# design 1

Fig. 1: design 1, M2 wires
Cells faint in the background.
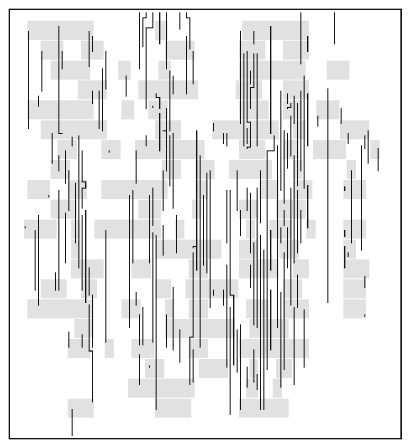

## src/rtl/mux41_pkg.sv

```systemverilog
// Shared types and helpers for the mux41 round-robin arbiter slice.
package mux41_pkg;

   localparam int unsigned N_REQ = 4;
   localparam int unsigned SEL_W = 2;

   typedef enum logic {
      IDLE,
      GRANT
   } state_t;

   // Index of the set bit in a one-hot vector; 0 when no bit is set.
   function automatic logic [SEL_W-1:0] onehot_to_idx(input logic [N_REQ-1:0] oh);
      logic [SEL_W-1:0] idx;
      idx = '0;
      for (int unsigned i = 0; i < N_REQ; i++) begin
         if (oh[i]) idx = SEL_W'(i);
      end
      return idx;
   endfunction

endpackage

```

## src/rtl/mux41.sv

```systemverilog
// 4:1 single-bit multiplexer (existing datapath block).
module mux41
   import mux41_pkg::*;
(
   input  logic             i0,
   input  logic             i1,
   input  logic             i2,
   input  logic             i3,
   input  logic [SEL_W-1:0] sel,
   output logic             out
);

   // Pure combinational select.
   always_comb begin
      out = i0;
      case (sel)
         2'd0: out = i0;
         2'd1: out = i1;
         2'd2: out = i2;
         2'd3: out = i3;
         default: out = i0;
      endcase
   end

endmodule

```

## src/rtl/mux41_rr_arbiter.sv

```systemverilog
// Round-robin, burst-limited arbiter sharing one mux41 among four requesters.
// The owner keeps the mux for up to MAX_BURST accepted beats, then ownership
// rotates; a release re-arbitrates in the same cycle, so there is no idle bubble.
module mux41_rr_arbiter
   import mux41_pkg::*;
#(
   parameter int unsigned MAX_BURST = 8,
   parameter int unsigned CNT_W     = 4
) (
   input  logic             clk,
   input  logic             rst_n,
   input  logic [N_REQ-1:0] req,
   input  logic [N_REQ-1:0] d,
   input  logic             out_ready,
   output logic [N_REQ-1:0] grant,
   output logic [SEL_W-1:0] sel,
   output logic             out_valid,
   output logic             out_data
);

   state_t           state;
   logic [CNT_W-1:0] cnt;
   logic [SEL_W-1:0] ptr;
   logic [SEL_W-1:0] owner;
   logic [SEL_W-1:0] base;
   logic [SEL_W-1:0] win;
   logic             win_any;
   logic             beat;
   logic             at_limit;
   logic             rel;

   assign owner    = onehot_to_idx(grant);
   assign beat     = out_valid & out_ready;
   assign at_limit = (cnt == CNT_W'(MAX_BURST - 1));
   assign rel      = ~req[owner] | (beat & at_limit);

   // Scan starts after the last owner when idle, after the current owner when granted.
   assign base = (state == GRANT) ? owner : ptr;

   // Round-robin pick: first requester at base+1, base+2, ... wrapping mod 4.
   always_comb begin
      logic [SEL_W-1:0] cand;
      win     = '0;
      win_any = 1'b0;
      cand    = '0;
      for (int unsigned k = 1; k <= N_REQ; k++) begin
         cand = base + SEL_W'(k);
         if (!win_any && req[cand]) begin
            win_any = 1'b1;
            win     = cand;
         end
      end
   end

   // Arbiter FSM with registered grant/sel/out_valid, burst counter and last-owner pointer.
   always_ff @(posedge clk or negedge rst_n) begin
      if (!rst_n) begin
         state     <= IDLE;
         grant     <= '0;
         sel       <= '0;
         out_valid <= 1'b0;
         cnt       <= '0;
         ptr       <= '1;
      end else begin
         case (state)
            IDLE: begin
               if (win_any) begin
                  state     <= GRANT;
                  grant     <= {{(N_REQ-1){1'b0}}, 1'b1} << win;
                  sel       <= win;
                  out_valid <= 1'b1;
                  cnt       <= '0;
               end
            end
            GRANT: begin
               if (rel) begin
                  ptr <= owner;
                  cnt <= '0;
                  if (win_any) begin
                     grant     <= {{(N_REQ-1){1'b0}}, 1'b1} << win;
                     sel       <= win;
                     out_valid <= 1'b1;
                  end else begin
                     state     <= IDLE;
                     grant     <= '0;
                     out_valid <= 1'b0;
                  end
               end else if (beat) begin
                  cnt <= cnt + CNT_W'(1);
               end
            end
            default: begin
               state     <= IDLE;
               grant     <= '0;
               out_valid <= 1'b0;
               cnt       <= '0;
            end
         endcase
      end
   end

   // Datapath: selected bit straight from the registered select.
   mux41 u_mux41 (
      .i0  (d[0]),
      .i1  (d[1]),
      .i2  (d[2]),
      .i3  (d[3]),
      .sel (sel),
      .out (out_data)
   );

endmodule

```

## config.mk

```make
export PLATFORM = sky130hd
export DESIGN_NAME = mux41_rr_arbiter
export DESIGN_NICKNAME = d
export VERILOG_FILES = /design/src/rtl/mux41_pkg.sv /design/src/rtl/mux41.sv /design/src/rtl/mux41_rr_arbiter.sv
export SDC_FILE = /design/constraint.sdc
export NUM_CORES = 1
export LEC_CHECK = 0
export CELL_PAD_IN_SITES_DETAIL_PLACEMENT = 2
export CELL_PAD_IN_SITES_GLOBAL_PLACEMENT = 2
export CORE_ASPECT_RATIO = 1.1
export CORE_UTILIZATION = 27
export CTS_CLUSTER_DIAMETER = 80
export CTS_CLUSTER_SIZE = 24
export DETAILED_ROUTE_END_ITERATION = 6
export GPL_TIMING_DRIVEN = 0
export PLACE_DENSITY_LB_ADDON = 0.1
export SYNTH_ARGS = -nofsm -noshare
export SYNTH_HDL_FRONTEND = slang
export SYNTH_SLANG_ARGS = --single-unit
```

## constraint.sdc

```tcl
create_clock -name clk -period 2.15 [get_ports clk]
set_clock_uncertainty 0.2 [all_clocks]
set_input_delay 0.645 -clock clk [delete_from_list [all_inputs] [get_ports clk]]
set_output_delay 0.645 -clock clk [all_outputs]
set_load 0.02 [all_outputs]
```

# design 2

<file path="src/rtl/alu32_arbiter.sv">
// -----------------------------------------------------------------------------
// alu32_arbiter
//
// Purpose:
//   Shares one 32-bit ALU between two requesters. A round-robin arbiter picks
//   a winner while idle, latches that requester's opcode and operands, spends
//   EXEC_CYCLES cycles executing, then publishes the result for one DONE cycle.
//
// Handshake (valid/ready style, one transaction per Req):
//   ReqN is a level "valid" that the requester holds until its DonePN pulse.
//   It is sampled only while the FSM is idle. GntN is a one-cycle "accepted"
//   pulse: OpN/AN/BN have been captured and may change freely afterwards.
//   DoneN is a one-cycle "complete" pulse; Result/Zero are valid with it and
//   hold until the next completion. Dropping ReqN after GntN does not cancel
//   the operation.
//
// Ports:
//   clk, rst_n        clock, asynchronous active-low reset
//   Req0/Req1         request levels
//   Op0/Op1 [2:0]     opcodes: AND, OR, XOR, ADD, SUB, NOR, 110/111 reserved
//   A0/B0/A1/B1[31:0] operands
//   Gnt0/Gnt1         grant pulses (first EXEC cycle)
//   Done0/Done1       completion pulses (DONE cycle)
//   Result [31:0]     result of the last completed operation
//   Zero              Result == 0
//   Busy              FSM not idle
//   dbg_state [1:0]   current FSM state, for observation only
// -----------------------------------------------------------------------------
module alu32_arbiter #(
  parameter int unsigned EXEC_CYCLES = 2
) (
  input  logic        clk,
  input  logic        rst_n,
  input  logic        Req0,
  input  logic        Req1,
  input  logic [2:0]  Op0,
  input  logic [2:0]  Op1,
  input  logic [31:0] A0,
  input  logic [31:0] B0,
  input  logic [31:0] A1,
  input  logic [31:0] B1,
  output logic        Gnt0,
  output logic        Gnt1,
  output logic        Done0,
  output logic        Done1,
  output logic [31:0] Result,
  output logic        Zero,
  output logic        Busy,
  output logic [1:0]  dbg_state
);

  typedef enum logic [1:0] {
    S_IDLE = 2'd0,
    S_EXEC = 2'd1,
    S_DONE = 2'd2
  } state_e;

  // Counter is loaded with EXEC_CYCLES-1 so that zero marks the last EXEC cycle.
  localparam logic [3:0] CNT_INIT = 4'(EXEC_CYCLES - 1);

  state_e      state_q, state_d;
  logic [3:0]  cnt_q, cnt_d;
  logic        last_q, last_d;   // requester granted most recently
  logic        win_q, win_d;     // requester owning the operation in flight
  logic [2:0]  op_q, op_d;
  logic [31:0] a_q, a_d;
  logic [31:0] b_q, b_d;
  logic        gnt0_q, gnt0_d;
  logic        gnt1_q, gnt1_d;
  logic        done0_q, done0_d;
  logic        done1_q, done1_d;
  logic [31:0] result_q, result_d;
  logic        zero_q, zero_d;
  logic        busy_q, busy_d;
  logic [31:0] alu_out;

  // Combinational ALU on the latched operation.
  always_comb begin
    alu_out = 32'd0;
    case (op_q)
      3'b000:  alu_out = a_q & b_q;
      3'b001:  alu_out = a_q | b_q;
      3'b010:  alu_out = a_q ^ b_q;
      3'b011:  alu_out = a_q + b_q;
      3'b100:  alu_out = a_q - b_q;
      3'b101:  alu_out = ~(a_q | b_q);
      default: alu_out = 32'd0;
    endcase
  end

  always_comb begin
    state_d  = state_q;
    cnt_d    = cnt_q;
    last_d   = last_q;
    win_d    = win_q;
    op_d     = op_q;
    a_d      = a_q;
    b_d      = b_q;
    gnt0_d   = 1'b0;
    gnt1_d   = 1'b0;
    done0_d  = 1'b0;
    done1_d  = 1'b0;
    result_d = result_q;
    zero_d   = zero_q;

    case (state_q)
      S_IDLE: begin
        if (Req0 || Req1) begin
          // Requester 1 wins when it is alone, or on a tie when 0 went last.
          win_d   = Req1 && (!Req0 || !last_q);
          op_d    = win_d ? Op1 : Op0;
          a_d     = win_d ? A1  : A0;
          b_d     = win_d ? B1  : B0;
          cnt_d   = CNT_INIT;
          gnt0_d  = !win_d;
          gnt1_d  = win_d;
          state_d = S_EXEC;
        end
      end
      S_EXEC: begin
        if (cnt_q == 4'd0) begin
          result_d = alu_out;
          zero_d   = (alu_out == 32'd0);
          done0_d  = !win_q;
          done1_d  = win_q;
          last_d   = win_q;
          state_d  = S_DONE;
        end else begin
          cnt_d = cnt_q - 4'd1;
        end
      end
      S_DONE: begin
        state_d = S_IDLE;
      end
      default: begin
        state_d = S_IDLE;
      end
    endcase

    busy_d = (state_d != S_IDLE);
  end

  always_ff @(posedge clk or negedge rst_n) begin
    if (!rst_n) begin
      state_q  <= S_IDLE;
      cnt_q    <= 4'd0;
      last_q   <= 1'b1;
      win_q    <= 1'b0;
      op_q     <= 3'd0;
      a_q      <= 32'd0;
      b_q      <= 32'd0;
      gnt0_q   <= 1'b0;
      gnt1_q   <= 1'b0;
      done0_q  <= 1'b0;
      done1_q  <= 1'b0;
      result_q <= 32'd0;
      zero_q   <= 1'b1;
      busy_q   <= 1'b0;
    end else begin
      state_q  <= state_d;
      cnt_q    <= cnt_d;
      last_q   <= last_d;
      win_q    <= win_d;
      op_q     <= op_d;
      a_q      <= a_d;
      b_q      <= b_d;
      gnt0_q   <= gnt0_d;
      gnt1_q   <= gnt1_d;
      done0_q  <= done0_d;
      done1_q  <= done1_d;
      result_q <= result_d;
      zero_q   <= zero_d;
      busy_q   <= busy_d;
    end
  end

  assign Gnt0      = gnt0_q;
  assign Gnt1      = gnt1_q;
  assign Done0     = done0_q;
  assign Done1     = done1_q;
  assign Result    = result_q;
  assign Zero      = zero_q;
  assign Busy      = busy_q;
  assign dbg_state = state_q;

endmodule

</file>
<file path="config.mk">
export PLATFORM = sky130hd
export DESIGN_NAME = alu32_arbiter
export DESIGN_NICKNAME = d
export VERILOG_FILES = /design/src/rtl/alu32_arbiter.sv
export SDC_FILE = /design/constraint.sdc
export NUM_CORES = 1
export LEC_CHECK = 0
export CAP_MARGIN = 15
export CORE_MARGIN = 2
export CORE_UTILIZATION = 58
export DETAILED_ROUTE_END_ITERATION = 8
export PLACE_DENSITY_LB_ADDON = 0.25
export SLEW_MARGIN = 10
export SYNTH_ARGS = -nofsm -noshare
export SYNTH_HDL_FRONTEND = slang
export SYNTH_SLANG_ARGS = --single-unit
export TNS_END_PERCENT = 5
</file>
<file path="constraint.sdc">
create_clock -name clk -period 9.6 [get_ports clk]
set_clock_uncertainty 0.15 [all_clocks]
set_input_delay 2.88 -clock clk [delete_from_list [all_inputs] [get_ports clk]]
set_output_delay 2.88 -clock clk [all_outputs]
set_load 0.02 [all_outputs]
</file>
# design 3

[config.mk]
export PLATFORM = sky130hd
export DESIGN_NAME = channel_window_accumulator
export DESIGN_NICKNAME = d
export VERILOG_FILES = /design/src/rtl/channel_window_accumulator_pkg.sv /design/src/rtl/channel_sample_ram.sv /design/src/rtl/channel_window_accumulator.sv
export SDC_FILE = /design/constraint.sdc
export NUM_CORES = 2
export LEC_CHECK = 0
export CAP_MARGIN = 20
export CORE_MARGIN = 1.5
export CORE_UTILIZATION = 54
export DETAILED_ROUTE_END_ITERATION = 7
export GPL_TIMING_DRIVEN = 0
export PLACE_DENSITY = 0.67
export SYNTH_ARGS = -nofsm -noshare
export SYNTH_HDL_FRONTEND = slang
export SYNTH_SLANG_ARGS = --single-unit
[constraint.sdc]
create_clock -name clk -period 14.8 [get_ports clk]
set_input_delay 2.96 -clock clk [delete_from_list [all_inputs] [get_ports clk]]
set_output_delay 2.96 -clock clk [all_outputs]
set_load 0.02 [all_outputs]
[src/rtl/channel_window_accumulator_pkg.sv]
// Shared constants, FSM encoding and pointer/count helpers for the channel window stages.
// Pure declarations; no latency and no flow control of its own.
package channel_window_accumulator_pkg;

    localparam int NUM_CHANNELS = 14;
    localparam int DATA_W       = 8;
    localparam int SAMPLES      = 10;
    localparam int CH_W         = 4;
    localparam int IDX_W        = $clog2(SAMPLES);
    localparam int CNT_W        = $clog2(SAMPLES + 1);
    localparam int SUM_W        = DATA_W + $clog2(SAMPLES);

    localparam logic [CNT_W-1:0] CNT_FULL = CNT_W'(SAMPLES);
    localparam logic [IDX_W-1:0] IDX_LAST = IDX_W'(SAMPLES - 1);

    typedef enum logic [1:0] {
        IDLE   = 2'd0,
        EVICT  = 2'd1,
        UPDATE = 2'd2,
        OUTPUT = 2'd3
    } state_t;

    function automatic logic [IDX_W-1:0] ptr_next(input logic [IDX_W-1:0] p);
        return (p == IDX_LAST) ? '0 : p + IDX_W'(1);
    endfunction

    function automatic logic [CNT_W-1:0] cnt_next(input logic [CNT_W-1:0] c);
        return (c == CNT_FULL) ? c : c + CNT_W'(1);
    endfunction

endpackage

[src/rtl/channel_sample_ram.sv]
// Per-channel sample storage addressed by {channel, index}; read data registered (1 cycle).
// No flow control: the caller owns read/write timing.
module channel_sample_ram
    import channel_window_accumulator_pkg::*;
(
    input  logic              clk,
    input  logic              rd_en,
    input  logic [CH_W-1:0]   rd_ch,
    input  logic [IDX_W-1:0]  rd_idx,
    output logic [DATA_W-1:0] rd_data,
    input  logic              wr_en,
    input  logic [CH_W-1:0]   wr_ch,
    input  logic [IDX_W-1:0]  wr_idx,
    input  logic [DATA_W-1:0] wr_data
);

    localparam int DEPTH = 1 << (CH_W + IDX_W);

    logic [DATA_W-1:0] mem [DEPTH];
    logic [DATA_W-1:0] rd_data_q;

    // Contents are never reset; stale entries are masked by the fill count upstream.
    always_ff @(posedge clk) begin
        if (wr_en) begin
            mem[{wr_ch, wr_idx}] <= wr_data;
        end
        if (rd_en) begin
            rd_data_q <= mem[{rd_ch, rd_idx}];
        end
    end

    assign rd_data = rd_data_q;

endmodule

[src/rtl/channel_window_accumulator.sv]
// Per-channel sliding-window sum over the last SAMPLES samples; result valid 3 cycles after accept.
// One sample in flight: in_ready low from accept until the result handshake; out_* held while stalled.
module channel_window_accumulator
    import channel_window_accumulator_pkg::*;
(
    input  logic              clk,
    input  logic              rst_n,
    input  logic              clear,
    input  logic              in_valid,
    output logic              in_ready,
    input  logic [CH_W-1:0]   in_channel,
    input  logic [DATA_W-1:0] in_data,
    output logic              out_valid,
    input  logic              out_ready,
    output logic [CH_W-1:0]   out_channel,
    output logic [SUM_W-1:0]  out_sum,
    output logic [CNT_W-1:0]  out_count,
    output logic              out_full,
    output logic              err_bad_channel
);

    state_t state_q, state_d;

    logic [CH_W-1:0]   ch_q, ch_d;
    logic [DATA_W-1:0] data_q, data_d;
    logic              err_q, err_d;

    logic [IDX_W-1:0]  wr_ptr_q [NUM_CHANNELS];
    logic [CNT_W-1:0]  cnt_q    [NUM_CHANNELS];
    logic [SUM_W-1:0]  sum_q    [NUM_CHANNELS];

    logic              out_valid_q, out_valid_d;
    logic [CH_W-1:0]   out_channel_q, out_channel_d;
    logic [SUM_W-1:0]  out_sum_q, out_sum_d;
    logic [CNT_W-1:0]  out_count_q, out_count_d;

    logic              legal_ch;
    logic              take;
    logic              ram_rd_en;
    logic              upd_en;
    logic [DATA_W-1:0] ram_rd_data;

    logic [IDX_W-1:0]  cur_ptr;
    logic [CNT_W-1:0]  cur_cnt;
    logic [SUM_W-1:0]  cur_sum;
    logic [DATA_W-1:0] old_eff;
    logic [SUM_W:0]    sum_ext;
    logic [SUM_W-1:0]  new_sum;

    assign legal_ch = ({1'b0, in_channel} < (CH_W + 1)'(NUM_CHANNELS));
    assign take     = in_ready && in_valid && !clear;

    // FSM: state register
    always_ff @(posedge clk or negedge rst_n) begin
        if (!rst_n) begin
            state_q <= IDLE;
        end else begin
            state_q <= state_d;
        end
    end

    // FSM: next state
    always_comb begin
        state_d = state_q;
        if (clear) begin
            state_d = IDLE;
        end else begin
            case (state_q)
                IDLE:    if (take && legal_ch) state_d = EVICT;
                EVICT:   state_d = UPDATE;
                UPDATE:  state_d = OUTPUT;
                OUTPUT:  if (out_ready) state_d = IDLE;
                default: state_d = IDLE;
            endcase
        end
    end

    // FSM: outputs
    always_comb begin
        in_ready  = 1'b0;
        ram_rd_en = 1'b0;
        upd_en    = 1'b0;
        case (state_q)
            IDLE:    in_ready  = 1'b1;
            EVICT:   ram_rd_en = !clear;
            UPDATE:  upd_en    = !clear;
            default: ;
        endcase
    end

    channel_sample_ram u_ram (
        .clk     (clk),
        .rd_en   (ram_rd_en),
        .rd_ch   (ch_q),
        .rd_idx  (wr_ptr_q[ch_q]),
        .rd_data (ram_rd_data),
        .wr_en   (upd_en),
        .wr_ch   (ch_q),
        .wr_idx  (wr_ptr_q[ch_q]),
        .wr_data (data_q)
    );

    assign cur_ptr = wr_ptr_q[ch_q];
    assign cur_cnt = cnt_q[ch_q];
    assign cur_sum = sum_q[ch_q];

    // Slot being overwritten only contributes once the window has wrapped.
    assign old_eff = (cur_cnt == CNT_FULL) ? ram_rd_data : '0;
    assign sum_ext = {1'b0, cur_sum}
                   - {{(SUM_W + 1 - DATA_W){1'b0}}, old_eff}
                   + {{(SUM_W + 1 - DATA_W){1'b0}}, data_q};
    assign new_sum = sum_ext[SUM_W-1:0];

    always_comb begin
        ch_d   = ch_q;
        data_d = data_q;
        if (take && legal_ch) begin
            ch_d   = in_channel;
            data_d = in_data;
        end
        err_d = take && !legal_ch;
    end

    always_comb begin
        out_valid_d   = out_valid_q;
        out_channel_d = out_channel_q;
        out_sum_d     = out_sum_q;
        out_count_d   = out_count_q;
        if (clear) begin
            out_valid_d   = 1'b0;
            out_channel_d = '0;
            out_sum_d     = '0;
            out_count_d   = '0;
        end else if (upd_en) begin
            out_valid_d   = 1'b1;
            out_channel_d = ch_q;
            out_sum_d     = new_sum;
            out_count_d   = cnt_next(cur_cnt);
        end else if (state_q == OUTPUT && out_ready) begin
            out_valid_d   = 1'b0;
        end
    end

    always_ff @(posedge clk or negedge rst_n) begin
        if (!rst_n) begin
            ch_q          <= '0;
            data_q        <= '0;
            err_q         <= 1'b0;
            out_valid_q   <= 1'b0;
            out_channel_q <= '0;
            out_sum_q     <= '0;
            out_count_q   <= '0;
        end else begin
            ch_q          <= ch_d;
            data_q        <= data_d;
            err_q         <= err_d;
            out_valid_q   <= out_valid_d;
            out_channel_q <= out_channel_d;
            out_sum_q     <= out_sum_d;
            out_count_q   <= out_count_d;
        end
    end

    always_ff @(posedge clk or negedge rst_n) begin
        if (!rst_n) begin
            for (int i = 0; i < NUM_CHANNELS; i++) begin
                wr_ptr_q[i] <= '0;
                cnt_q[i]    <= '0;
                sum_q[i]    <= '0;
            end
        end else if (clear) begin
            for (int i = 0; i < NUM_CHANNELS; i++) begin
                wr_ptr_q[i] <= '0;
                cnt_q[i]    <= '0;
                sum_q[i]    <= '0;
            end
        end else if (upd_en) begin
            wr_ptr_q[ch_q] <= ptr_next(cur_ptr);
            cnt_q[ch_q]    <= cnt_next(cur_cnt);
            sum_q[ch_q]    <= new_sum;
        end
    end

    assign out_valid       = out_valid_q;
    assign out_channel     = out_channel_q;
    assign out_sum         = out_sum_q;
    assign out_count       = out_count_q;
    assign out_full        = (out_count_q == CNT_FULL);
    assign err_bad_channel = err_q;

endmodule

# design 4

## src/rtl/qick_axi_pkg.sv

```systemverilog
// Shared AXI-Lite response codes and decoder state encoding for the qick AXI-Lite fabric.
package qick_axi_pkg;

    localparam logic [1:0] RESP_OKAY   = 2'b00;
    localparam logic [1:0] RESP_SLVERR = 2'b10;
    localparam logic [1:0] RESP_DECERR = 2'b11;

    typedef enum logic [2:0] {
        ST_IDLE,
        ST_RD,
        ST_WR,
        ST_ERR_RD,
        ST_ERR_WR
    } deco_state_t;

endpackage

```

## src/rtl/axi_lite_err_slave.sv

```systemverilog
// Local responder used when a transaction cannot reach a master: accepts AR or AW/W itself and
// returns the response code supplied by the parent FSM.
module axi_lite_err_slave
    import qick_axi_pkg::*;
(
    input  logic       clk,
    input  logic       rst_n,
    input  logic       rd_req,
    input  logic       wr_req,
    input  logic [1:0] resp,
    input  logic       ar_done,
    input  logic       aw_done,
    input  logic       w_done,
    input  logic       arvalid,
    input  logic       awvalid,
    input  logic       wvalid,
    input  logic       rready,
    input  logic       bready,
    output logic       arready,
    output logic       awready,
    output logic       wready,
    output logic       rvalid,
    output logic [1:0] rresp,
    output logic       bvalid,
    output logic [1:0] bresp,
    output logic       done
);

    logic [1:0] resp_q;

    // NOTE: state is updated with non-blocking assignments so every register samples pre-edge values.
    always_ff @(posedge clk or negedge rst_n) begin
        if (!rst_n) begin
            arready <= 1'b0;
            awready <= 1'b0;
            wready  <= 1'b0;
            rvalid  <= 1'b0;
            bvalid  <= 1'b0;
            resp_q  <= RESP_OKAY;
        end else begin
            // Ready pulses for one cycle; the parent's done flags stop a second acceptance.
            arready <= rd_req && !ar_done && arvalid && !arready;
            awready <= wr_req && !aw_done && awvalid && !awready;
            wready  <= wr_req && !w_done && wvalid && !wready;
            if (rvalid) begin
                if (rready) rvalid <= 1'b0;
            end else if (rd_req && ar_done) begin
                rvalid <= 1'b1;
                resp_q <= resp;
            end
            if (bvalid) begin
                if (bready) bvalid <= 1'b0;
            end else if (wr_req && aw_done && w_done) begin
                bvalid <= 1'b1;
                resp_q <= resp;
            end
        end
    end

    assign rresp = rvalid ? resp_q : RESP_OKAY;
    assign bresp = bvalid ? resp_q : RESP_OKAY;
    assign done  = (rvalid && rready) || (bvalid && bready);

endmodule

```

## src/rtl/axi_lite_deco_n.sv

```systemverilog
// AXI-Lite 1-to-OUTS address decoder, one outstanding transaction, bank latched per transaction.
// Optional response timeout enabled by defining AXI_DECO_TIMEOUT_EN.
module axi_lite_deco_n
    import qick_axi_pkg::*;
#(
    parameter int OUTS        = 4,
    parameter int ADDR_W      = 8,
    parameter int DATA_W      = 32,
    parameter int BANK_LSB    = 6,
    parameter int BANK_W      = 2,
    parameter int TIMEOUT_CYC = 1024
) (
    input  logic                     ps_aclk,
    input  logic                     ps_aresetn,
    input  logic [ADDR_W-1:0]        s_awaddr,
    input  logic [2:0]               s_awprot,
    input  logic                     s_awvalid,
    output logic                     s_awready,
    input  logic [DATA_W-1:0]        s_wdata,
    input  logic [DATA_W/8-1:0]      s_wstrb,
    input  logic                     s_wvalid,
    output logic                     s_wready,
    output logic [1:0]               s_bresp,
    output logic                     s_bvalid,
    input  logic                     s_bready,
    input  logic [ADDR_W-1:0]        s_araddr,
    input  logic [2:0]               s_arprot,
    input  logic                     s_arvalid,
    output logic                     s_arready,
    output logic [DATA_W-1:0]        s_rdata,
    output logic [1:0]               s_rresp,
    output logic                     s_rvalid,
    input  logic                     s_rready,
    output logic [OUTS*ADDR_W-1:0]   m_awaddr,
    output logic [OUTS*3-1:0]        m_awprot,
    output logic [OUTS-1:0]          m_awvalid,
    input  logic [OUTS-1:0]          m_awready,
    output logic [OUTS*DATA_W-1:0]   m_wdata,
    output logic [OUTS*DATA_W/8-1:0] m_wstrb,
    output logic [OUTS-1:0]          m_wvalid,
    input  logic [OUTS-1:0]          m_wready,
    input  logic [OUTS*2-1:0]        m_bresp,
    input  logic [OUTS-1:0]          m_bvalid,
    output logic [OUTS-1:0]          m_bready,
    output logic [OUTS*ADDR_W-1:0]   m_araddr,
    output logic [OUTS*3-1:0]        m_arprot,
    output logic [OUTS-1:0]          m_arvalid,
    input  logic [OUTS-1:0]          m_arready,
    input  logic [OUTS*DATA_W-1:0]   m_rdata,
    input  logic [OUTS*2-1:0]        m_rresp,
    input  logic [OUTS-1:0]          m_rvalid,
    output logic [OUTS-1:0]          m_rready,
    output logic [15:0]              err_cnt
);

    localparam int STRB_W = DATA_W / 8;

    if (OUTS < 1 || OUTS > 16 || (1 << BANK_W) < OUTS || TIMEOUT_CYC < 1 || TIMEOUT_CYC > 65535)
    begin : g_bad_params
        $error("axi_lite_deco_n: illegal parameter combination");
    end

    deco_state_t       state;
    logic [BANK_W-1:0] sel;
    logic [1:0]        err_code;
    logic              ar_done, aw_done, w_done;
    logic              to_hit;
    logic [OUTS-1:0]   rd_fwd, wr_fwd;

    logic [BANK_W-1:0] ar_bank, aw_bank;
    logic              ar_ok, aw_ok;
    assign ar_bank = s_araddr[BANK_LSB +: BANK_W];
    assign aw_bank = s_awaddr[BANK_LSB +: BANK_W];
    assign ar_ok   = 32'(ar_bank) < OUTS;
    assign aw_ok   = 32'(aw_bank) < OUTS;

    logic       es_arready, es_awready, es_wready, es_rvalid, es_bvalid, es_done;
    logic [1:0] es_rresp, es_bresp;

`ifdef AXI_DECO_TIMEOUT_EN
    logic [15:0] to_cnt;
    assign to_hit = (state == ST_RD || state == ST_WR) && (to_cnt == 16'(TIMEOUT_CYC));
`else
    assign to_hit = 1'b0;
`endif

    always_ff @(posedge ps_aclk or negedge ps_aresetn) begin
        if (!ps_aresetn) begin
            state    <= ST_IDLE;
            sel      <= '0;
            err_code <= RESP_DECERR;
            ar_done  <= 1'b0;
            aw_done  <= 1'b0;
            w_done   <= 1'b0;
            err_cnt  <= '0;
`ifdef AXI_DECO_TIMEOUT_EN
            to_cnt   <= '0;
`endif
        end else begin
            if (s_arvalid && s_arready) ar_done <= 1'b1;
            if (s_awvalid && s_awready) aw_done <= 1'b1;
            if (s_wvalid && s_wready)   w_done  <= 1'b1;
`ifdef AXI_DECO_TIMEOUT_EN
            to_cnt <= (state == ST_RD || state == ST_WR) ? to_cnt + 16'd1 : '0;
`endif
            unique case (state)
                ST_IDLE: begin
                    ar_done  <= 1'b0;
                    aw_done  <= 1'b0;
                    w_done   <= 1'b0;
                    err_code <= RESP_DECERR;
                    // Reads take priority; a pending write is picked up on a later IDLE cycle.
                    if (s_arvalid) begin
                        sel   <= ar_bank;
                        state <= ar_ok ? ST_RD : ST_ERR_RD;
                    end else if (s_awvalid) begin
                        sel   <= aw_bank;
                        state <= aw_ok ? ST_WR : ST_ERR_WR;
                    end
                end
                ST_RD: begin
                    if (to_hit) begin
                        state    <= ST_ERR_RD;
                        err_code <= RESP_SLVERR;
                    end else if (s_rvalid && s_rready) begin
                        state <= ST_IDLE;
                    end
                end
                ST_WR: begin
                    if (to_hit) begin
                        state    <= ST_ERR_WR;
                        err_code <= RESP_SLVERR;
                    end else if (s_bvalid && s_bready) begin
                        state <= ST_IDLE;
                    end
                end
                ST_ERR_RD, ST_ERR_WR: begin
                    if (es_done) begin
                        state <= ST_IDLE;
                        if (err_cnt != 16'hFFFF) err_cnt <= err_cnt + 16'd1;
                    end
                end
                default: state <= ST_IDLE;
            endcase
        end
    end

    axi_lite_err_slave u_err_slave (
        .clk     (ps_aclk),
        .rst_n   (ps_aresetn),
        .rd_req  (state == ST_ERR_RD),
        .wr_req  (state == ST_ERR_WR),
        .resp    (err_code),
        .ar_done (ar_done),
        .aw_done (aw_done),
        .w_done  (w_done),
        .arvalid (s_arvalid),
        .awvalid (s_awvalid),
        .wvalid  (s_wvalid),
        .rready  (s_rready),
        .bready  (s_bready),
        .arready (es_arready),
        .awready (es_awready),
        .wready  (es_wready),
        .rvalid  (es_rvalid),
        .rresp   (es_rresp),
        .bvalid  (es_bvalid),
        .bresp   (es_bresp),
        .done    (es_done)
    );

    for (genvar i = 0; i < OUTS; i++) begin : g_master
        assign rd_fwd[i] = !to_hit && state == ST_RD && sel == BANK_W'(i);
        assign wr_fwd[i] = !to_hit && state == ST_WR && sel == BANK_W'(i);

        assign m_araddr[i*ADDR_W +: ADDR_W] = rd_fwd[i] ? s_araddr : '0;
        assign m_arprot[i*3 +: 3]           = rd_fwd[i] ? s_arprot : '0;
        assign m_arvalid[i]                 = rd_fwd[i] && s_arvalid && !ar_done;
        assign m_rready[i]                  = rd_fwd[i] && s_rready;

        assign m_awaddr[i*ADDR_W +: ADDR_W] = wr_fwd[i] ? s_awaddr : '0;
        assign m_awprot[i*3 +: 3]           = wr_fwd[i] ? s_awprot : '0;
        assign m_awvalid[i]                 = wr_fwd[i] && s_awvalid && !aw_done;
        assign m_wdata[i*DATA_W +: DATA_W]  = wr_fwd[i] ? s_wdata : '0;
        assign m_wstrb[i*STRB_W +: STRB_W]  = wr_fwd[i] ? s_wstrb : '0;
        assign m_wvalid[i]                  = wr_fwd[i] && s_wvalid && !w_done;
        assign m_bready[i]                  = wr_fwd[i] && s_bready;
    end

    // NOTE: every output gets a default before the loop, so no path leaves a latch behind.
    always_comb begin
        s_arready = es_arready;
        s_rvalid  = es_rvalid;
        s_rresp   = es_rresp;
        s_rdata   = '0;
        s_awready = es_awready;
        s_wready  = es_wready;
        s_bvalid  = es_bvalid;
        s_bresp   = es_bresp;
        for (int i = 0; i < OUTS; i++) begin
            if (rd_fwd[i]) begin
                s_arready = m_arready[i] && !ar_done;
                s_rvalid  = m_rvalid[i];
                s_rresp   = m_rresp[i*2 +: 2];
                s_rdata   = m_rdata[i*DATA_W +: DATA_W];
            end
            if (wr_fwd[i]) begin
                s_awready = m_awready[i] && !aw_done;
                s_wready  = m_wready[i] && !w_done;
                s_bvalid  = m_bvalid[i];
                s_bresp   = m_bresp[i*2 +: 2];
            end
        end
    end

endmodule
```

## config.mk

```make
export PLATFORM = sky130hd
export DESIGN_NAME = axi_lite_deco_n
export DESIGN_NICKNAME = d
export VERILOG_FILES = /design/src/rtl/qick_axi_pkg.sv /design/src/rtl/axi_lite_err_slave.sv /design/src/rtl/axi_lite_deco_n.sv
export SDC_FILE = /design/constraint.sdc
export NUM_CORES = 1
export LEC_CHECK = 0
export ABC_AREA = 1
export CAP_MARGIN = 20
export CORE_AREA = 3 3 206 208
export CTS_CLUSTER_DIAMETER = 50
export DETAILED_ROUTE_END_ITERATION = 10
export DIE_AREA = 0 0 209 211
export SYNTH_ARGS = -nofsm -noshare
export SYNTH_HDL_FRONTEND = slang
export SYNTH_SLANG_ARGS = --single-unit
export TNS_END_PERCENT = 30
```

## constraint.sdc

```tcl
create_clock -name ps_aclk -period 1.6 [get_ports ps_aclk]
set_input_delay 0.24 -clock ps_aclk [delete_from_list [all_inputs] [get_ports ps_aclk]]
set_output_delay 0.24 -clock ps_aclk [all_outputs]
set_load 0.02 [all_outputs]
```

Fig. 2: design 1, M1 wires
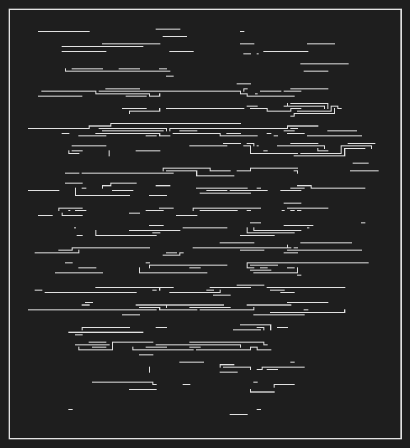
wire length on this layer: 1,020 um
share of all routed wire: 44%
main direction: horizontal
nets with wire on the layer: 101
longest straight run: 19.3 um
Total Wirelength: 2.33 mm
met1 Use GR: 19.4%
total vias in the final route: 723

About Fig. 1:
nets with wire on the layer: 111
longest straight run: 29.9 um
wire length on this layer: 1,210 um
met2 GRT Util: 29.1%

==> run_results.csv, design 1 <==
group,metric,value,unit
synth,xor_area_share,0,%
synth,ys_chip_area,785,um^2
detailed_routing,top_layer,"met4",
critical_path,r2r_slack,0.05,ns
place,place.gp.congestion,0.680,
floorplanning,dieWidth,53.4,um
cts,post_cts_resized,36,
floorplanning,core_area,2750,um^2
synth,logic_family,"AND-OR/OR-AND gates",
synth,ys_types,31,
critical_path,timing.critical_path.to_type,"primary output",
final_layout,antenna_cells,0,
cts,postCtsSetupRepairBufs,8,
place,dp_hpwl,1.61,mm
final_layout,final_cell_area,1150,um^2
detailed_routing,viasPerCell,5.32,
detailed_routing,drt_pass1_iterations,4,
final_timing,timing.final.ws_setup,-0.0476,ns
detailed_routing,wl_per_cell,17.2,um
synth,synth_area,785,um^2
critical_path,worstPathRequired,1.30,ns
grt,grt_pass1_vias,774,
run_status,violations,"negative setup slack",
cts,clk_pin_slew,0.09,ns
synth,synthTopCellsByArea,"dfrtp_1 (38%), a32o_1 (7.7%), dfstp_2 (6.7%)",
synth,flop_cell,"dfrtp_1",
final_timing,rsz0062_at_grt,"true",
final_timing,report.final.setup_viol,1,
cts,clockBufferDepth,2,
final_layout,mostFrequentLayoutCell,"dfrtp_1",
final_layout,syn2layout_area_growth,46.3,%
final_layout,nets,116,
run_status,status,"finished, violations left",
final_layout,fillers,308,
detailed_routing,wirelength_met1,1.02,mm
synth,synthSimpleGateAreaFrac,16.1,%
critical_path,path_cells,"mux4_2 > buf_6",
design 1: critical path: cells and delay by family, from the launching register on:
kind	cells	cell delay, ns
flip-flops	1	0.40
buffers and inverters	1	0.15
multiplexers	1	0.52
design 1: layer usage:
| metal | global-route usage, % | vias up |
|---|---|---|
| met2 | 29.1 | 12 |
| met5 | 0 | - |
| met3 | 2.33 | 5 |
| met4 | 7.89 | 0 |
| li1 | - | 334 |
| met1 | 19.4 | 372 |
design 1: final timing paths:
check                           end      from  cells after the start
max in group asynchronous  grant[3]     rst_n                      1
min in group asynchronous    cnt[1]     rst_n                      1
setup reg to reg             sel[0]  grant[3]                      5
hold reg to reg              ptr[0]    ptr[0]                      2
setup / recovery           out_data    sel[0]                      2
hold / removal               ptr[0]    ptr[0]                      2
design 1: layout make-up:
cell class	count	area [um^2]	area share (%)
timing repair buffer	29	235	20.5
tap	33	41.3	3.60
inverter	3	11.3	0.981
multi-input combinational	53	469	40.9
clock buffer	4	36.3	3.16
sequential	14	354	30.9
design 1: registers in the layout (all words and copies together) (netlist names):
| register | cells |
|---|---|
| out_valid | 1 |
| ptr | 2 |
| state | 1 |
| grant | 4 |
| sel | 2 |
| cnt | 4 |
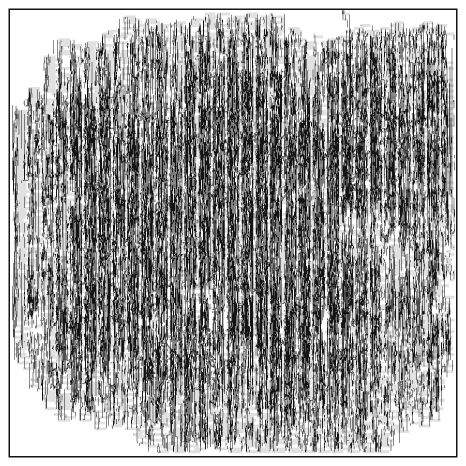
Fig. 3. M2 wires (design 3).
Cells faint in the background.
longest straight run: 157 um
wire length on this layer: 155 mm
share of all routed wire: 43%
main direction: vertical
Total Wirelength: 359 mm
total vias in the final route: 68.5k
met2 GRT Util: 57.5%

==> run_results.csv, design 3 <==
group,metric,value,unit
synth,yosys_cells,7116,
final_timing,clock-skew-final,0.0580,ns
synth,synth_area,95700,um^2
cts,postCtsSetupRepairBufs,0,
final_layout,seq_share,63.8,%
critical_path,start_kind,"flip-flop",
final_layout,comb_area_share,22.5,%
critical_path,crit_end,"sum_q[127]",
run_status,violations,"design-rule violations, max-capacitance violations",
final_layout,finalNonFillerCells,10300,
final_layout,drive_gt1_share,9.04,%
final_layout,inv_count,40,
synth,synth-edff-count,2056,
detailed_routing,drc,1,
run_status,status,"finished, violations left",
critical_path,cp_max_fo,10,
critical_path,cp_slowest_cell,"a21oi_1",
job,max_cap_violations,1,
detailed_routing,wl_per_cell,34.9,um
detailed_routing,drt_pass1_iterations,6,
place,place_area,101000,um^2
final_timing,tightest_slew,1.47,ns
[design 3: cells in the mapped netlist, types with 33 or more instances]
cell type	instances	area [um^2]
edfxtp_1	2056	61700
nand2_1	1471	5520
nand3_1	504	2520
a21oi_1	422	2110
dfrtp_1	316	7910
nor2_1	312	1170
clkbuf_1	297	1110
a22o_1	206	1800
mux2i_1	168	1680
buf_2	164	821
a22oi_1	155	1160
a31oi_1	138	863
a211oi_1	135	1010
and3_1	119	744
o21ai_0	89	445
nand4_1	68	425
mux4_2	60	1350
a32oi_1	46	403
inv_1	40	150
nor3_1	33	165
[design 3: cells by family (layout without fill, tap and decap cells)]
family	count (synthesis)	in the layout	synth area share, %
multiplexers	232	232	3.22
flip-flops	2372	2372	72.7
AND/OR/NAND/NOR	2568	2568	11.4
AND-OR/OR-AND	1342	1342	9.47
XOR/XNOR	13	13	0.133
adder cells (fa/ha/maj)	26	26	0.403
buffers and inverters	562	1126	2.58
other	1	263	0.00392
[design 3: layer usage]
layer	track usage [%]	routed length, um	vias up
li1	-	-	27800
met1	50.8	124000	34000
met2	57.5	155000	5524
met3	12.1	49300	1232
met4	27.4	29800	16
met5	0.0538	96	-
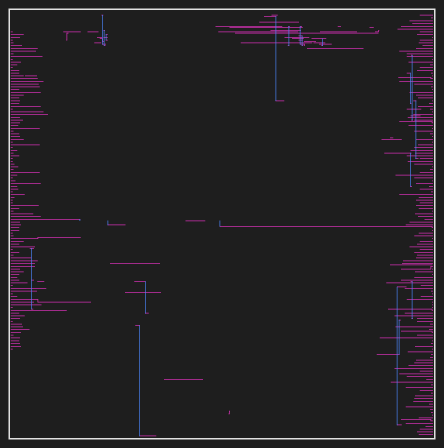
Fig. 4. Signal wires by layer (design 4).
Only two layers are drawn.
| color | layer | wire length |
|---|---|---|
| blue | metal 4 | 393 um |
| magenta | metal 3 | 2,630 um |
total vias in the final route: 7,623
Total Wirelength: 35.6 mm

==> run_results.csv, design 4 <==
group,metric,value,unit
run_status,violations,"negative setup slack",
cts,post_cts_resized,653,
critical_path,cpMostUsedCell,"buf_12",
cts,hold_buffers,0,
floorplanning,ioPinCount,538,
run_status,status,"finished, violations left",
grt,grt.total_usage,13.9,%
final_layout,fin_util,28.6,%
grt,antenna_found_initial,2,
final_layout,dominant_cells,"buffers",
final_layout,finalNonFillerCells,1961,
final_timing,timing.final.ws_setup,-0.622,ns
final_layout,comb_area,3070,um^2
synth,synth_cells,761,
synth,flop_cell,"dfrtp_1",
grt,busiest_layer,"met2",
grt,grt_pass1_vias,7361,
cts,ctsRootBufferMaster,"clkbuf_16",
grt,grtUsageMet1,17.3,%
synth,yosys.cell_count.top_type,"nor2_1",
synth,logic_family,"simple AND/OR/NAND/NOR gates",
detailed_routing,wl_per_cell,18.2,um
critical_path,start_kind,"flip-flop",
grt,grt_max_degree,43,
job,max_cap_violations,0,
final_layout,comb_area_share,26.3,%
final_timing,report.final.setup_viol,312,
synth,ys_types,37,
synth,ys_seq_share,17.6,%
place,place.gp.congestion,0.869,
final_timing,tns,-104.10,ns
final_timing,relSlewSlack,75.4,%
-- design 4: cells by family (layout without fill, tap and decap cells) --
group	Yosys count	in the layout
AND/OR/NAND/NOR	548	548
buffers and inverters	136	804
AND-OR/OR-AND	34	34
XOR/XNOR	15	15
adder cells (fa/ha/maj)	1	1
flip-flops	27	27
-- design 4: final timing paths --
kind                            slack, ns                 from             endpoint
worst max-delay path                -0.62             state[0]            s_arready
worst min-delay path                 0.35           ps_aresetn          err_cnt[14]
worst max register to register      -0.46             state[0]              ar_done
worst min register to register       0.44  u_err_slave.arready  u_err_slave.arready
max in group asynchronous            0.95           ps_aresetn             state[0]
min in group ps_aclk                 0.44  u_err_slave.arready  u_err_slave.arready
-- design 4: registers in the layout, indices dropped and copies added, names as in the netlist --
register             flops
ar_done                  1
err_cnt                 16
u_err_slave.arready      1
u_err_slave.rvalid       1
aw_done                  1
u_err_slave.bvalid       1
w_done                   1
state                    2
u_err_slave.resp_q       1
sel                      2
Fig. 5: design 2, signal wires by layer
Only two layers are drawn.
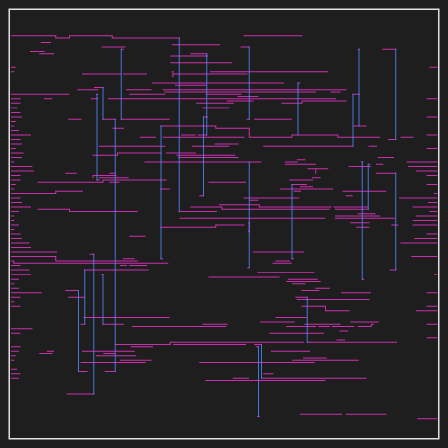
| color | layer | wire length |
|---|---|---|
| blue | metal 4 | 652 um |
| magenta | metal 3 | 2,440 um |
Total Wirelength: 29.0 mm
drt wl/cell: 20.4 um
total vias in the final route: 8,860

==> run_results.csv, design 2 <==
group,metric,value,unit
floorplanning,dieWidth,129,um
final_timing,timing.final.ws_setup,2.90,ns
final_timing,tightest_slew,0.989,ns
floorplanning,tap_cells,211,
place,place.gp.congestion,0.987,
cts,h-tree-depth,4,
synth,synth_cells,1050,
synth,synth_warnings,0,
critical_path,timing.critical_path.to_type,"flip-flop",
final_layout,clock_area_share,5.17,%
final_layout,seq_share,24.6,%
detailed_routing,postRouteAntennaNets,0,
final_layout,seq_area,2830,um^2
final_layout,finalNonFillerCells,1421,
detailed_routing,viasPerCell,6.24,
run_status,status,"finished, final reports clean",
final_layout,mostFrequentLayoutCell,"clkdlybuf4s50_1",
synth,ys_types,73,
place,place_area,10900,um^2
synth,synth_area,9080,um^2
synth,flop_cell,"dfrtp_1",
critical_path,crit_end,"Zero",
detailed_routing,drc,0,
critical_path,path_depth,17,
floorplanning,fp-utilization,59.5,%
==> design 2: worst register-to-register path, delay by kind of cell, from the launching register on <==
kind                       cells  cell delay (ns)
adders and majority gates      1             0.40
and+or+nand+nor               10             3.66
DFF                            1             0.46
AOI/OAI and AO/OA              4             1.55
xor gates and xnor gates       2             0.38
==> design 2: cell families (layout without fill, tap and decap cells) <==
family | after synthesis | in the layout | share of synthesized area (%)
xor+xnor | 83 | 83 | 8.00
simple gates | 254 | 254 | 13.2
fa+ha+maj | 99 | 99 | 13.7
compound gates | 349 | 349 | 25.6
mux | 14 | 14 | 1.56
buf+inv | 138 | 298 | 6.78
flops | 113 | 113 | 31.2
==> design 2: layer usage <==
metal,share of wire [%],up-vias
li1,-,4100
met1,44,4267
met2,45,438
met3,8.4,55
met4,2.3,0
met5,0,-

# design 5

Fig. 6: design 5, the metal 4 layer
The bar under the picture is 20 um long. Cells faint in the background.
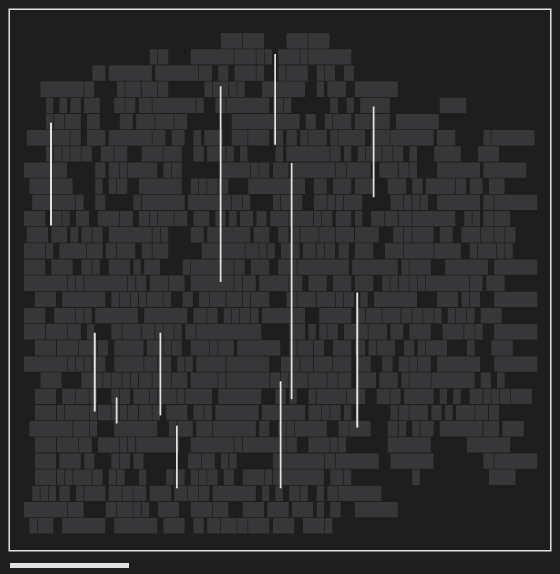

<file path="src/rtl/tone_gen_if.sv">
// Note-transfer channel between the CPU I/O store path and the tone generator.
// The CPU side drives a note (half-period plus duration) under a valid/ready handshake.
interface tone_gen_if #(
    parameter int PERIOD_W = 20,
    parameter int DUR_W    = 16
) ();
    logic                note_valid;
    logic                note_ready;
    logic [PERIOD_W-1:0] note_period;
    logic [DUR_W-1:0]    note_dur;

    modport master (
        output note_valid,
        output note_period,
        output note_dur,
        input  note_ready
    );

    modport slave (
        input  note_valid,
        input  note_period,
        input  note_dur,
        output note_ready
    );
endinterface

</file>
<file path="src/rtl/tone_gen.sv">
// Square-wave note player: accepts one note at a time and drives Output_Sound for its duration.
// Optional macro TONE_GAP_EN inserts GAP_TICKS silent ticks after every note.
module tone_gen #(
    parameter int PERIOD_W  = 20,
    parameter int DUR_W     = 16,
    parameter int TICK_DIV  = 50000,
    parameter int GAP_TICKS = 10
) (
    input  logic       clock,
    input  logic       reset,
    tone_gen_if.slave  note,
    input  logic       mute,
    output logic       Output_Sound,
    output logic       busy,
    output logic       note_done
);
    localparam int PC_W = (TICK_DIV > 32'sd1) ? $clog2(TICK_DIV) : 32'sd1;
    localparam int GT_W = (GAP_TICKS > 32'sd1) ? $clog2(GAP_TICKS + 32'sd1) : 32'sd1;
    // The tick counter is shared between note duration and the post-note gap.
    localparam int RT_W = (GT_W > DUR_W) ? GT_W : DUR_W;

    localparam logic [PERIOD_W-1:0] P_ONE    = PERIOD_W'(1'b1);
    localparam logic [RT_W-1:0]     RT_ONE   = RT_W'(1'b1);
    localparam logic [PC_W-1:0]     PC_ONE   = PC_W'(1'b1);
    localparam logic [PC_W-1:0]     PC_LAST  = PC_W'(TICK_DIV - 32'sd1);

`ifdef TONE_GAP_EN
    typedef enum logic [1:0] {
        S_IDLE = 2'd0,
        S_PLAY = 2'd1,
        S_GAP  = 2'd2
    } state_t;
`else
    typedef enum logic [1:0] {
        S_IDLE = 2'd0,
        S_PLAY = 2'd1
    } state_t;
`endif

    state_t              state_r;
    logic [PERIOD_W-1:0] period_r;
    logic [PERIOD_W-1:0] hc_r;
    logic [PC_W-1:0]     pc_r;
    logic [RT_W-1:0]     rt_r;
    logic                sq_r;
    logic                sound_r;
    logic                done_r;

    logic [PERIOD_W-1:0] hc_next_s;
    logic                sq_next_s;
    logic                tick_wrap_s;
    logic                last_tick_s;

    // Half-period stepping and tick-boundary detection for the current note.
    always_comb begin
        hc_next_s   = hc_r;
        sq_next_s   = sq_r;
        tick_wrap_s = (pc_r == PC_LAST);
        last_tick_s = tick_wrap_s && (rt_r == RT_ONE);
        if (period_r == {PERIOD_W{1'b0}}) begin
            hc_next_s = {PERIOD_W{1'b0}};
            sq_next_s = 1'b0;
        end else if (hc_r == (period_r - P_ONE)) begin
            hc_next_s = {PERIOD_W{1'b0}};
            sq_next_s = ~sq_r;
        end else begin
            hc_next_s = hc_r + P_ONE;
            sq_next_s = sq_r;
        end
    end

    // Main FSM with all counters and registered outputs.
    always_ff @(posedge clock) begin
        if (reset) begin
            state_r  <= S_IDLE;
            period_r <= {PERIOD_W{1'b0}};
            hc_r     <= {PERIOD_W{1'b0}};
            pc_r     <= {PC_W{1'b0}};
            rt_r     <= {RT_W{1'b0}};
            sq_r     <= 1'b0;
            sound_r  <= 1'b0;
            done_r   <= 1'b0;
        end else begin
            done_r  <= 1'b0;
            sound_r <= 1'b0;
            case (state_r)
                S_IDLE: begin
                    if (note.note_valid) begin
                        period_r <= note.note_period;
                        hc_r     <= {PERIOD_W{1'b0}};
                        pc_r     <= {PC_W{1'b0}};
                        sq_r     <= 1'b0;
                        rt_r     <= RT_W'(note.note_dur);
                        // A zero-length note completes immediately without playing.
                        if (note.note_dur == {DUR_W{1'b0}}) begin
                            done_r <= 1'b1;
                        end else begin
                            state_r <= S_PLAY;
                        end
                    end else begin
                        state_r <= S_IDLE;
                    end
                end
                S_PLAY: begin
                    pc_r <= tick_wrap_s ? {PC_W{1'b0}} : (pc_r + PC_ONE);
                    if (last_tick_s) begin
                        sq_r <= 1'b0;
                        hc_r <= {PERIOD_W{1'b0}};
`ifdef TONE_GAP_EN
                        if (GAP_TICKS != 32'sd0) begin
                            state_r <= S_GAP;
                            rt_r    <= RT_W'(GAP_TICKS);
                        end else begin
                            state_r <= S_IDLE;
                            done_r  <= 1'b1;
                        end
`else
                        state_r <= S_IDLE;
                        done_r  <= 1'b1;
`endif
                    end else begin
                        if (tick_wrap_s) begin
                            rt_r <= rt_r - RT_ONE;
                        end else begin
                            rt_r <= rt_r;
                        end
                        hc_r    <= hc_next_s;
                        sq_r    <= sq_next_s;
                        sound_r <= sq_next_s & ~mute;
                    end
                end
`ifdef TONE_GAP_EN
                S_GAP: begin
                    pc_r <= tick_wrap_s ? {PC_W{1'b0}} : (pc_r + PC_ONE);
                    if (last_tick_s) begin
                        state_r <= S_IDLE;
                        done_r  <= 1'b1;
                    end else if (tick_wrap_s) begin
                        rt_r <= rt_r - RT_ONE;
                    end else begin
                        rt_r <= rt_r;
                    end
                end
`endif
                default: begin
                    state_r <= S_IDLE;
                    sq_r    <= 1'b0;
                end
            endcase
        end
    end

    assign note.note_ready = (state_r == S_IDLE) && !reset;
    assign busy            = (state_r != S_IDLE);
    assign Output_Sound    = sound_r;
    assign note_done       = done_r;

endmodule

</file>
<file path="src/flat_wrapper.sv">
// flat-port wrapper written by rule: the top's interface ports become plain ports
module tone_gen_flat 
#(
    parameter int PERIOD_W  = 20,
    parameter int DUR_W     = 16,
    parameter int TICK_DIV  = 50000,
    parameter int GAP_TICKS = 10
)
  (clock, reset, mute, Output_Sound, busy, note_done, note_note_valid, note_note_period, note_note_dur, note_note_ready);
  tone_gen_if #(.PERIOD_W(PERIOD_W), .DUR_W(DUR_W)) note_i ();
  input  logic clock;
  input  logic reset;
  input  logic mute;
  output logic Output_Sound;
  output logic busy;
  output logic note_done;
  input wire logic [$bits(note_i.note_valid)-1:0] note_note_valid;
  input wire logic [$bits(note_i.note_period)-1:0] note_note_period;
  input wire logic [$bits(note_i.note_dur)-1:0] note_note_dur;
  output wire logic [$bits(note_i.note_ready)-1:0] note_note_ready;
  assign note_i.note_valid = note_note_valid;
  assign note_i.note_period = note_note_period;
  assign note_i.note_dur = note_note_dur;
  assign note_note_ready = note_i.note_ready;
  tone_gen #(.PERIOD_W(PERIOD_W), .DUR_W(DUR_W), .TICK_DIV(TICK_DIV), .GAP_TICKS(GAP_TICKS)) u_core (.clock(clock), .reset(reset), .note(note_i), .mute(mute), .Output_Sound(Output_Sound), .busy(busy), .note_done(note_done));
endmodule
</file>
<file path="config.mk">
export PLATFORM = sky130hd
export DESIGN_NAME = tone_gen_flat
export DESIGN_NICKNAME = d
export VERILOG_FILES = /design/src/rtl/tone_gen_if.sv /design/src/rtl/tone_gen.sv /design/src/flat_wrapper.sv
export SDC_FILE = /design/constraint.sdc
export NUM_CORES = 1
export LEC_CHECK = 0
export CAP_MARGIN = 15
export CORE_MARGIN = 2
export CORE_UTILIZATION = 59
export CTS_CLUSTER_SIZE = 14
export DETAILED_ROUTE_END_ITERATION = 8
export GPL_ROUTABILITY_DRIVEN = 0
export HOLD_SLACK_MARGIN = 0.12
export PLACE_DENSITY = 0.92
export SLEW_MARGIN = 10
export SYNTH_ARGS = -nofsm -noshare
export SYNTH_HDL_FRONTEND = slang
export SYNTH_SLANG_ARGS = --single-unit
</file>
<file path="constraint.sdc">
create_clock -name clock -period 5.86 [get_ports clock]
set_input_delay 1.465 -clock clock [delete_from_list [all_inputs] [get_ports clock]]
set_output_delay 1.465 -clock clock [all_outputs]
set_load 0.02 [all_outputs]
</file>
# design 6

$ cat config.mk
export PLATFORM = sky130hd
export DESIGN_NAME = mext_exec
export DESIGN_NICKNAME = d
export VERILOG_FILES = /design/src/rtl/mext_exec_pkg.sv /design/src/rtl/mext_exec_div_iter.sv /design/src/rtl/mext_exec.sv
export SDC_FILE = /design/constraint.sdc
export NUM_CORES = 2
export LEC_CHECK = 0
export CAP_MARGIN = 5
export CORE_UTILIZATION = 45
export CTS_BUF_LIST = sky130_fd_sc_hd__clkbuf_8
export DETAILED_ROUTE_END_ITERATION = 7
export GPL_TIMING_DRIVEN = 0
export PLACE_DENSITY = 0.76
export SLEW_MARGIN = 15
export SYNTH_ARGS = -nofsm -noshare
export SYNTH_HDL_FRONTEND = slang
export SYNTH_SLANG_ARGS = --single-unit
$ cat constraint.sdc
create_clock -name clock -period 6.94 [get_ports clock]
set_input_delay 1.041 -clock clock [delete_from_list [all_inputs] [get_ports clock]]
set_output_delay 1.041 -clock clock [all_outputs]
set_load 0.02 [all_outputs]
$ cat src/rtl/mext_exec_pkg.sv
// Shared types for the M-extension execute stage and its multiplier interface.
package mul;
  typedef enum logic [1:0] {
    MOP_MUL,
    MOP_MULH,
    MOP_MULHSU,
    MOP_MULHU
  } op_t;
endpackage

package mext_exec_pkg;
  localparam int unsigned XLEN = 64;

  typedef enum logic [2:0] {
    MUL, MULH, MULHSU, MULHU, DIV, DIVU, REM, REMU
  } op_t;

  function automatic logic is_div(op_t op);
    return op inside {DIV, DIVU, REM, REMU};
  endfunction

  function automatic mul::op_t to_mul_op(op_t op);
    mul::op_t m;
    case (op)
      MULH:    m = mul::MOP_MULH;
      MULHSU:  m = mul::MOP_MULHSU;
      MULHU:   m = mul::MOP_MULHU;
      default: m = mul::MOP_MUL;
    endcase
    return m;
  endfunction
endpackage

$ cat src/rtl/mext_exec_div_iter.sv
// Iterative unsigned restoring divider, one quotient bit per cycle,
// 32 iterations for word operands and XLEN iterations otherwise.
module mext_exec_div_iter
  import mext_exec_pkg::*;
(
  input  logic            clk_i,
  input  logic            rst_ni,
  input  logic            start_i,
  input  logic            clear_i,
  input  logic            word_i,
  input  logic [XLEN-1:0] dividend_i,
  input  logic [XLEN-1:0] divisor_i,
  output logic            busy_o,
  output logic            done_o,
  output logic [XLEN-1:0] quotient_o,
  output logic [XLEN-1:0] remainder_o
);
  localparam int unsigned CNT_W = $clog2(XLEN);

  logic [XLEN-1:0]  quo_q, rem_q, dvs_q, diff;
  logic [CNT_W-1:0] cnt_q;
  logic             busy_q, word_q, ge;
  logic [XLEN:0]    partial;

  // Trial subtraction of the divisor from the shifted partial remainder.
  always_comb begin
    partial = {rem_q, quo_q[XLEN-1]};
    ge      = partial >= {1'b0, dvs_q};
    diff    = partial[XLEN-1:0] - dvs_q;
  end

  assign done_o      = busy_q && (cnt_q == (word_q ? CNT_W'(XLEN/2-1) : CNT_W'(XLEN-1)));
  assign busy_o      = busy_q;
  assign quotient_o  = quo_q;
  assign remainder_o = rem_q;

  // Load operands on start, then shift one dividend bit in per cycle.
  // Word dividends are pre-shifted to the top so the same shift path serves both widths.
  always_ff @(posedge clk_i or negedge rst_ni) begin
    if (!rst_ni) begin
      busy_q <= 1'b0;
      word_q <= 1'b0;
      cnt_q  <= '0;
      quo_q  <= '0;
      rem_q  <= '0;
      dvs_q  <= '0;
    end else if (clear_i) begin
      busy_q <= 1'b0;
      cnt_q  <= '0;
    end else if (start_i) begin
      busy_q <= 1'b1;
      cnt_q  <= '0;
      word_q <= word_i;
      dvs_q  <= divisor_i;
      rem_q  <= '0;
      quo_q  <= word_i ? {dividend_i[XLEN/2-1:0], {(XLEN/2){1'b0}}} : dividend_i;
    end else if (busy_q) begin
      quo_q <= {quo_q[XLEN-2:0], ge};
      rem_q <= ge ? diff : partial[XLEN-1:0];
      cnt_q <= cnt_q + CNT_W'(1);
      if (done_o) busy_q <= 1'b0;
    end
  end
endmodule

$ cat src/rtl/mext_exec.sv
// M-extension execute sequencer: drives the external multiplier, runs the
// iterative divider and holds a single result for writeback.
module mext_exec
  import mext_exec_pkg::*;
(
  input  logic            clock,
  input  logic            reset_n,
  input  logic            flush,
  input  logic            in_valid,
  output logic            in_ready,
  input  op_t             in_op,
  input  logic            in_is_word_op,
  input  logic [XLEN-1:0] in_a,
  input  logic [XLEN-1:0] in_b,
  output logic            mul_enable,
  output mul::op_t        mul_op,
  output logic            mul_is_word_op,
  output logic [XLEN-1:0] mul_a,
  output logic [XLEN-1:0] mul_b,
  input  logic [XLEN-1:0] mul_result,
  output logic            out_valid,
  input  logic            out_ready,
  output logic [XLEN-1:0] out_result
);
  typedef enum logic [2:0] {IDLE, MUL_LAUNCH, MUL_CAPT, DIV_RUN, DIV_FIX, RESP} state_t;

  localparam logic [XLEN-1:0] DMIN = {1'b1, {(XLEN-1){1'b0}}};
  localparam logic [XLEN-1:0] WMIN = {{(XLEN/2+1){1'b1}}, {(XLEN/2-1){1'b0}}};

  state_t          state_q;
  op_t             op_q;
  logic            word_q, qneg_q, rneg_q, special_q, valid_q, mul_en_q;
  logic [XLEN-1:0] a_q, b_q, forced_q, res_q;

  logic            signed_op, is_rem_in, sa, sb, div_zero, ovf, special;
  logic [XLEN-1:0] ea, eb, ma, mb, forced, min_neg;
  logic            accept, kill, div_start, div_busy, div_done, is_rem;
  logic [XLEN-1:0] div_quo, div_rem, raw, fix_result;

  // Divide operand preparation on the incoming op: width extension,
  // magnitudes, result signs and the forced results for special cases.
  always_comb begin
    signed_op = (in_op == DIV) || (in_op == REM);
    is_rem_in = (in_op == REM) || (in_op == REMU);
    if (in_is_word_op) begin
      ea = signed_op ? {{(XLEN/2){in_a[XLEN/2-1]}}, in_a[XLEN/2-1:0]}
                     : {{(XLEN/2){1'b0}}, in_a[XLEN/2-1:0]};
      eb = signed_op ? {{(XLEN/2){in_b[XLEN/2-1]}}, in_b[XLEN/2-1:0]}
                     : {{(XLEN/2){1'b0}}, in_b[XLEN/2-1:0]};
    end else begin
      ea = in_a;
      eb = in_b;
    end
    sa       = signed_op & ea[XLEN-1];
    sb       = signed_op & eb[XLEN-1];
    ma       = sa ? -ea : ea;
    mb       = sb ? -eb : eb;
    min_neg  = in_is_word_op ? WMIN : DMIN;
    div_zero = (eb == '0);
    ovf      = signed_op && (ea == min_neg) && (eb == '1);
    special  = div_zero || ovf;
    if (div_zero) forced = is_rem_in ? ea : '1;
    else          forced = is_rem_in ? '0 : ea;
  end

  // Sign fix-up and result selection once the divider has finished.
  always_comb begin
    is_rem = (op_q == REM) || (op_q == REMU);
    if (special_q)   raw = forced_q;
    else if (is_rem) raw = rneg_q ? -div_rem : div_rem;
    else             raw = qneg_q ? -div_quo : div_quo;
    fix_result = word_q ? {{(XLEN/2){raw[XLEN/2-1]}}, raw[XLEN/2-1:0]} : raw;
  end

  assign accept    = (state_q == IDLE) && in_valid && !flush;
  assign kill      = flush && (state_q != IDLE);
  assign div_start = accept && is_div(in_op) && !special;

  mext_exec_div_iter u_div (
    .clk_i       (clock),
    .rst_ni      (reset_n),
    .start_i     (div_start),
    .clear_i     (kill),
    .word_i      (in_is_word_op),
    .dividend_i  (ma),
    .divisor_i   (mb),
    .busy_o      (div_busy),
    .done_o      (div_done),
    .quotient_o  (div_quo),
    .remainder_o (div_rem)
  );

  // Sequencer: accept, mul launch/capture, divide run/fix, response hold.
  always_ff @(posedge clock or negedge reset_n) begin
    if (!reset_n) begin
      state_q   <= IDLE;
      op_q      <= MUL;
      word_q    <= 1'b0;
      a_q       <= '0;
      b_q       <= '0;
      qneg_q    <= 1'b0;
      rneg_q    <= 1'b0;
      special_q <= 1'b0;
      forced_q  <= '0;
      res_q     <= '0;
      valid_q   <= 1'b0;
      mul_en_q  <= 1'b0;
    end else if (kill) begin
      state_q  <= IDLE;
      valid_q  <= 1'b0;
      mul_en_q <= 1'b0;
    end else begin
      case (state_q)
        IDLE: if (accept) begin
          op_q      <= in_op;
          word_q    <= in_is_word_op;
          a_q       <= in_a;
          b_q       <= in_b;
          qneg_q    <= sa ^ sb;
          rneg_q    <= sa;
          special_q <= special;
          forced_q  <= forced;
          if (is_div(in_op)) begin
            state_q <= special ? DIV_FIX : DIV_RUN;
          end else begin
            mul_en_q <= 1'b1;
            state_q  <= MUL_LAUNCH;
          end
        end
        MUL_LAUNCH: begin
          mul_en_q <= 1'b0;
          state_q  <= MUL_CAPT;
        end
        MUL_CAPT: begin
          res_q   <= mul_result;
          valid_q <= 1'b1;
          state_q <= RESP;
        end
        DIV_RUN: if (div_done || !div_busy) state_q <= DIV_FIX;
        DIV_FIX: begin
          res_q   <= fix_result;
          valid_q <= 1'b1;
          state_q <= RESP;
        end
        RESP: if (out_ready) begin
          valid_q <= 1'b0;
          state_q <= IDLE;
        end
        default: state_q <= IDLE;
      endcase
    end
  end

  assign in_ready       = (state_q == IDLE);
  assign mul_enable     = mul_en_q;
  assign mul_op         = to_mul_op(op_q);
  assign mul_is_word_op = word_q;
  assign mul_a          = a_q;
  assign mul_b          = b_q;
  assign out_valid      = valid_q;
  assign out_result     = res_q;
endmodule
# design 7

[config.mk]
export PLATFORM = sky130hd
export DESIGN_NAME = uart_loader
export DESIGN_NICKNAME = d
export VERILOG_FILES = /design/src/rtl/uart_loader.sv
export SDC_FILE = /design/constraint.sdc
export NUM_CORES = 1
export LEC_CHECK = 0
export ABC_AREA = 1
export CORE_MARGIN = 2
export CORE_UTILIZATION = 50
export CTS_CLUSTER_SIZE = 14
export DETAILED_ROUTE_END_ITERATION = 8
export PLACE_DENSITY_LB_ADDON = 0.25
export SLEW_MARGIN = 20
export SYNTH_ARGS = -nofsm -noshare
export SYNTH_HDL_FRONTEND = slang
export SYNTH_SLANG_ARGS = --single-unit
export TNS_END_PERCENT = 20
[constraint.sdc]
create_clock -name clk -period 4.4 [get_ports clk]
set_clock_uncertainty 0.05 [all_clocks]
set_input_delay 1.1 -clock clk [delete_from_list [all_inputs] [get_ports clk]]
set_output_delay 1.1 -clock clk [all_outputs]
set_load 0.02 [all_outputs]
[src/rtl/uart_loader.sv]
// uart_loader: parses framed program-load packets from the UART receiver's
// byte stream and writes the payload into CPU memory. The CPU is held for the
// duration of each frame, and each frame ends in a done or err pulse.
// Frame: A5 | ADDR | LEN (0 = 256) | LEN payload bytes | CHK
// CHK = (ADDR + LEN + sum of payload) mod 256.
// Optional build macro UART_LOADER_ACK_EN adds tx_start/tx_byte (ACK 0x06 / NAK 0x15).
//
// state  | meaning
// S_IDLE | waiting for SYNC 0xA5, any other byte ignored
// S_ADDR | expecting the start-address byte
// S_LEN  | expecting the payload length byte
// S_DATA | receiving payload, one memory write per byte
// S_CHK  | expecting the checksum byte
module uart_loader #(
    parameter int ADDR_W         = 8,
    parameter int TIMEOUT_CYCLES = 1_000_000
) (
    input  logic              clk,
    input  logic              rst_n,
    input  logic              rx_valid,
    input  logic [7:0]        rx_data,
    output logic              mem_we,
    output logic [ADDR_W-1:0] mem_addr,
    output logic [7:0]        mem_wdata,
    output logic              cpu_hold,
    output logic              load_done,
    output logic              load_err,
`ifdef UART_LOADER_ACK_EN
    output logic              tx_start,
    output logic [7:0]        tx_byte,
`endif
    output logic              busy
);

    localparam logic [7:0] SYNC = 8'hA5;
    localparam int TMO_W = $clog2(TIMEOUT_CYCLES + 1);
    // Reloaded to N-1 on a byte; expiry is seen on the N-th edge after that byte.
    localparam logic [TMO_W-1:0] TMO_RELOAD = TMO_W'(TIMEOUT_CYCLES - 1);

    typedef enum logic [2:0] {S_IDLE, S_ADDR, S_LEN, S_DATA, S_CHK} state_t;

    state_t            state, state_next;
    logic [ADDR_W-1:0] base, base_next;
    logic [8:0]        count, count_next;
    logic [8:0]        idx, idx_next;
    logic [7:0]        sum, sum_next;
    logic [TMO_W-1:0]  tmo, tmo_next;
    logic              we_next, done_next, err_next;
    logic [ADDR_W-1:0] addr_next;
    logic [7:0]        wdata_next;

    // Next-state, datapath and registered-output decode.
    always_comb begin
        state_next = state;
        base_next  = base;
        count_next = count;
        idx_next   = idx;
        sum_next   = sum;
        tmo_next   = tmo;
        we_next    = 1'b0;
        addr_next  = mem_addr;
        wdata_next = mem_wdata;
        done_next  = 1'b0;
        err_next   = 1'b0;

        if (rx_valid) begin
            tmo_next = TMO_RELOAD;
        end else if (state != S_IDLE && tmo != '0) begin
            tmo_next = tmo - TMO_W'(1);
        end

        case (state)
            S_IDLE: begin
                if (rx_valid && rx_data == SYNC) state_next = S_ADDR;
            end
            S_ADDR: begin
                if (rx_valid) begin
                    base_next  = ADDR_W'(rx_data);
                    sum_next   = rx_data;
                    state_next = S_LEN;
                end
            end
            S_LEN: begin
                if (rx_valid) begin
                    count_next = (rx_data == 8'd0) ? 9'd256 : {1'b0, rx_data};
                    sum_next   = sum + rx_data;
                    idx_next   = '0;
                    state_next = S_DATA;
                end
            end
            S_DATA: begin
                if (rx_valid) begin
                    sum_next   = sum + rx_data;
                    we_next    = 1'b1;
                    addr_next  = base + ADDR_W'(idx);
                    wdata_next = rx_data;
                    idx_next   = idx + 9'd1;
                    if (idx + 9'd1 == count) state_next = S_CHK;
                end
            end
            S_CHK: begin
                if (rx_valid) begin
                    if (rx_data == sum) done_next = 1'b1;
                    else                err_next  = 1'b1;
                    state_next = S_IDLE;
                end
            end
            default: state_next = S_IDLE;
        endcase

        // A byte arriving on the expiry cycle wins over the timeout.
        if (state != S_IDLE && !rx_valid && tmo == '0) begin
            state_next = S_IDLE;
            err_next   = 1'b1;
        end
    end

    // State register, datapath registers and registered outputs.
    always_ff @(posedge clk) begin
        if (!rst_n) begin
            state     <= S_IDLE;
            base      <= '0;
            count     <= '0;
            idx       <= '0;
            sum       <= '0;
            tmo       <= '0;
            mem_we    <= 1'b0;
            mem_addr  <= '0;
            mem_wdata <= '0;
            cpu_hold  <= 1'b0;
            load_done <= 1'b0;
            load_err  <= 1'b0;
            busy      <= 1'b0;
`ifdef UART_LOADER_ACK_EN
            tx_start  <= 1'b0;
            tx_byte   <= '0;
`endif
        end else begin
            state     <= state_next;
            base      <= base_next;
            count     <= count_next;
            idx       <= idx_next;
            sum       <= sum_next;
            tmo       <= tmo_next;
            mem_we    <= we_next;
            mem_addr  <= addr_next;
            mem_wdata <= wdata_next;
            cpu_hold  <= (state_next != S_IDLE);
            load_done <= done_next;
            load_err  <= err_next;
            busy      <= (state_next != S_IDLE);
`ifdef UART_LOADER_ACK_EN
            tx_start  <= done_next | err_next;
            if (done_next)     tx_byte <= 8'h06;
            else if (err_next) tx_byte <= 8'h15;
`endif
        end
    end

endmodule


==> screenshots <==
Signal wires by layer.
Only two layers are drawn.
panel A
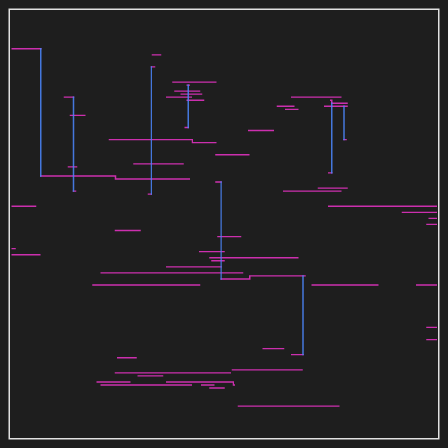
panel B
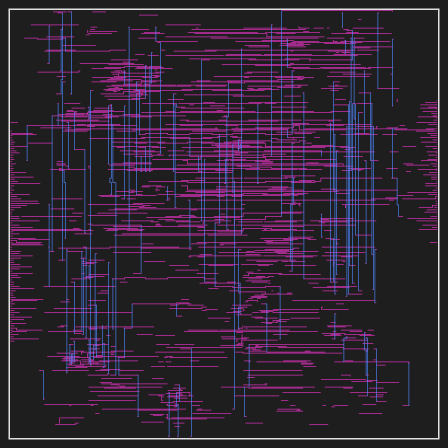
panel C
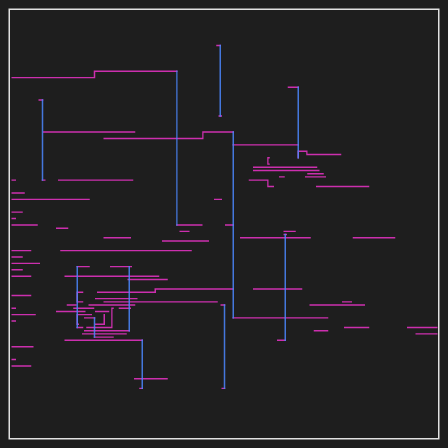
Panel A comes from design 7.
Panel B comes from design 6.
Panel C comes from design 5.
The one with the most wire is panel B.

Key to panel B:
| color | layer | wire length |
|---|---|---|
| blue | metal 4 | 5,750 um |
| magenta | metal 3 | 15,400 um |

Fig. 7: design 5, M2 wires
Cells faint in the background.
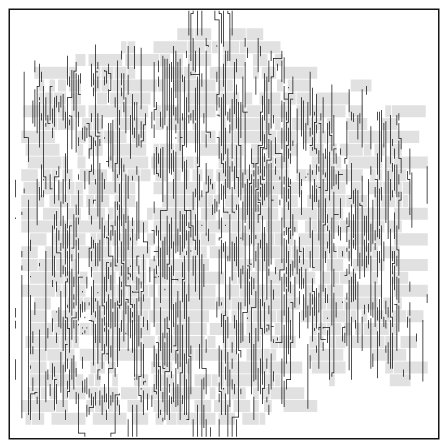
longest straight run: 45.9 um
share of all routed wire: 50%

About Fig. 6:
share of all routed wire: 1.8%
nets with wire on the layer: 10
main direction: vertical
wire length on this layer: 200 um
longest straight run: 39.4 um

==> run_results.csv, design 5 <==
group,metric,value,unit
detailed_routing,drt_pass1_iterations,5,
critical_path,cp_slowest_cell,"nor4_4",
synth,synthTopCellsByArea,"dfxtp_1 (34%), nand2_1 (8.2%), a21oi_1 (6.4%)",
cts,postCtsSetupRepairBufs,0,
floorplanning,rows,31,
place,post-place-ws,1.98,ns
final_timing,hold-worst-slack,0.504,ns
run_status,status,"finished, final reports clean",
detailed_routing,drc,0,
critical_path,crit_start,"u_core.period_r[0]",
hold_path,hold_path_startpoint,"u_core.period_r[10]",
final_layout,nets,666,
critical_path,critical_path_arrival,4.14,ns
detailed_routing,met2_length,5.42,mm
floorplanning,die_h,90.9,um
cts,h-tree-depth,3,
synth,ys_sh_adder,1.41,%
power_and_ir_drop,clockPowerShare,32.9,%
final_layout,syn2layout_area_growth,15.1,%
grt,grtUsageMet3,5.84,%
synth,logic_family,"simple AND/OR/NAND/NOR gates",
final_layout,antenna_cells,0,
final_layout,drive_gt1_share,7.03,%
detailed_routing,drtIter0Drc,223,
critical_path,cp_top_family,"simple AND/OR/NAND/NOR gates",
grt,grt_max_degree,57,
synth,aoi_share,19.3,%
grt,antenna_found_initial,0,
cts,hold_buffers,0,
synth,synthArstFlopShare,0,%
cts,clk_pin_slew,0.08,ns
==> design 5: layout by cell type, fill, tap and decap left out, drive strengths merged, types with 7 or more instances in the layout <==
| cell | n |
|---|---|
| clkdlybuf4s50 | 42 |
| inv | 15 |
| nand2b | 7 |
| a221o | 9 |
| o21ai | 26 |
| xnor2 | 21 |
| nor3 | 8 |
| nor3b | 10 |
| a211oi | 8 |
| and3 | 11 |
| xor2 | 11 |
| nand2 | 97 |
| dfxtp | 76 |
| nor4 | 12 |
| nand3 | 28 |
| clkbuf | 12 |
| or3 | 8 |
| nor2 | 71 |
| a21oi | 57 |
| buf | 8 |
==> design 5: logic make-up (layout without fill, tap and decap cells) <==
family | after synthesis | after routing
and+or+nand+nor | 288 | 288
adders and majority gates | 5 | 5
DFF | 76 | 76
muxes | 7 | 7
AOI/OAI and AO/OA | 137 | 137
xor gates and xnor gates | 32 | 32
buffers and inverters | 48 | 81
==> design 5: cell type report <==
class	count	area, um^2
multi-input combinational	469	2740
fill	582	2170
sequential	76	1520
inverter	15	56.3
tap	99	124
clock inverter	4	47.5
timing repair buffer	50	478
clock buffer	12	155
Fig. 8: design 6, drive-strength map
The bar under the picture is 100 um long.
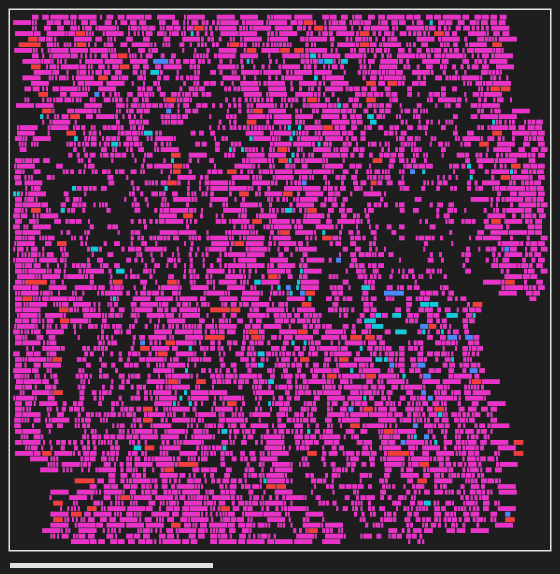
| color | size | cells | share |
|---|---|---|---|
| magenta | _0 and _1 cells | 4,295 | 95% |
| cyan | _2 cells | 88 | 1.9% |
| red | _6 and larger | 118 | 2.6% |
| blue | _3 and _4 cells | 26 | 0.57% |

==> run_results.csv, design 6 <==
group,metric,value,unit
run_status,status,"finished, final reports clean",
final_layout,fin_util,55.6,%
synth,synthTopCellsByArea,"dfrtp_1 (37%), nand2_1 (8.9%), o21ai_0 (5.6%)",
synth,ys_seq_share,37.3,%
cts,cts_buffers,86,
critical_path,max_stage_delay,1.17,ns
critical_path,worstPathRequired,7.54,ns
power_and_ir_drop,ir_worst_vdd,293,uV
cts,clock_sinks,468,
cts,clock.latency.late_pin,0.72,ns
critical_path,critical_path_arrival,6.55,ns
floorplanning,dieWidth,266,um
cts,ctsRootBufferMaster,"clkbuf_8",
power_and_ir_drop,internal-power,0.00961,W
final_layout,finalNonFillerCells,5459,
critical_path,reg2reg_to,"u_div.remainder_o[58]",
critical_path,path_depth,14,
## design 6: worst register-to-register path: stages, from the launching register on
cell      delay, ns
dfrtp_1        0.51
ha_1           0.34
clkbuf_1       0.30
nand4_1        0.19
nor3_1         0.62
o21ai_0        0.32
o21ai_0        0.48
a21oi_1        0.24
o21ai_0        0.55
a21boi_0       0.44
o31ai_1        0.36
xnor2_1        0.20
o21ai_1        0.09
## design 6: final cells by class
type	instances	area [um^2]
repair buffers	389	3960
plain buffers	290	1180
diodes	1	2.50
multi-input cells	3113	18100
flip-flops and latches	468	11700
inverters	115	432
fillers	6555	30500
clock buffers	106	1460
clock inverters	46	320
well taps	931	1160
## design 6: layer usage
metal,wire [um],global-route usage [%],vias to the layer above
li1,-,-,15100
met1,59700,55.6,16000
met2,59900,57.3,1961
met5,23,0,-
met4,5750,14.9,4
met3,15400,8.96,294
## design 6: kinds of logic after synthesis
group,count (synthesis),share of synthesized area (%)
compound gates,1240,23.8
xor+xnor,302,8.43
fa+ha+maj,74,2.95
buf+inv,405,5.13
flops,468,37.3
mux,51,1.64
simple gates,1446,20.7
Fig. 9: design 7, clock wiring as the flow saved it
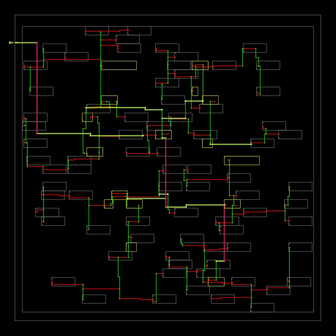
registers: 77
Insertion Delay late pin: 0.35 ns

==> run_results.csv, design 7 <==
group,metric,value,unit
cts,cts_tree,"built",
critical_path,cp_max_fo,14,
synth,syn_avg_cell_area,7.21,um^2
final_timing,fmax,0.326,GHz
critical_path,reg2reg_to,"mem_addr[5]",
final_layout,layout_top_cells,"nand2_1 (105), dfxtp_1 (77), a21oi_1 (65)",
final_timing,finalClockPeriodUsage,69.7,%
power_and_ir_drop,seqPwrFrac,50.7,%
power_and_ir_drop,clockPowerShare,43.0,%
synth,yosysTopAreaCell,"dfxtp_1",
hold_path,hold_path_startpoint,"mem_wdata[6]",
detailed_routing,viasPerCell,5.45,
synth,floorplan.nets,617,
cts,ctsRootBufferMaster,"clkbuf_8",
final_timing,tns,0,ns
grt,gr-total-overflow,0,
power_and_ir_drop,power.share.combinational,6.3,%
run_status,status,"finished, final reports clean",
detailed_routing,drt_pass1_iterations,5,
detailed_routing,drtIter0Drc,196,
final_layout,mostFrequentLayoutCell,"nand2_1",
synth,ys_chip_area,4240,um^2
synth,mux_share,0,%
final_layout,fin_util,58.7,%
power_and_ir_drop,leakagePower,2.07,nW
floorplanning,rows,33,
final_timing,post-route-min-period,3.07,ns
critical_path,worstPathRequired,4.61,ns
critical_path,reg2reg_from,"state[1]",
critical_path,critical_path_arrival,3.28,ns
cts,hold_buffers,0,
power_and_ir_drop,p_sw,0.000346,W
place,post-place-ws,1.05,ns
place,place.gp.congestion,0.884,
final_layout,drive_gt1_share,10.6,%
final_layout,finalNonFillerCells,725,
[design 7: cells by family after synthesis]
logic type	after synthesis
compound gates	137
xor+xnor	12
fa+ha+maj	18
buf+inv	95
flops	77
simple gates	249
[design 7: critical path: stages]
cell and delay (ns):
clkdlybuf4s50_1 0.81, inv_2 0.27, nor3_2 0.49, inv_2 0.18
a21oi_1 0.19, o21ai_1 0.10, a21oi_1 0.13
[design 7: sequential cells by signal, summed over array words and instances, names as in the netlist]
register   cells
tmo           20
count          9
idx            9
base           8
mem_addr       8
mem_wdata      8
sum            8
state          3
busy           1
load_done      1
load_err       1
mem_we         1
[design 7: power groups by stage]
stage               registers [W]   logic, W  clock network, W
CTS                      0.000711  0.0000879          0.000613
global placement         0.000727  0.0000863                 0
finish                   0.000711  0.0000881          0.000603
global route             0.000712  0.0000988          0.000644
floorplan                0.000726  0.0000570                 0
detailed placement       0.000727  0.0000875                 0
[design 7: area by class of cell]
cell class	count	area, um^2	share of cell area, %
inverters	79	304	6.30
well taps	105	131	2.72
clock buffers	9	124	2.57
repair buffers	32	318	6.58
multi-input cells	416	2310	47.8
clock inverters	7	98.8	2.05
flip-flops and latches	77	1540	31.9

# design 8

Fig. 10: design 8, signal wires by layer
Only two layers are drawn.
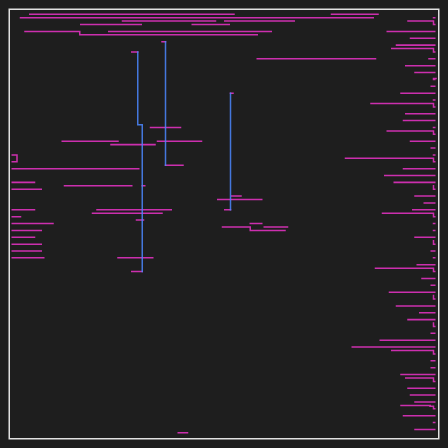

## config.mk

```make
export PLATFORM = sky130hd
export DESIGN_NAME = pkt_dispatch
export DESIGN_NICKNAME = d
export VERILOG_FILES = /design/src/rtl/pkt_dispatch.sv
export SDC_FILE = /design/constraint.sdc
export NUM_CORES = 1
export LEC_CHECK = 0
export ABC_AREA = 1
export CAP_MARGIN = 30
export CORE_UTILIZATION = 34
export CTS_CLUSTER_SIZE = 28
export DETAILED_ROUTE_END_ITERATION = 6
export PLACE_DENSITY = 0.88
export SLEW_MARGIN = 15
export SYNTH_ARGS = -nofsm -noshare
export SYNTH_HDL_FRONTEND = slang
export SYNTH_SLANG_ARGS = --single-unit
```

## constraint.sdc

```tcl
create_clock -name clk -period 4.1 [get_ports clk]
set_input_delay 0.82 -clock clk [delete_from_list [all_inputs] [get_ports clk]]
set_output_delay 0.82 -clock clk [all_outputs]
set_load 0.005 [all_outputs]
```

## src/rtl/pkt_dispatch.sv

```systemverilog
// Packet dispatch stage: ingress stream -> packet buffer, processor hand-off, buffer -> egress stream.
// Optional build macro DISPATCH_STATS_EN adds saturating packet/drop counters (pkt_cnt_o, drop_cnt_o).

`ifndef ADDR_BUS
`define ADDR_BUS 31:0
`endif
`ifndef DATA_BUS
`define DATA_BUS 31:0
`endif

module pkt_dispatch #(
    parameter logic [31:0] BUF_BASE  = 32'h0000_0100,
    parameter int          MAX_WORDS = 64
) (
    input  logic             clk,
    input  logic             rst,
    input  logic             in_valid_i,
    output logic             in_ready_o,
    input  logic [31:0]      in_data_i,
    input  logic             in_last_i,
    input  logic [2:0]       in_bytes_i,
    output logic             out_valid_o,
    input  logic             out_ready_i,
    output logic [31:0]      out_data_o,
    output logic             out_last_o,
    output logic [2:0]       out_bytes_o,
    output logic             proc_start_o,
    output logic [`ADDR_BUS] proc_pkt_addr_o,
    input  logic             proc_ready_i,
    output logic             mem_sel_o,
    output logic             mem_ce_o,
    output logic             mem_we_o,
    output logic [`ADDR_BUS] mem_addr_o,
    output logic [3:0]       mem_width_o,
    output logic [`DATA_BUS] mem_data_o,
    input  logic [`DATA_BUS] mem_data_i
`ifdef DISPATCH_STATS_EN
    ,
    output logic [15:0]      pkt_cnt_o,
    output logic [15:0]      drop_cnt_o
`endif
);

    localparam int            IW       = $clog2(MAX_WORDS + 1);
    localparam logic [IW-1:0] IDX_FULL = IW'(MAX_WORDS);

    localparam logic [2:0] S_IDLE = 3'd0;
    localparam logic [2:0] S_RECV = 3'd1;
    localparam logic [2:0] S_DROP = 3'd2;
    localparam logic [2:0] S_PROC = 3'd3;
    localparam logic [2:0] S_SEND = 3'd4;

    logic [2:0]      state;
    logic [IW-1:0]   idx;
    logic [IW-1:0]   last_idx;     // index of the final word, i.e. nwords-1
    logic [2:0]      last_bytes;
    logic [2:0]      in_bytes_norm;
    logic [2:0]      send_bytes;
    logic [`ADDR_BUS] word_addr;
    logic            in_fire;
    logic            out_fire;
    logic            overflow;
    logic            wr_en;
    logic            idx_at_last;

    assign in_bytes_norm   = (in_bytes_i == 3'd0 || in_bytes_i > 3'd4) ? 3'd4 : in_bytes_i;
    assign word_addr       = BUF_BASE + (32'(idx) << 2);
    assign proc_pkt_addr_o = BUF_BASE;
    assign out_data_o      = mem_data_i;

    // Ready is held low while rst is asserted so nothing is accepted in the reset cycle.
    assign in_ready_o  = !rst && (state == S_IDLE || state == S_RECV || state == S_DROP);
    assign in_fire     = in_valid_i && in_ready_o;
    assign overflow    = (state == S_RECV) && (idx == IDX_FULL);
    assign wr_en       = in_fire && (state == S_IDLE || (state == S_RECV && !overflow));
    assign idx_at_last = (idx == last_idx);
    assign send_bytes  = idx_at_last ? last_bytes : 3'd4;
    assign out_fire    = out_valid_o && out_ready_i;

    always_comb begin
        // NOTE: every output gets a default first so no path through the case infers a latch.
        out_valid_o  = 1'b0;
        out_last_o   = 1'b0;
        out_bytes_o  = 3'd0;
        proc_start_o = 1'b0;
        mem_sel_o    = 1'b0;
        mem_ce_o     = 1'b0;
        mem_we_o     = 1'b0;
        mem_addr_o   = '0;
        mem_width_o  = 4'd0;
        mem_data_o   = '0;
        if (wr_en) begin
            mem_ce_o    = 1'b1;
            mem_we_o    = 1'b1;
            mem_addr_o  = word_addr;
            mem_width_o = in_last_i ? {1'b0, in_bytes_norm} : 4'd4;
            mem_data_o  = in_data_i;
        end
        if (!rst && state == S_PROC) begin
            proc_start_o = 1'b1;
            mem_sel_o    = 1'b1;
        end
        if (!rst && state == S_SEND) begin
            out_valid_o = 1'b1;
            out_last_o  = idx_at_last;
            out_bytes_o = send_bytes;
            mem_ce_o    = 1'b1;
            mem_addr_o  = word_addr;
            mem_width_o = {1'b0, send_bytes};
        end
    end

    // NOTE: state registers use non-blocking assignments so every flop samples pre-edge values.
    always_ff @(posedge clk) begin
        if (rst) begin
            state      <= S_IDLE;
            idx        <= '0;
            last_idx   <= '0;
            last_bytes <= 3'd0;
        end else begin
            case (state)
                S_IDLE: begin
                    if (in_fire) begin
                        idx <= IW'(1);
                        if (in_last_i) begin
                            last_idx   <= '0;
                            last_bytes <= in_bytes_norm;
                            state      <= S_PROC;
                        end else begin
                            state <= S_RECV;
                        end
                    end
                end
                S_RECV: begin
                    if (in_fire) begin
                        if (overflow) begin
                            idx   <= '0;
                            state <= in_last_i ? S_IDLE : S_DROP;
                        end else begin
                            idx <= idx + IW'(1);
                            if (in_last_i) begin
                                last_idx   <= idx;
                                last_bytes <= in_bytes_norm;
                                state      <= S_PROC;
                            end
                        end
                    end
                end
                S_DROP: begin
                    if (in_fire && in_last_i) begin
                        state <= S_IDLE;
                    end
                end
                S_PROC: begin
                    if (proc_ready_i) begin
                        idx   <= '0;
                        state <= S_SEND;
                    end
                end
                S_SEND: begin
                    if (out_fire) begin
                        if (idx_at_last) begin
                            idx   <= '0;
                            state <= S_IDLE;
                        end else begin
                            idx <= idx + IW'(1);
                        end
                    end
                end
                default: state <= S_IDLE;
            endcase
        end
    end

`ifdef DISPATCH_STATS_EN
    always_ff @(posedge clk) begin
        if (rst) begin
            pkt_cnt_o  <= 16'd0;
            drop_cnt_o <= 16'd0;
        end else begin
            if (out_fire && idx_at_last && pkt_cnt_o != 16'hFFFF) begin
                pkt_cnt_o <= pkt_cnt_o + 16'd1;
            end
            // One event per dropped packet: the first word that finds the buffer full.
            if (in_fire && overflow && drop_cnt_o != 16'hFFFF) begin
                drop_cnt_o <= drop_cnt_o + 16'd1;
            end
        end
    end
`endif

endmodule

```

# design 9

### src/rtl/simon_playback.sv
// Simon sequence playback: walks the sequence ROM from step 0 to len-1, lighting one LED per
// step for ON_TICKS slow ticks followed by an OFF_TICKS blank gap, then pulses done.
module simon_playback #(
    parameter int DEPTH     = 16,
    parameter int ON_TICKS  = 2,
    parameter int OFF_TICKS = 1,
    localparam int ADDR_W   = $clog2(DEPTH)
) (
    input  logic              clk,
    input  logic              reset,
    input  logic              tick,
    input  logic              start,
    input  logic              abort,
    input  logic [ADDR_W:0]   length,
    output logic [ADDR_W-1:0] rd_addr,
    input  logic [1:0]        rd_data,
    output logic [3:0]        led,
    output logic              busy,
    output logic              done,
    output logic [ADDR_W-1:0] step
);

    localparam int MAX_TICKS = (ON_TICKS > OFF_TICKS) ? ON_TICKS : OFF_TICKS;
    localparam int CNT_W     = $clog2(MAX_TICKS) + 1;

    localparam logic [CNT_W-1:0] ON_LAST  = CNT_W'(ON_TICKS - 1);
    localparam logic [CNT_W-1:0] OFF_LAST = CNT_W'(OFF_TICKS - 1);
    localparam logic [ADDR_W:0]  DEPTH_L  = (ADDR_W + 1)'(DEPTH);

    typedef enum logic [2:0] {
        ST_IDLE,
        ST_FETCH,
        ST_LOAD,
        ST_ON,
        ST_OFF,
        ST_DONE
    } state_t;

    state_t            state, state_nxt;
    logic [ADDR_W:0]   len, len_nxt;
    logic [ADDR_W-1:0] step_nxt;
    logic [3:0]        led_nxt;
    logic [CNT_W-1:0]  cnt, cnt_nxt;
    logic              last_step;

    assign last_step = ({1'b0, step} == (len - 1'b1));

    always_ff @(posedge clk) begin
        if (reset) begin
            state <= ST_IDLE;
            len   <= '0;
            step  <= '0;
            led   <= '0;
            cnt   <= '0;
        end else begin
            state <= state_nxt;
            len   <= len_nxt;
            step  <= step_nxt;
            led   <= led_nxt;
            cnt   <= cnt_nxt;
        end
    end

    always_comb begin
        state_nxt = state;
        len_nxt   = len;
        step_nxt  = step;
        led_nxt   = led;
        cnt_nxt   = cnt;

        case (state)
            ST_IDLE: begin
                if (start) begin
                    len_nxt   = (length > DEPTH_L) ? DEPTH_L : length;
                    step_nxt  = '0;
                    state_nxt = (length == '0) ? ST_DONE : ST_FETCH;
                end
            end
            ST_FETCH: state_nxt = ST_LOAD;
            // rd_data now reflects the address presented during FETCH
            ST_LOAD: begin
                led_nxt   = 4'b0001 << rd_data;
                cnt_nxt   = '0;
                state_nxt = ST_ON;
            end
            ST_ON: begin
                if (tick) begin
                    if (cnt == ON_LAST) begin
                        cnt_nxt   = '0;
                        led_nxt   = '0;
                        state_nxt = ST_OFF;
                    end else begin
                        cnt_nxt = cnt + 1'b1;
                    end
                end
            end
            ST_OFF: begin
                if (tick) begin
                    if (cnt == OFF_LAST) begin
                        cnt_nxt = '0;
                        if (last_step) begin
                            state_nxt = ST_DONE;
                        end else begin
                            step_nxt  = step + 1'b1;
                            state_nxt = ST_FETCH;
                        end
                    end else begin
                        cnt_nxt = cnt + 1'b1;
                    end
                end
            end
            ST_DONE: state_nxt = ST_IDLE;
            default: state_nxt = ST_IDLE;
        endcase

        // abort overrides every transition above, including a pending DONE
        if (abort) begin
            state_nxt = ST_IDLE;
            led_nxt   = '0;
            step_nxt  = '0;
            cnt_nxt   = '0;
        end
    end

    assign rd_addr = step;
    assign busy    = (state == ST_FETCH) || (state == ST_LOAD) ||
                     (state == ST_ON)    || (state == ST_OFF);
    assign done    = (state == ST_DONE);

endmodule

### config.mk
export PLATFORM = sky130hd
export DESIGN_NAME = simon_playback
export DESIGN_NICKNAME = d
export VERILOG_FILES = /design/src/rtl/simon_playback.sv
export SDC_FILE = /design/constraint.sdc
export NUM_CORES = 1
export LEC_CHECK = 0
export CELL_PAD_IN_SITES_DETAIL_PLACEMENT = 1
export CELL_PAD_IN_SITES_GLOBAL_PLACEMENT = 1
export CORE_ASPECT_RATIO = 0.5
export CORE_UTILIZATION = 36
export CTS_BUF_LIST = sky130_fd_sc_hd__clkbuf_16
export CTS_CLUSTER_DIAMETER = 40
export DETAILED_ROUTE_END_ITERATION = 8
export PLACE_DENSITY = 0.8
export SYNTH_ARGS = -nofsm -noshare
export SYNTH_HDL_FRONTEND = slang
export SYNTH_SLANG_ARGS = --single-unit
### constraint.sdc
create_clock -name clk -period 2.4 [get_ports clk]
set_input_delay 0.48 -clock clk [delete_from_list [all_inputs] [get_ports clk]]
set_output_delay 0.48 -clock clk [all_outputs]
set_load 0.01 [all_outputs]
Fig. 11: design 9, signal wires by layer
Only two layers are drawn.
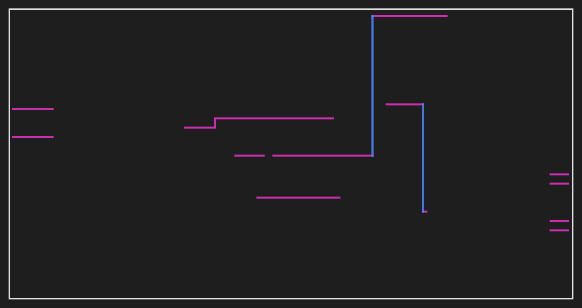
| color | layer | wire length |
|---|---|---|
| magenta | metal 3 | 91.5 um |
| blue | metal 4 | 36.0 um |

==> run_results.csv, design 9 <==
group,metric,value,unit
synth,synthArstFlopShare,0,%
detailed_routing,drtIter0Drc,71,
detailed_routing,wl_per_cell,14.7,um
hold_path,hp-class,"flip-flop to flip-flop",
critical_path,ff2ff_path_depth,7,
detailed_routing,viasPerCell,5.41,
grt,grt_pass1_wl,4.94,mm
synth,ys_seq_elements,18,
power_and_ir_drop,cellPowerDensity,503,nW/um^2
hold_path,hold_path_startpoint,"led[3]",
final_layout,antenna_cells,0,
synth,yosysTopAreaCell,"dfxtp_1",
cts,clock.latency.late_pin,0.25,ns
hold_path,worstHoldPathCells,2,
run_status,status,"finished, final reports clean",
final_layout,mostFrequentLayoutCell,"clkdlybuf4s50_1",
final_layout,largest_register_ffs,5,
detailed_routing,vias,1120,
detailed_routing,drt_pass1_iterations,6,
floorplanning,dieWidth,82.0,um
place,post-place-ws,0.288,ns
final_timing,fmax,0.447,GHz
synth,ys_types,41,
cts,postCtsSetupRepairBufs,0,
critical_path,start_kind,"flip-flop",
detailed_routing,postRouteAntennaNets,0,
synth,top_cells_by_count,"nand2_1 (19), dfxtp_1 (18), a21oi_1 (13)",
final_timing,report.final.setup_viol,0,
synth,top_area_share,31.3,%
detailed_routing,drc,0,
cts,cts_buffers,3,
cts,post_cts_resized,0,
final_layout,fin_util,49.3,%
critical_path,timing.critical_path.to_type,"primary output",
critical_path,cp_max_fo,13,
final_layout,nets,187,
synth,yosys.cell_count.top_type,"nand2_1",
cts,clock_sinks,18,
cts,clk_pin_slew,0.05,ns
cts,clockBufferDepth,2,
final_timing,post-route-min-period,2.24,ns
synth,ys_seq_share,31.3,%
power_and_ir_drop,leakagePower,0.519,nW
synth,synth_cells,145,
critical_path,cp_slowest_cell,"dfxtp_1",
place,dp.cells,204,
## design 9: cell type report
cell class                      count  area [um^2]  share of cell area [%]
Multi-Input combinational cell    111          704                    47.2
Sequential cell                    18          360                    24.1
Timing Repair Buffer               29          280                    18.8
Clock buffer                        3         75.1                    5.03
Tap cell                           40         50.0                    3.35
Inverter                            6         22.5                    1.51
## design 9: cells by family after synthesis
family          after synthesis  synth area share [%]
fa+ha+maj                     6                  6.51
compound gates               33                  19.2
flops                        18                  31.3
mux                           2                  1.74
xor+xnor                      7                  5.32
buf+inv                      16                  7.60
simple gates                 63                  28.3
## design 9: critical path: cells and delay by family (launching register included)
kind          cells  cell delay, ns
flops             1            0.60
buf+inv           1            0.55
xor+xnor          1            0.17
simple gates      1            0.20
## design 9: layer usage
metal  share of wire, %  global-route usage (%)  vias up
li1                   -                       -      565
met1                 48                    24.1      535
met2                 48                    32.7       16
met3                3.0                    5.43        4
met4                1.2                    7.02        0
met5                  0                       0        -
## design 9: where the power goes
group          internal, W  total (W)  switching, W
sequential        0.000305   0.000314    0.00000872
clock             0.000219   0.000335      0.000116
combinational    0.0000500   0.000102     0.0000520
Fig. 12: design 8, drive-strength map
The bar under the picture is 20 um long.
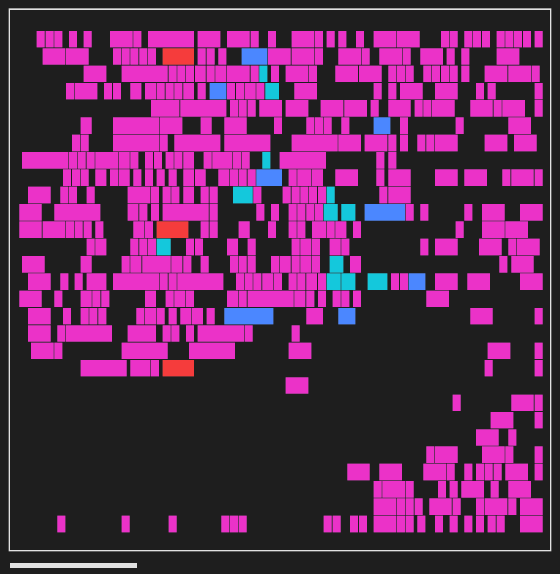
| color | size | cells | share |
|---|---|---|---|
| red | _6 and larger | 3 | 0.67% |
| magenta | _0 and _1 cells | 428 | 95% |
| cyan | _2 cells | 12 | 2.7% |
| blue | _3 and _4 cells | 8 | 1.8% |
worst setup slack after layout: 0.506 ns
Finished Cell Area: 2920 um^2
area grow syn2layout: 25.1%
nonclk buf count: 97

Notes on Fig. 10 above:
| color | layer | wire length |
|---|---|---|
| blue | metal 4 | 92.0 um |
| magenta | metal 3 | 778 um |
Total Wirelength: 7.12 mm
total vias in the final route: 2,293
drt wl/cell: 13.5 um

==> run_results.csv, design 8 <==
group,metric,value,unit
run_status,status,"finished, violations left",
run_status,violations,"design-rule violations",
final_layout,flops,20,
floorplanning,tap_cells,77,
synth,flop_cell,"dfxtp_1",
synth,ys_seq_share,17.2,%
cts,clk_pin_slew,0.07,ns
job,log.warning_count,27,
hold_path,holdPathEnd,"last_bytes[1]",
detailed_routing,drc,15,
final_layout,comb_area_share,39.7,%
synth,yosysTopAreaCell,"buf_4",
synth,mux_share,0,%
place,place.gp.congestion,0.850,
place,dp.cells,525,
final_layout,comb_area,1160,um^2
design 8: placed cells by master, fill, tap and decap left out, types with 2 or more instances in the layout:
| cell | count |
|---|---|
| o21ai_2 | 2 |
| ha_1 | 3 |
| inv_2 | 3 |
| clkdlybuf4s50_1 | 93 |
| clkbuf_8 | 3 |
| nor2_1 | 76 |
| xor2_1 | 2 |
| dfxtp_1 | 20 |
| nand2_1 | 66 |
| inv_1 | 66 |
| conb_1 | 57 |
| nand3_1 | 19 |
| nor2_2 | 6 |
| nand4_1 | 2 |
| buf_4 | 4 |
| o21ai_0 | 7 |
| a21oi_1 | 13 |
design 8: report_power, final:
| group | internal (W) | total [W] | switching (W) |
|---|---|---|---|
| Sequential | 0.000220 | 0.000260 | 0.0000404 |
| Combinational | 0.000465 | 0.000997 | 0.000532 |
| Clock | 0.0000657 | 0.000133 | 0.0000670 |
| Total | 0.000751 | 0.00139 | 0.000639 |
design 8: critical path, delay by kind of cell:
kind | cells | cell delay (ns)
buffers and inverters | 4 | 1.19
AND/OR/NAND/NOR | 3 | 0.53
AND-OR/OR-AND | 1 | 0.22
design 8: flip-flops by register name, indices dropped and copies added (netlist names):
register,flops
last_idx,7
last_bytes,3
state,3
idx,7

# design 10

Fig. 13: design 10, clock wiring as the flow saved it
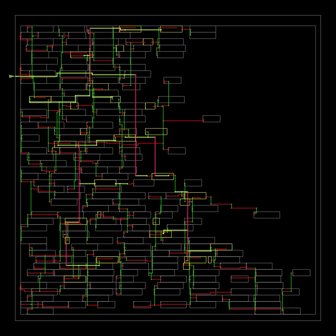

File: config.mk
export PLATFORM = sky130hd
export DESIGN_NAME = rf_wr_arbiter
export DESIGN_NICKNAME = d
export VERILOG_FILES = /design/src/rtl/rf_wr_arbiter.sv
export SDC_FILE = /design/constraint.sdc
export NUM_CORES = 1
export LEC_CHECK = 0
export CAP_MARGIN = 5
export CORE_MARGIN = 2
export CORE_UTILIZATION = 58
export CTS_CLUSTER_DIAMETER = 120
export DETAILED_ROUTE_END_ITERATION = 6
export PLACE_DENSITY = 0.93
export REMOVE_ABC_BUFFERS = 1
export SLEW_MARGIN = 20
export SYNTH_ARGS = -nofsm -noshare
export SYNTH_HDL_FRONTEND = slang
export SYNTH_SLANG_ARGS = --single-unit
export TNS_END_PERCENT = 30
File: constraint.sdc
create_clock -name i_clk -period 5.5 [get_ports i_clk]
set_clock_uncertainty 0.15 [all_clocks]
set_input_delay 0.55 -clock i_clk [delete_from_list [all_inputs] [get_ports i_clk]]
set_output_delay 0.55 -clock i_clk [all_outputs]
set_load 0.02 [all_outputs]
File: src/rtl/rf_wr_arbiter.sv
// rf_wr_arbiter: round-robin merge of two queued register-file write streams into one write port
module rf_wr_arbiter #(
    parameter int DEPTH = 2
) (
    input  logic        i_clk,
    input  logic        i_rst,
    input  logic        i_a_valid,
    input  logic [4:0]  i_a_addr,
    input  logic [31:0] i_a_data,
    output logic        o_a_ready,
    input  logic        i_b_valid,
    input  logic [4:0]  i_b_addr,
    input  logic [31:0] i_b_data,
    output logic        o_b_ready,
    output logic        o_we,
    output logic [4:0]  o_waddr,
    output logic [31:0] o_wdata,
    output logic [31:0] o_pend
);
    localparam int AW = $clog2(DEPTH);
    logic [4:0]  q_addr [2][DEPTH];
    logic [31:0] q_data [2][DEPTH];
    logic [AW:0] wr_ptr [2];
    logic [AW:0] rd_ptr [2];
    logic [4:0]  addr_in [2];
    logic [31:0] data_in [2];
    logic [1:0]  valid_in, full, empty, push, pop;
    logic        last_b;
    logic [4:0]  g_addr;
    logic [31:0] g_data;
    always_comb begin
        valid_in = {i_b_valid, i_a_valid};
        addr_in[0] = i_a_addr;
        addr_in[1] = i_b_addr;
        data_in[0] = i_a_data;
        data_in[1] = i_b_data;
        for (int q = 0; q < 2; q++) begin
            empty[q] = wr_ptr[q] == rd_ptr[q];
            full[q] = (wr_ptr[q][AW] != rd_ptr[q][AW]) && (wr_ptr[q][AW-1:0] == rd_ptr[q][AW-1:0]);
        end
        o_a_ready = !full[0] && !i_rst;
        o_b_ready = !full[1] && !i_rst;
        push = valid_in & {o_b_ready, o_a_ready};
        pop[0] = !empty[0] && (empty[1] || last_b);
        pop[1] = !empty[1] && (empty[0] || !last_b);
        g_addr = pop[1] ? q_addr[1][rd_ptr[1][AW-1:0]] : q_addr[0][rd_ptr[0][AW-1:0]];
        g_data = pop[1] ? q_data[1][rd_ptr[1][AW-1:0]] : q_data[0][rd_ptr[0][AW-1:0]];
    end
    always_ff @(posedge i_clk) begin
        for (int q = 0; q < 2; q++) begin
            if (push[q]) begin
                q_addr[q][wr_ptr[q][AW-1:0]] <= addr_in[q];
                q_data[q][wr_ptr[q][AW-1:0]] <= data_in[q];
            end
        end
    end
    always_ff @(posedge i_clk) begin
        if (i_rst) begin
            for (int q = 0; q < 2; q++) begin
                wr_ptr[q] <= '0;
                rd_ptr[q] <= '0;
            end
            last_b <= 1'b1;
            o_we <= 1'b0;
            o_waddr <= '0;
            o_wdata <= '0;
        end else begin
            for (int q = 0; q < 2; q++) begin
                wr_ptr[q] <= wr_ptr[q] + (AW+1)'(push[q]);
                rd_ptr[q] <= rd_ptr[q] + (AW+1)'(pop[q]);
            end
            if (|pop) last_b <= pop[1];
            o_we <= |pop && g_addr != 5'd0;
            o_waddr <= g_addr;
            o_wdata <= g_data;
        end
    end
    always_comb begin
        o_pend = '0;
        for (int q = 0; q < 2; q++) begin
            for (int k = 0; k < DEPTH; k++) begin
                if ((AW+1)'(k) < wr_ptr[q] - rd_ptr[q])
                    o_pend = o_pend | (32'd1 << q_addr[q][rd_ptr[q][AW-1:0] + AW'(k)]);
            end
        end
        if (o_we) o_pend = o_pend | (32'd1 << o_waddr);
        o_pend[0] = 1'b0;
    end
endmodule

# design 11

[src/rtl/fifo_pkg.sv]
// Shared constants for the FIFO family: default geometry, thresholds and read-mode selectors.
package fifo_pkg;

  localparam int FIFO_WIDTH_DEF = 8;
  localparam int FIFO_DEPTH_DEF = 8;
  localparam int FIFO_AF_DEF    = FIFO_DEPTH_DEF - 2;
  localparam int FIFO_AE_DEF    = 2;

  localparam int FIFO_MODE_STD  = 0;
  localparam int FIFO_MODE_FWFT = 1;

  // Occupancy needs one bit more than the pointers so that DEPTH itself is representable.
  function automatic int fifo_cnt_width(input int depth);
    return $clog2(depth) + 1;
  endfunction

endpackage

[src/rtl/fifo_mem.sv]
// DEPTH x WIDTH register array: one synchronous write port, one asynchronous read port, no reset.
module fifo_mem #(
  parameter int WIDTH = 8,
  parameter int DEPTH = 8,
  localparam int AW = $clog2(DEPTH)
) (
  input  logic             clk,
  input  logic             we,
  input  logic [AW-1:0]    waddr,
  input  logic [WIDTH-1:0] wdata,
  input  logic [AW-1:0]    raddr,
  output logic [WIDTH-1:0] rdata
);

  logic [WIDTH-1:0] mem [DEPTH];

  always_ff @(posedge clk) begin
    if (we) mem[waddr] <= wdata;
  end

  assign rdata = mem[raddr];

endmodule

[src/rtl/sync_fifo_param.sv]
// Parametrised single-clock FIFO with thresholds, sticky error flags and optional FWFT read mode.
module sync_fifo_param
  import fifo_pkg::*;
#(
  parameter int WIDTH    = FIFO_WIDTH_DEF,
  parameter int DEPTH    = FIFO_DEPTH_DEF,
  parameter int AF_LEVEL = DEPTH - 2,
  parameter int AE_LEVEL = FIFO_AE_DEF,
  parameter int FWFT     = FIFO_MODE_STD,
  localparam int CW = fifo_cnt_width(DEPTH)
) (
  input  logic             clk,
  input  logic             rst_n,
  input  logic [WIDTH-1:0] data_in,
  input  logic             w_en,
  input  logic             r_en,
  input  logic             clr_err,
  output logic [WIDTH-1:0] data_out,
  output logic             empty,
  output logic             full,
  output logic             almost_full,
  output logic             almost_empty,
  output logic [CW-1:0]    fifo_cnt,
  output logic             overflow,
  output logic             underflow
);

  localparam int AW = $clog2(DEPTH);

  logic [AW-1:0]    wptr, rptr;
  logic [CW-1:0]    cnt;
  logic             rd, wr;
  logic [WIDTH-1:0] mem_rdata;

  assign rd = r_en && !empty;
  // A full FIFO can still take a write when a read frees a slot in the same cycle.
  assign wr = w_en && (!full || rd);

  fifo_mem #(.WIDTH(WIDTH), .DEPTH(DEPTH)) u_mem (
    .clk   (clk),
    .we    (wr),
    .waddr (wptr),
    .wdata (data_in),
    .raddr (rptr),
    .rdata (mem_rdata)
  );

  always_ff @(posedge clk or negedge rst_n) begin
    if (!rst_n) begin
      wptr      <= '0;
      rptr      <= '0;
      cnt       <= '0;
      overflow  <= 1'b0;
      underflow <= 1'b0;
    end else begin
      if (wr) wptr <= wptr + 1'b1;
      if (rd) rptr <= rptr + 1'b1;
      cnt <= cnt + {{(CW-1){1'b0}}, wr} - {{(CW-1){1'b0}}, rd};
      if (w_en && !wr)  overflow <= 1'b1;
      else if (clr_err) overflow <= 1'b0;
      if (r_en && !rd)  underflow <= 1'b1;
      else if (clr_err) underflow <= 1'b0;
    end
  end

  generate
    if (FWFT != 0) begin : g_fwft
      assign data_out = empty ? '0 : mem_rdata;
    end else begin : g_std
      logic [WIDTH-1:0] dout_q;
      always_ff @(posedge clk or negedge rst_n) begin
        if (!rst_n)  dout_q <= '0;
        else if (rd) dout_q <= mem_rdata;
      end
      assign data_out = dout_q;
    end
  endgenerate

  assign fifo_cnt     = cnt;
  assign empty        = (cnt == '0);
  assign full         = (cnt == CW'(DEPTH));
  assign almost_full  = (cnt >= CW'(AF_LEVEL));
  assign almost_empty = (cnt <= CW'(AE_LEVEL));

endmodule

[config.mk]
export PLATFORM = sky130hd
export DESIGN_NAME = sync_fifo_param
export DESIGN_NICKNAME = d
export VERILOG_FILES = /design/src/rtl/fifo_pkg.sv /design/src/rtl/fifo_mem.sv /design/src/rtl/sync_fifo_param.sv
export SDC_FILE = /design/constraint.sdc
export NUM_CORES = 1
export LEC_CHECK = 0
export CAP_MARGIN = 20
export CORE_UTILIZATION = 48
export DETAILED_ROUTE_END_ITERATION = 12
export GPL_ROUTABILITY_DRIVEN = 0
export GPL_TIMING_DRIVEN = 0
export PLACE_DENSITY = 0.68
export SYNTH_ARGS = -nofsm -noshare
export SYNTH_HDL_FRONTEND = slang
export SYNTH_SLANG_ARGS = --single-unit
[constraint.sdc]
create_clock -name clk -period 2.8 [get_ports clk]
set_input_delay 0.56 -clock clk [delete_from_list [all_inputs] [get_ports clk]]
set_output_delay 0.56 -clock clk [all_outputs]
set_load 0.005 [all_outputs]
Fig. 14: design 11, clock wiring as the flow saved it
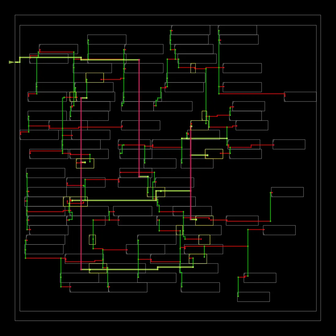
final-layout clock buffer total: 11
P_clk: 0.000734 W
registers: 84
Insertion Delay late pin: 0.35 ns
TritonCTS buffer count: 9

==> run_results.csv, design 11 <==
group,metric,value,unit
synth,synthSimpleGateAreaFrac,3.95,%
grt,busiest_layer,"met2",
floorplanning,die_h,87.3,um
critical_path,max_stage_delay,0.51,ns
detailed_routing,top_layer,"met4",
synth,logic_family,"multiplexers",
power_and_ir_drop,netSwitchingFraction,32.6,%
grt,antenna_found_initial,0,
final_timing,hold_violations,0,
hold_path,hold_path_startpoint,"overflow",
synth,top_cells_by_count,"edfxtp_1 (64), dfrtp_1 (20), mux2_2 (17)",
critical_path,timing.critical_path.to_type,"primary output",
floorplanning,rows,30,
synth,synth_warnings,0,
synth,ys_chip_area,3490,um^2
synth,ys_types,34,
final_layout,antenna_cells,0,
floorplanning,fp-utilization,50.5,%
run_status,status,"finished, final reports clean",
detailed_routing,wirelength_met1,2.74,mm
critical_path,worstPathRequired,2.24,ns
floorplanning,ioPinCount,31,
final_timing,slew_violations,0,
detailed_routing,vias,1956,
final_layout,comb_area,1010,um^2
power_and_ir_drop,power.share.combinational,37.1,%
critical_path,ff2ff_path_depth,6,
final_timing,report.final.setup_viol,0,
place,dp_hpwl,4.47,mm
final_timing,timing.final.ws_setup,0.122,ns
synth,synthTopCellsByArea,"edfxtp_1 (55%), dfrtp_1 (14%), mux2_2 (5.5%)",
critical_path,cp_top_family,"buffers and inverters",
critical_path,start_kind,"flip-flop",
cts,cts_tree,"built",
hold_path,holdPathEnd,"overflow",
cts,h-tree-depth,3,
place,post-place-ws,-0.0800,ns
synth,synthArstFlopShare,23.8,%
final_timing,clock-skew-final,0.00994,ns
power_and_ir_drop,ir_worst_vdd,448,uV
power_and_ir_drop,internal-power,0.00273,W
final_timing,post-route-min-period,2.68,ns
final_layout,mostFrequentLayoutCell,"edfxtp_1",
critical_path,critical_path_class,"flip-flop to primary output",
synth,yosysTopAreaCell,"edfxtp_1",
final_timing,tightest_slew,0.912,ns
-- design 11: how the worst max path moves through the flow --
stage | from | to | cells after the start
6_report | fifo_cnt[3] | empty | 5
5_1_grt | fifo_cnt[2] | empty | 5
4_1_cts | fifo_cnt[3] | empty | 5
3_5_place_dp | r_en | u_mem.mem[2][5] | 5
3_3_place_gp | r_en | u_mem.mem[0][3] | 4
2_1_floorplan | fifo_cnt[2] | u_mem.mem[0][0] | 5
-- design 11: repair_timing --
item	in CTS	in global routing
setup endpoints to repair	1	1
gates resized	1	3
endpoints found under the hold margin	0	0
hold buffers	0	0
-- design 11: final cells by class --
class                      count  share of cell area (%)
tap                           96                    2.91
clock buffer                  11                    3.19
inverter                       6                   0.546
clock inverter                 5                   0.698
timing repair buffer          35                    8.13
buffer                         8                    1.40
multi-input combinational    117                    24.4
sequential                    84                    58.7
-- design 11: metrics by stage --
step                hold slack, ns  utilization (%)  instances  area (um^2)
CTS                          0.498             59.6        362         4120
global placement             0.472             56.6        341         3910
floorplan                    0.264                -        215         3490
global route                 0.510             59.7        362         4120
detailed placement           0.480             57.2        346         3950
finish                       0.495             59.7        362         4120
Fig. 15: design 10, signal wires by layer
Only two layers are drawn.
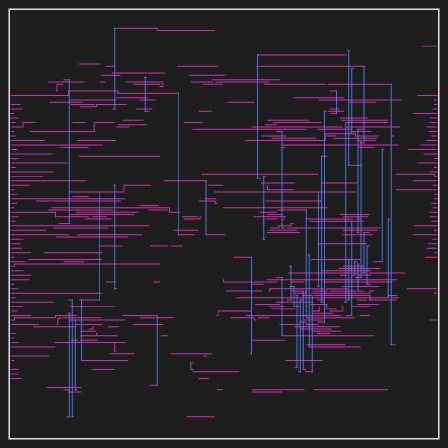
| color | layer | wire length |
|---|---|---|
| blue | metal 4 | 1,190 um |
| magenta | metal 3 | 3,070 um |
total vias in the final route: 7,430
Total Wirelength: 29.1 mm
drt wl/cell: 26.8 um

About Fig. 13:
clock sinks: 195
P_clk: 0.00115 W
TritonCTS buffer count: 17
final-layout clock buffer total: 19

==> run_results.csv, design 10 <==
group,metric,value,unit
run_status,status,"finished, final reports clean",
final_timing,hold_violations,0,
synth,yosys_cells,752,
grt,gr-total-overflow,0,
detailed_routing,viasPerCell,6.84,
synth,ys_chip_area,9150,um^2
detailed_routing,drtIter0Drc,972,
final_timing,relSlewSlack,26.4,%
final_timing,timing.final.ws_setup,0.891,ns
floorplanning,die_h,130,um
final_timing,hold-worst-slack,0.446,ns
synth,aoi_share,15.0,%
final_timing,post-route-min-period,4.61,ns
floorplanning,core_area,15300,um^2
synth,synth_area,9150,um^2
floorplanning,die_area,16800,um^2
cts,post_cts_resized,0,
job,log.warning_count,28,
final_timing,rsz0062_at_grt,"false",
place,port_buffers,148,
critical_path,ff2ff_path_depth,7,
final_timing,finalClockPeriodUsage,83.8,%
final_layout,finalNonFillerCells,1087,
synth,flop_cell,"edfxtp_1",
final_timing,fmax,0.217,GHz
synth,logic_family,"simple AND/OR/NAND/NOR gates",
grt,grt_pass1_wl,43.2,mm
cts,h-tree-depth,4,
final_layout,nets,951,
hold_path,hold_path_startpoint,"last_b",
detailed_routing,postRouteAntennaNets,0,
final_layout,seq_area,5390,um^2
hold_path,hp-class,"flip-flop to flip-flop",
critical_path,crit_start,"rd_ptr[0][2]",
critical_path,reg2reg_from,"rd_ptr[0][0]",
synth,synthTopCellsByArea,"edfxtp_1 (49%), dfxtp_1 (10%), mux2i_1 (4.4%)",
power_and_ir_drop,ir_worst_vdd,326,uV
synth,ys_seq_elements,195,
critical_path,crit_end,"o_pend[23]",
final_layout,final_cell_area,11200,um^2
power_and_ir_drop,p_total,0.00533,W
power_and_ir_drop,leakagePower,3.66,nW
grt,antenna_found_initial,0,
grt,grt.total_usage,35.2,%
place,dp.cells,1056,
final_layout,syn2layout_area_growth,22.7,%
-- design 10: worst max-delay path, cell delays in order (launching register included) --
cell and delay [ns]:
dfxtp_4 1.02, ha_1 0.34, xnor3_2 0.56, a21oi_1 0.54, a221oi_1 0.23, o221ai_1 0.14
clkdlybuf4s50_1 0.64
-- design 10: sequential cells by signal (all words and copies together), names as in the netlist --
name / cells
q_addr: 20
q_data: 128
o_we: 1
o_waddr: 5
wr_ptr: 4
o_wdata: 32
rd_ptr: 4
last_b: 1
-- design 10: power breakdown --
part           leakage [nW]  internal, W  switching [W]
Sequential             1.75      0.00180       0.000287
Clock                 0.254     0.000588       0.000559
Combinational          1.66     0.000789        0.00131
Total                  3.66      0.00317        0.00215
-- design 10: layer usage --
metal	share of wire, %	global-route usage (%)	wire length [um]	up-vias
li1	-	-	-	3189
met1	37	43.6	10700	3558
met5	0	0	0	-
met2	49	58.9	14100	579
met4	4.1	13.9	1190	0
met3	11	9.62	3070	104
-- design 10: layout make-up --
type	instances	area share [%]
Sequential cell	195	48.0
Multi-Input combinational cell	490	31.0
Timing Repair Buffer	152	13.5
Clock buffer	19	3.86
Tap cell	211	2.35
Clock inverter	11	0.881
Inverter	9	0.301


==> notes/layouts.md <==
Pictures saved along the way, in no particular order.

Drive-strength map.
shot_01.png
The bar under the picture is 20 um long.
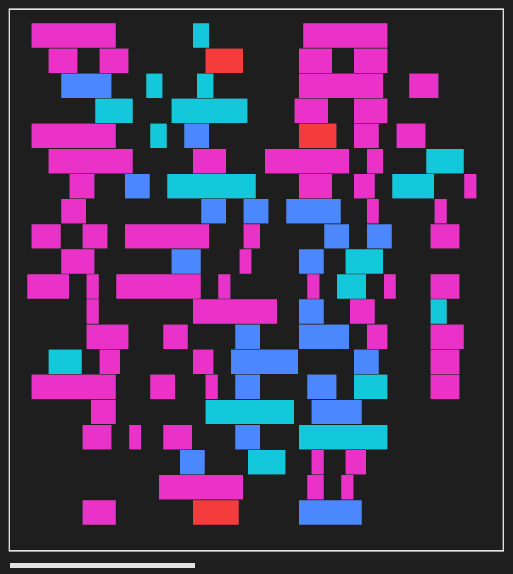
shot_02.png
The bar under the picture is 50 um long.
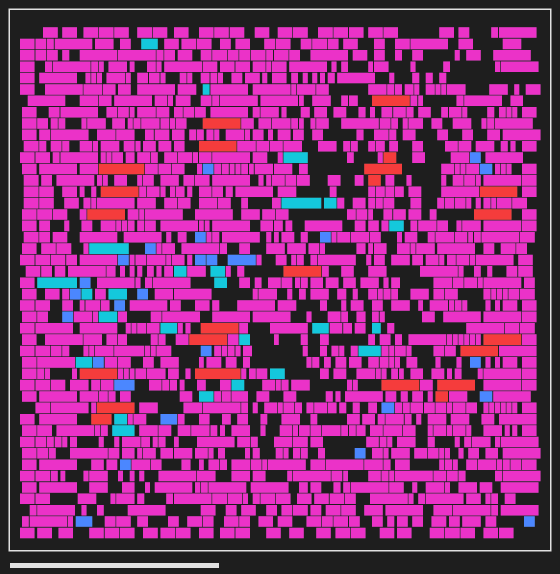
shot_03.png
The bar under the picture is 20 um long.
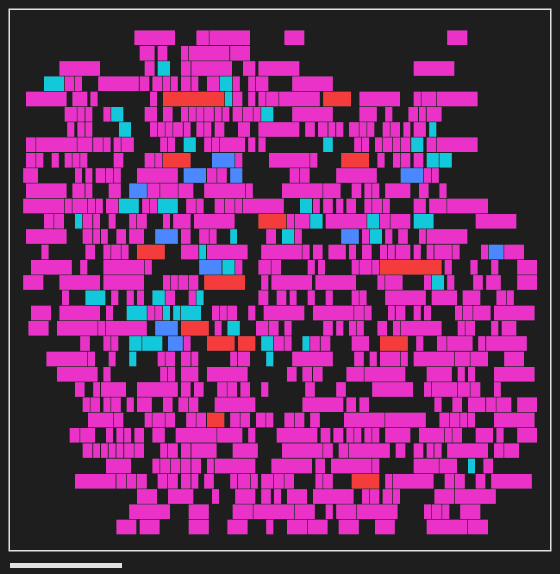
shot_04.png
The bar under the picture is 50 um long.
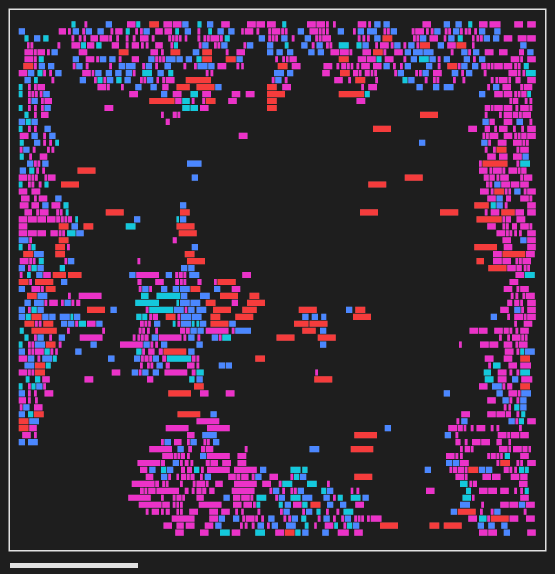
shot_05.png
The bar under the picture is 20 um long.
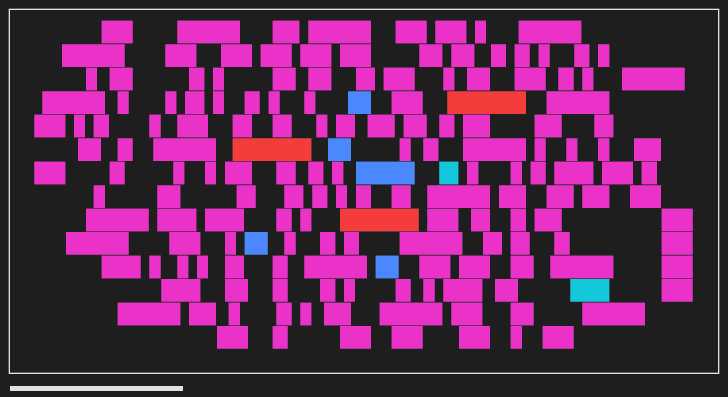
shot_06.png
The bar under the picture is 50 um long.
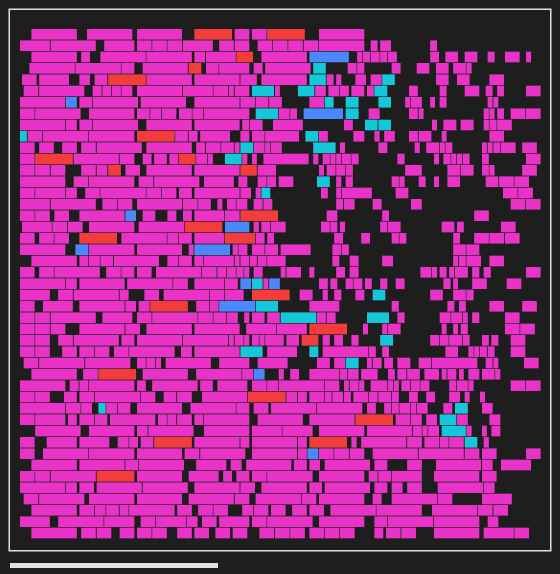
- design 7 = shot_03.png
- design 10 = shot_06.png
- design 2 = shot_02.png
- design 4 = shot_04.png
- design 1 = shot_01.png
- design 9 = shot_05.png
- largest die: shot_04.png
- most cells: shot_04.png


==> notes/layouts.md <==
Pictures saved along the way, in no particular order.

M2 wires.
Cells faint in the background.
Plate I
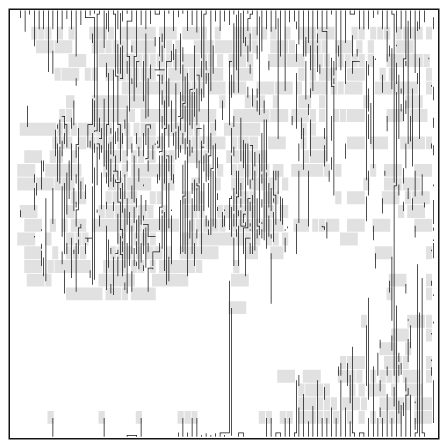
Plate II
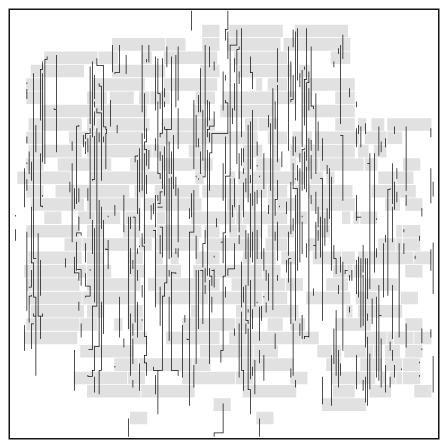
Plate III
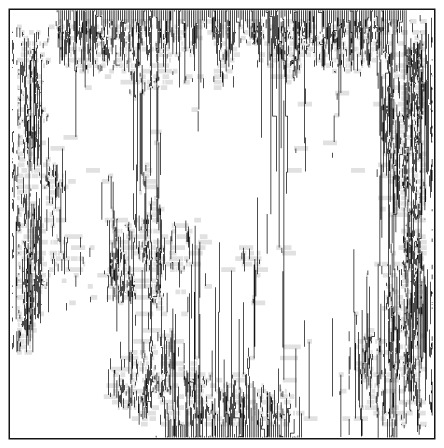
Plate IV
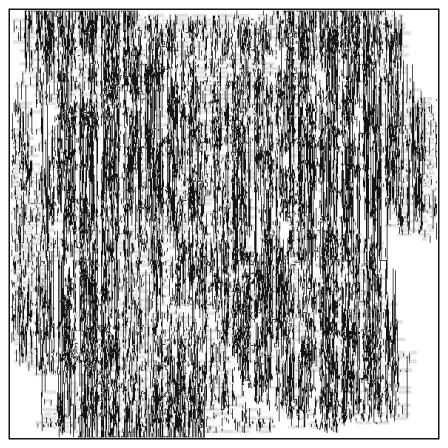
Plate V
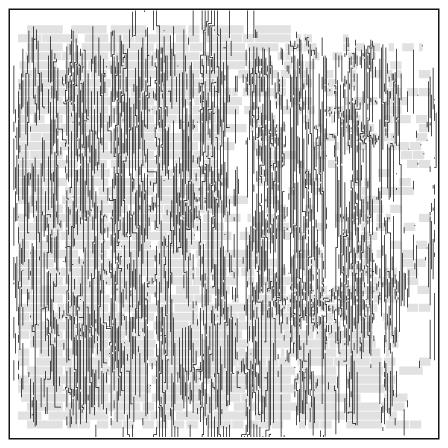
Plate VI
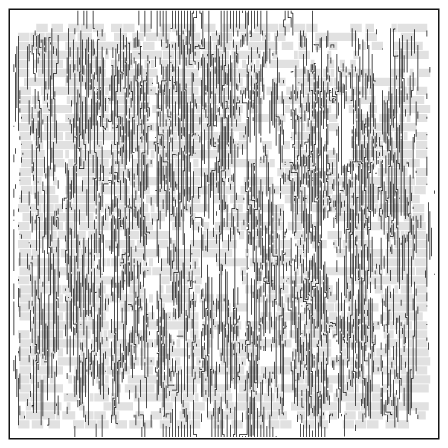
Plate III is design 4.
Plate I is design 8.
Plate II is design 11.
Plate IV is design 6.
Plate V is design 10.
Plate VI is design 2.

Power is estimated from default activity; no workload was simulated.
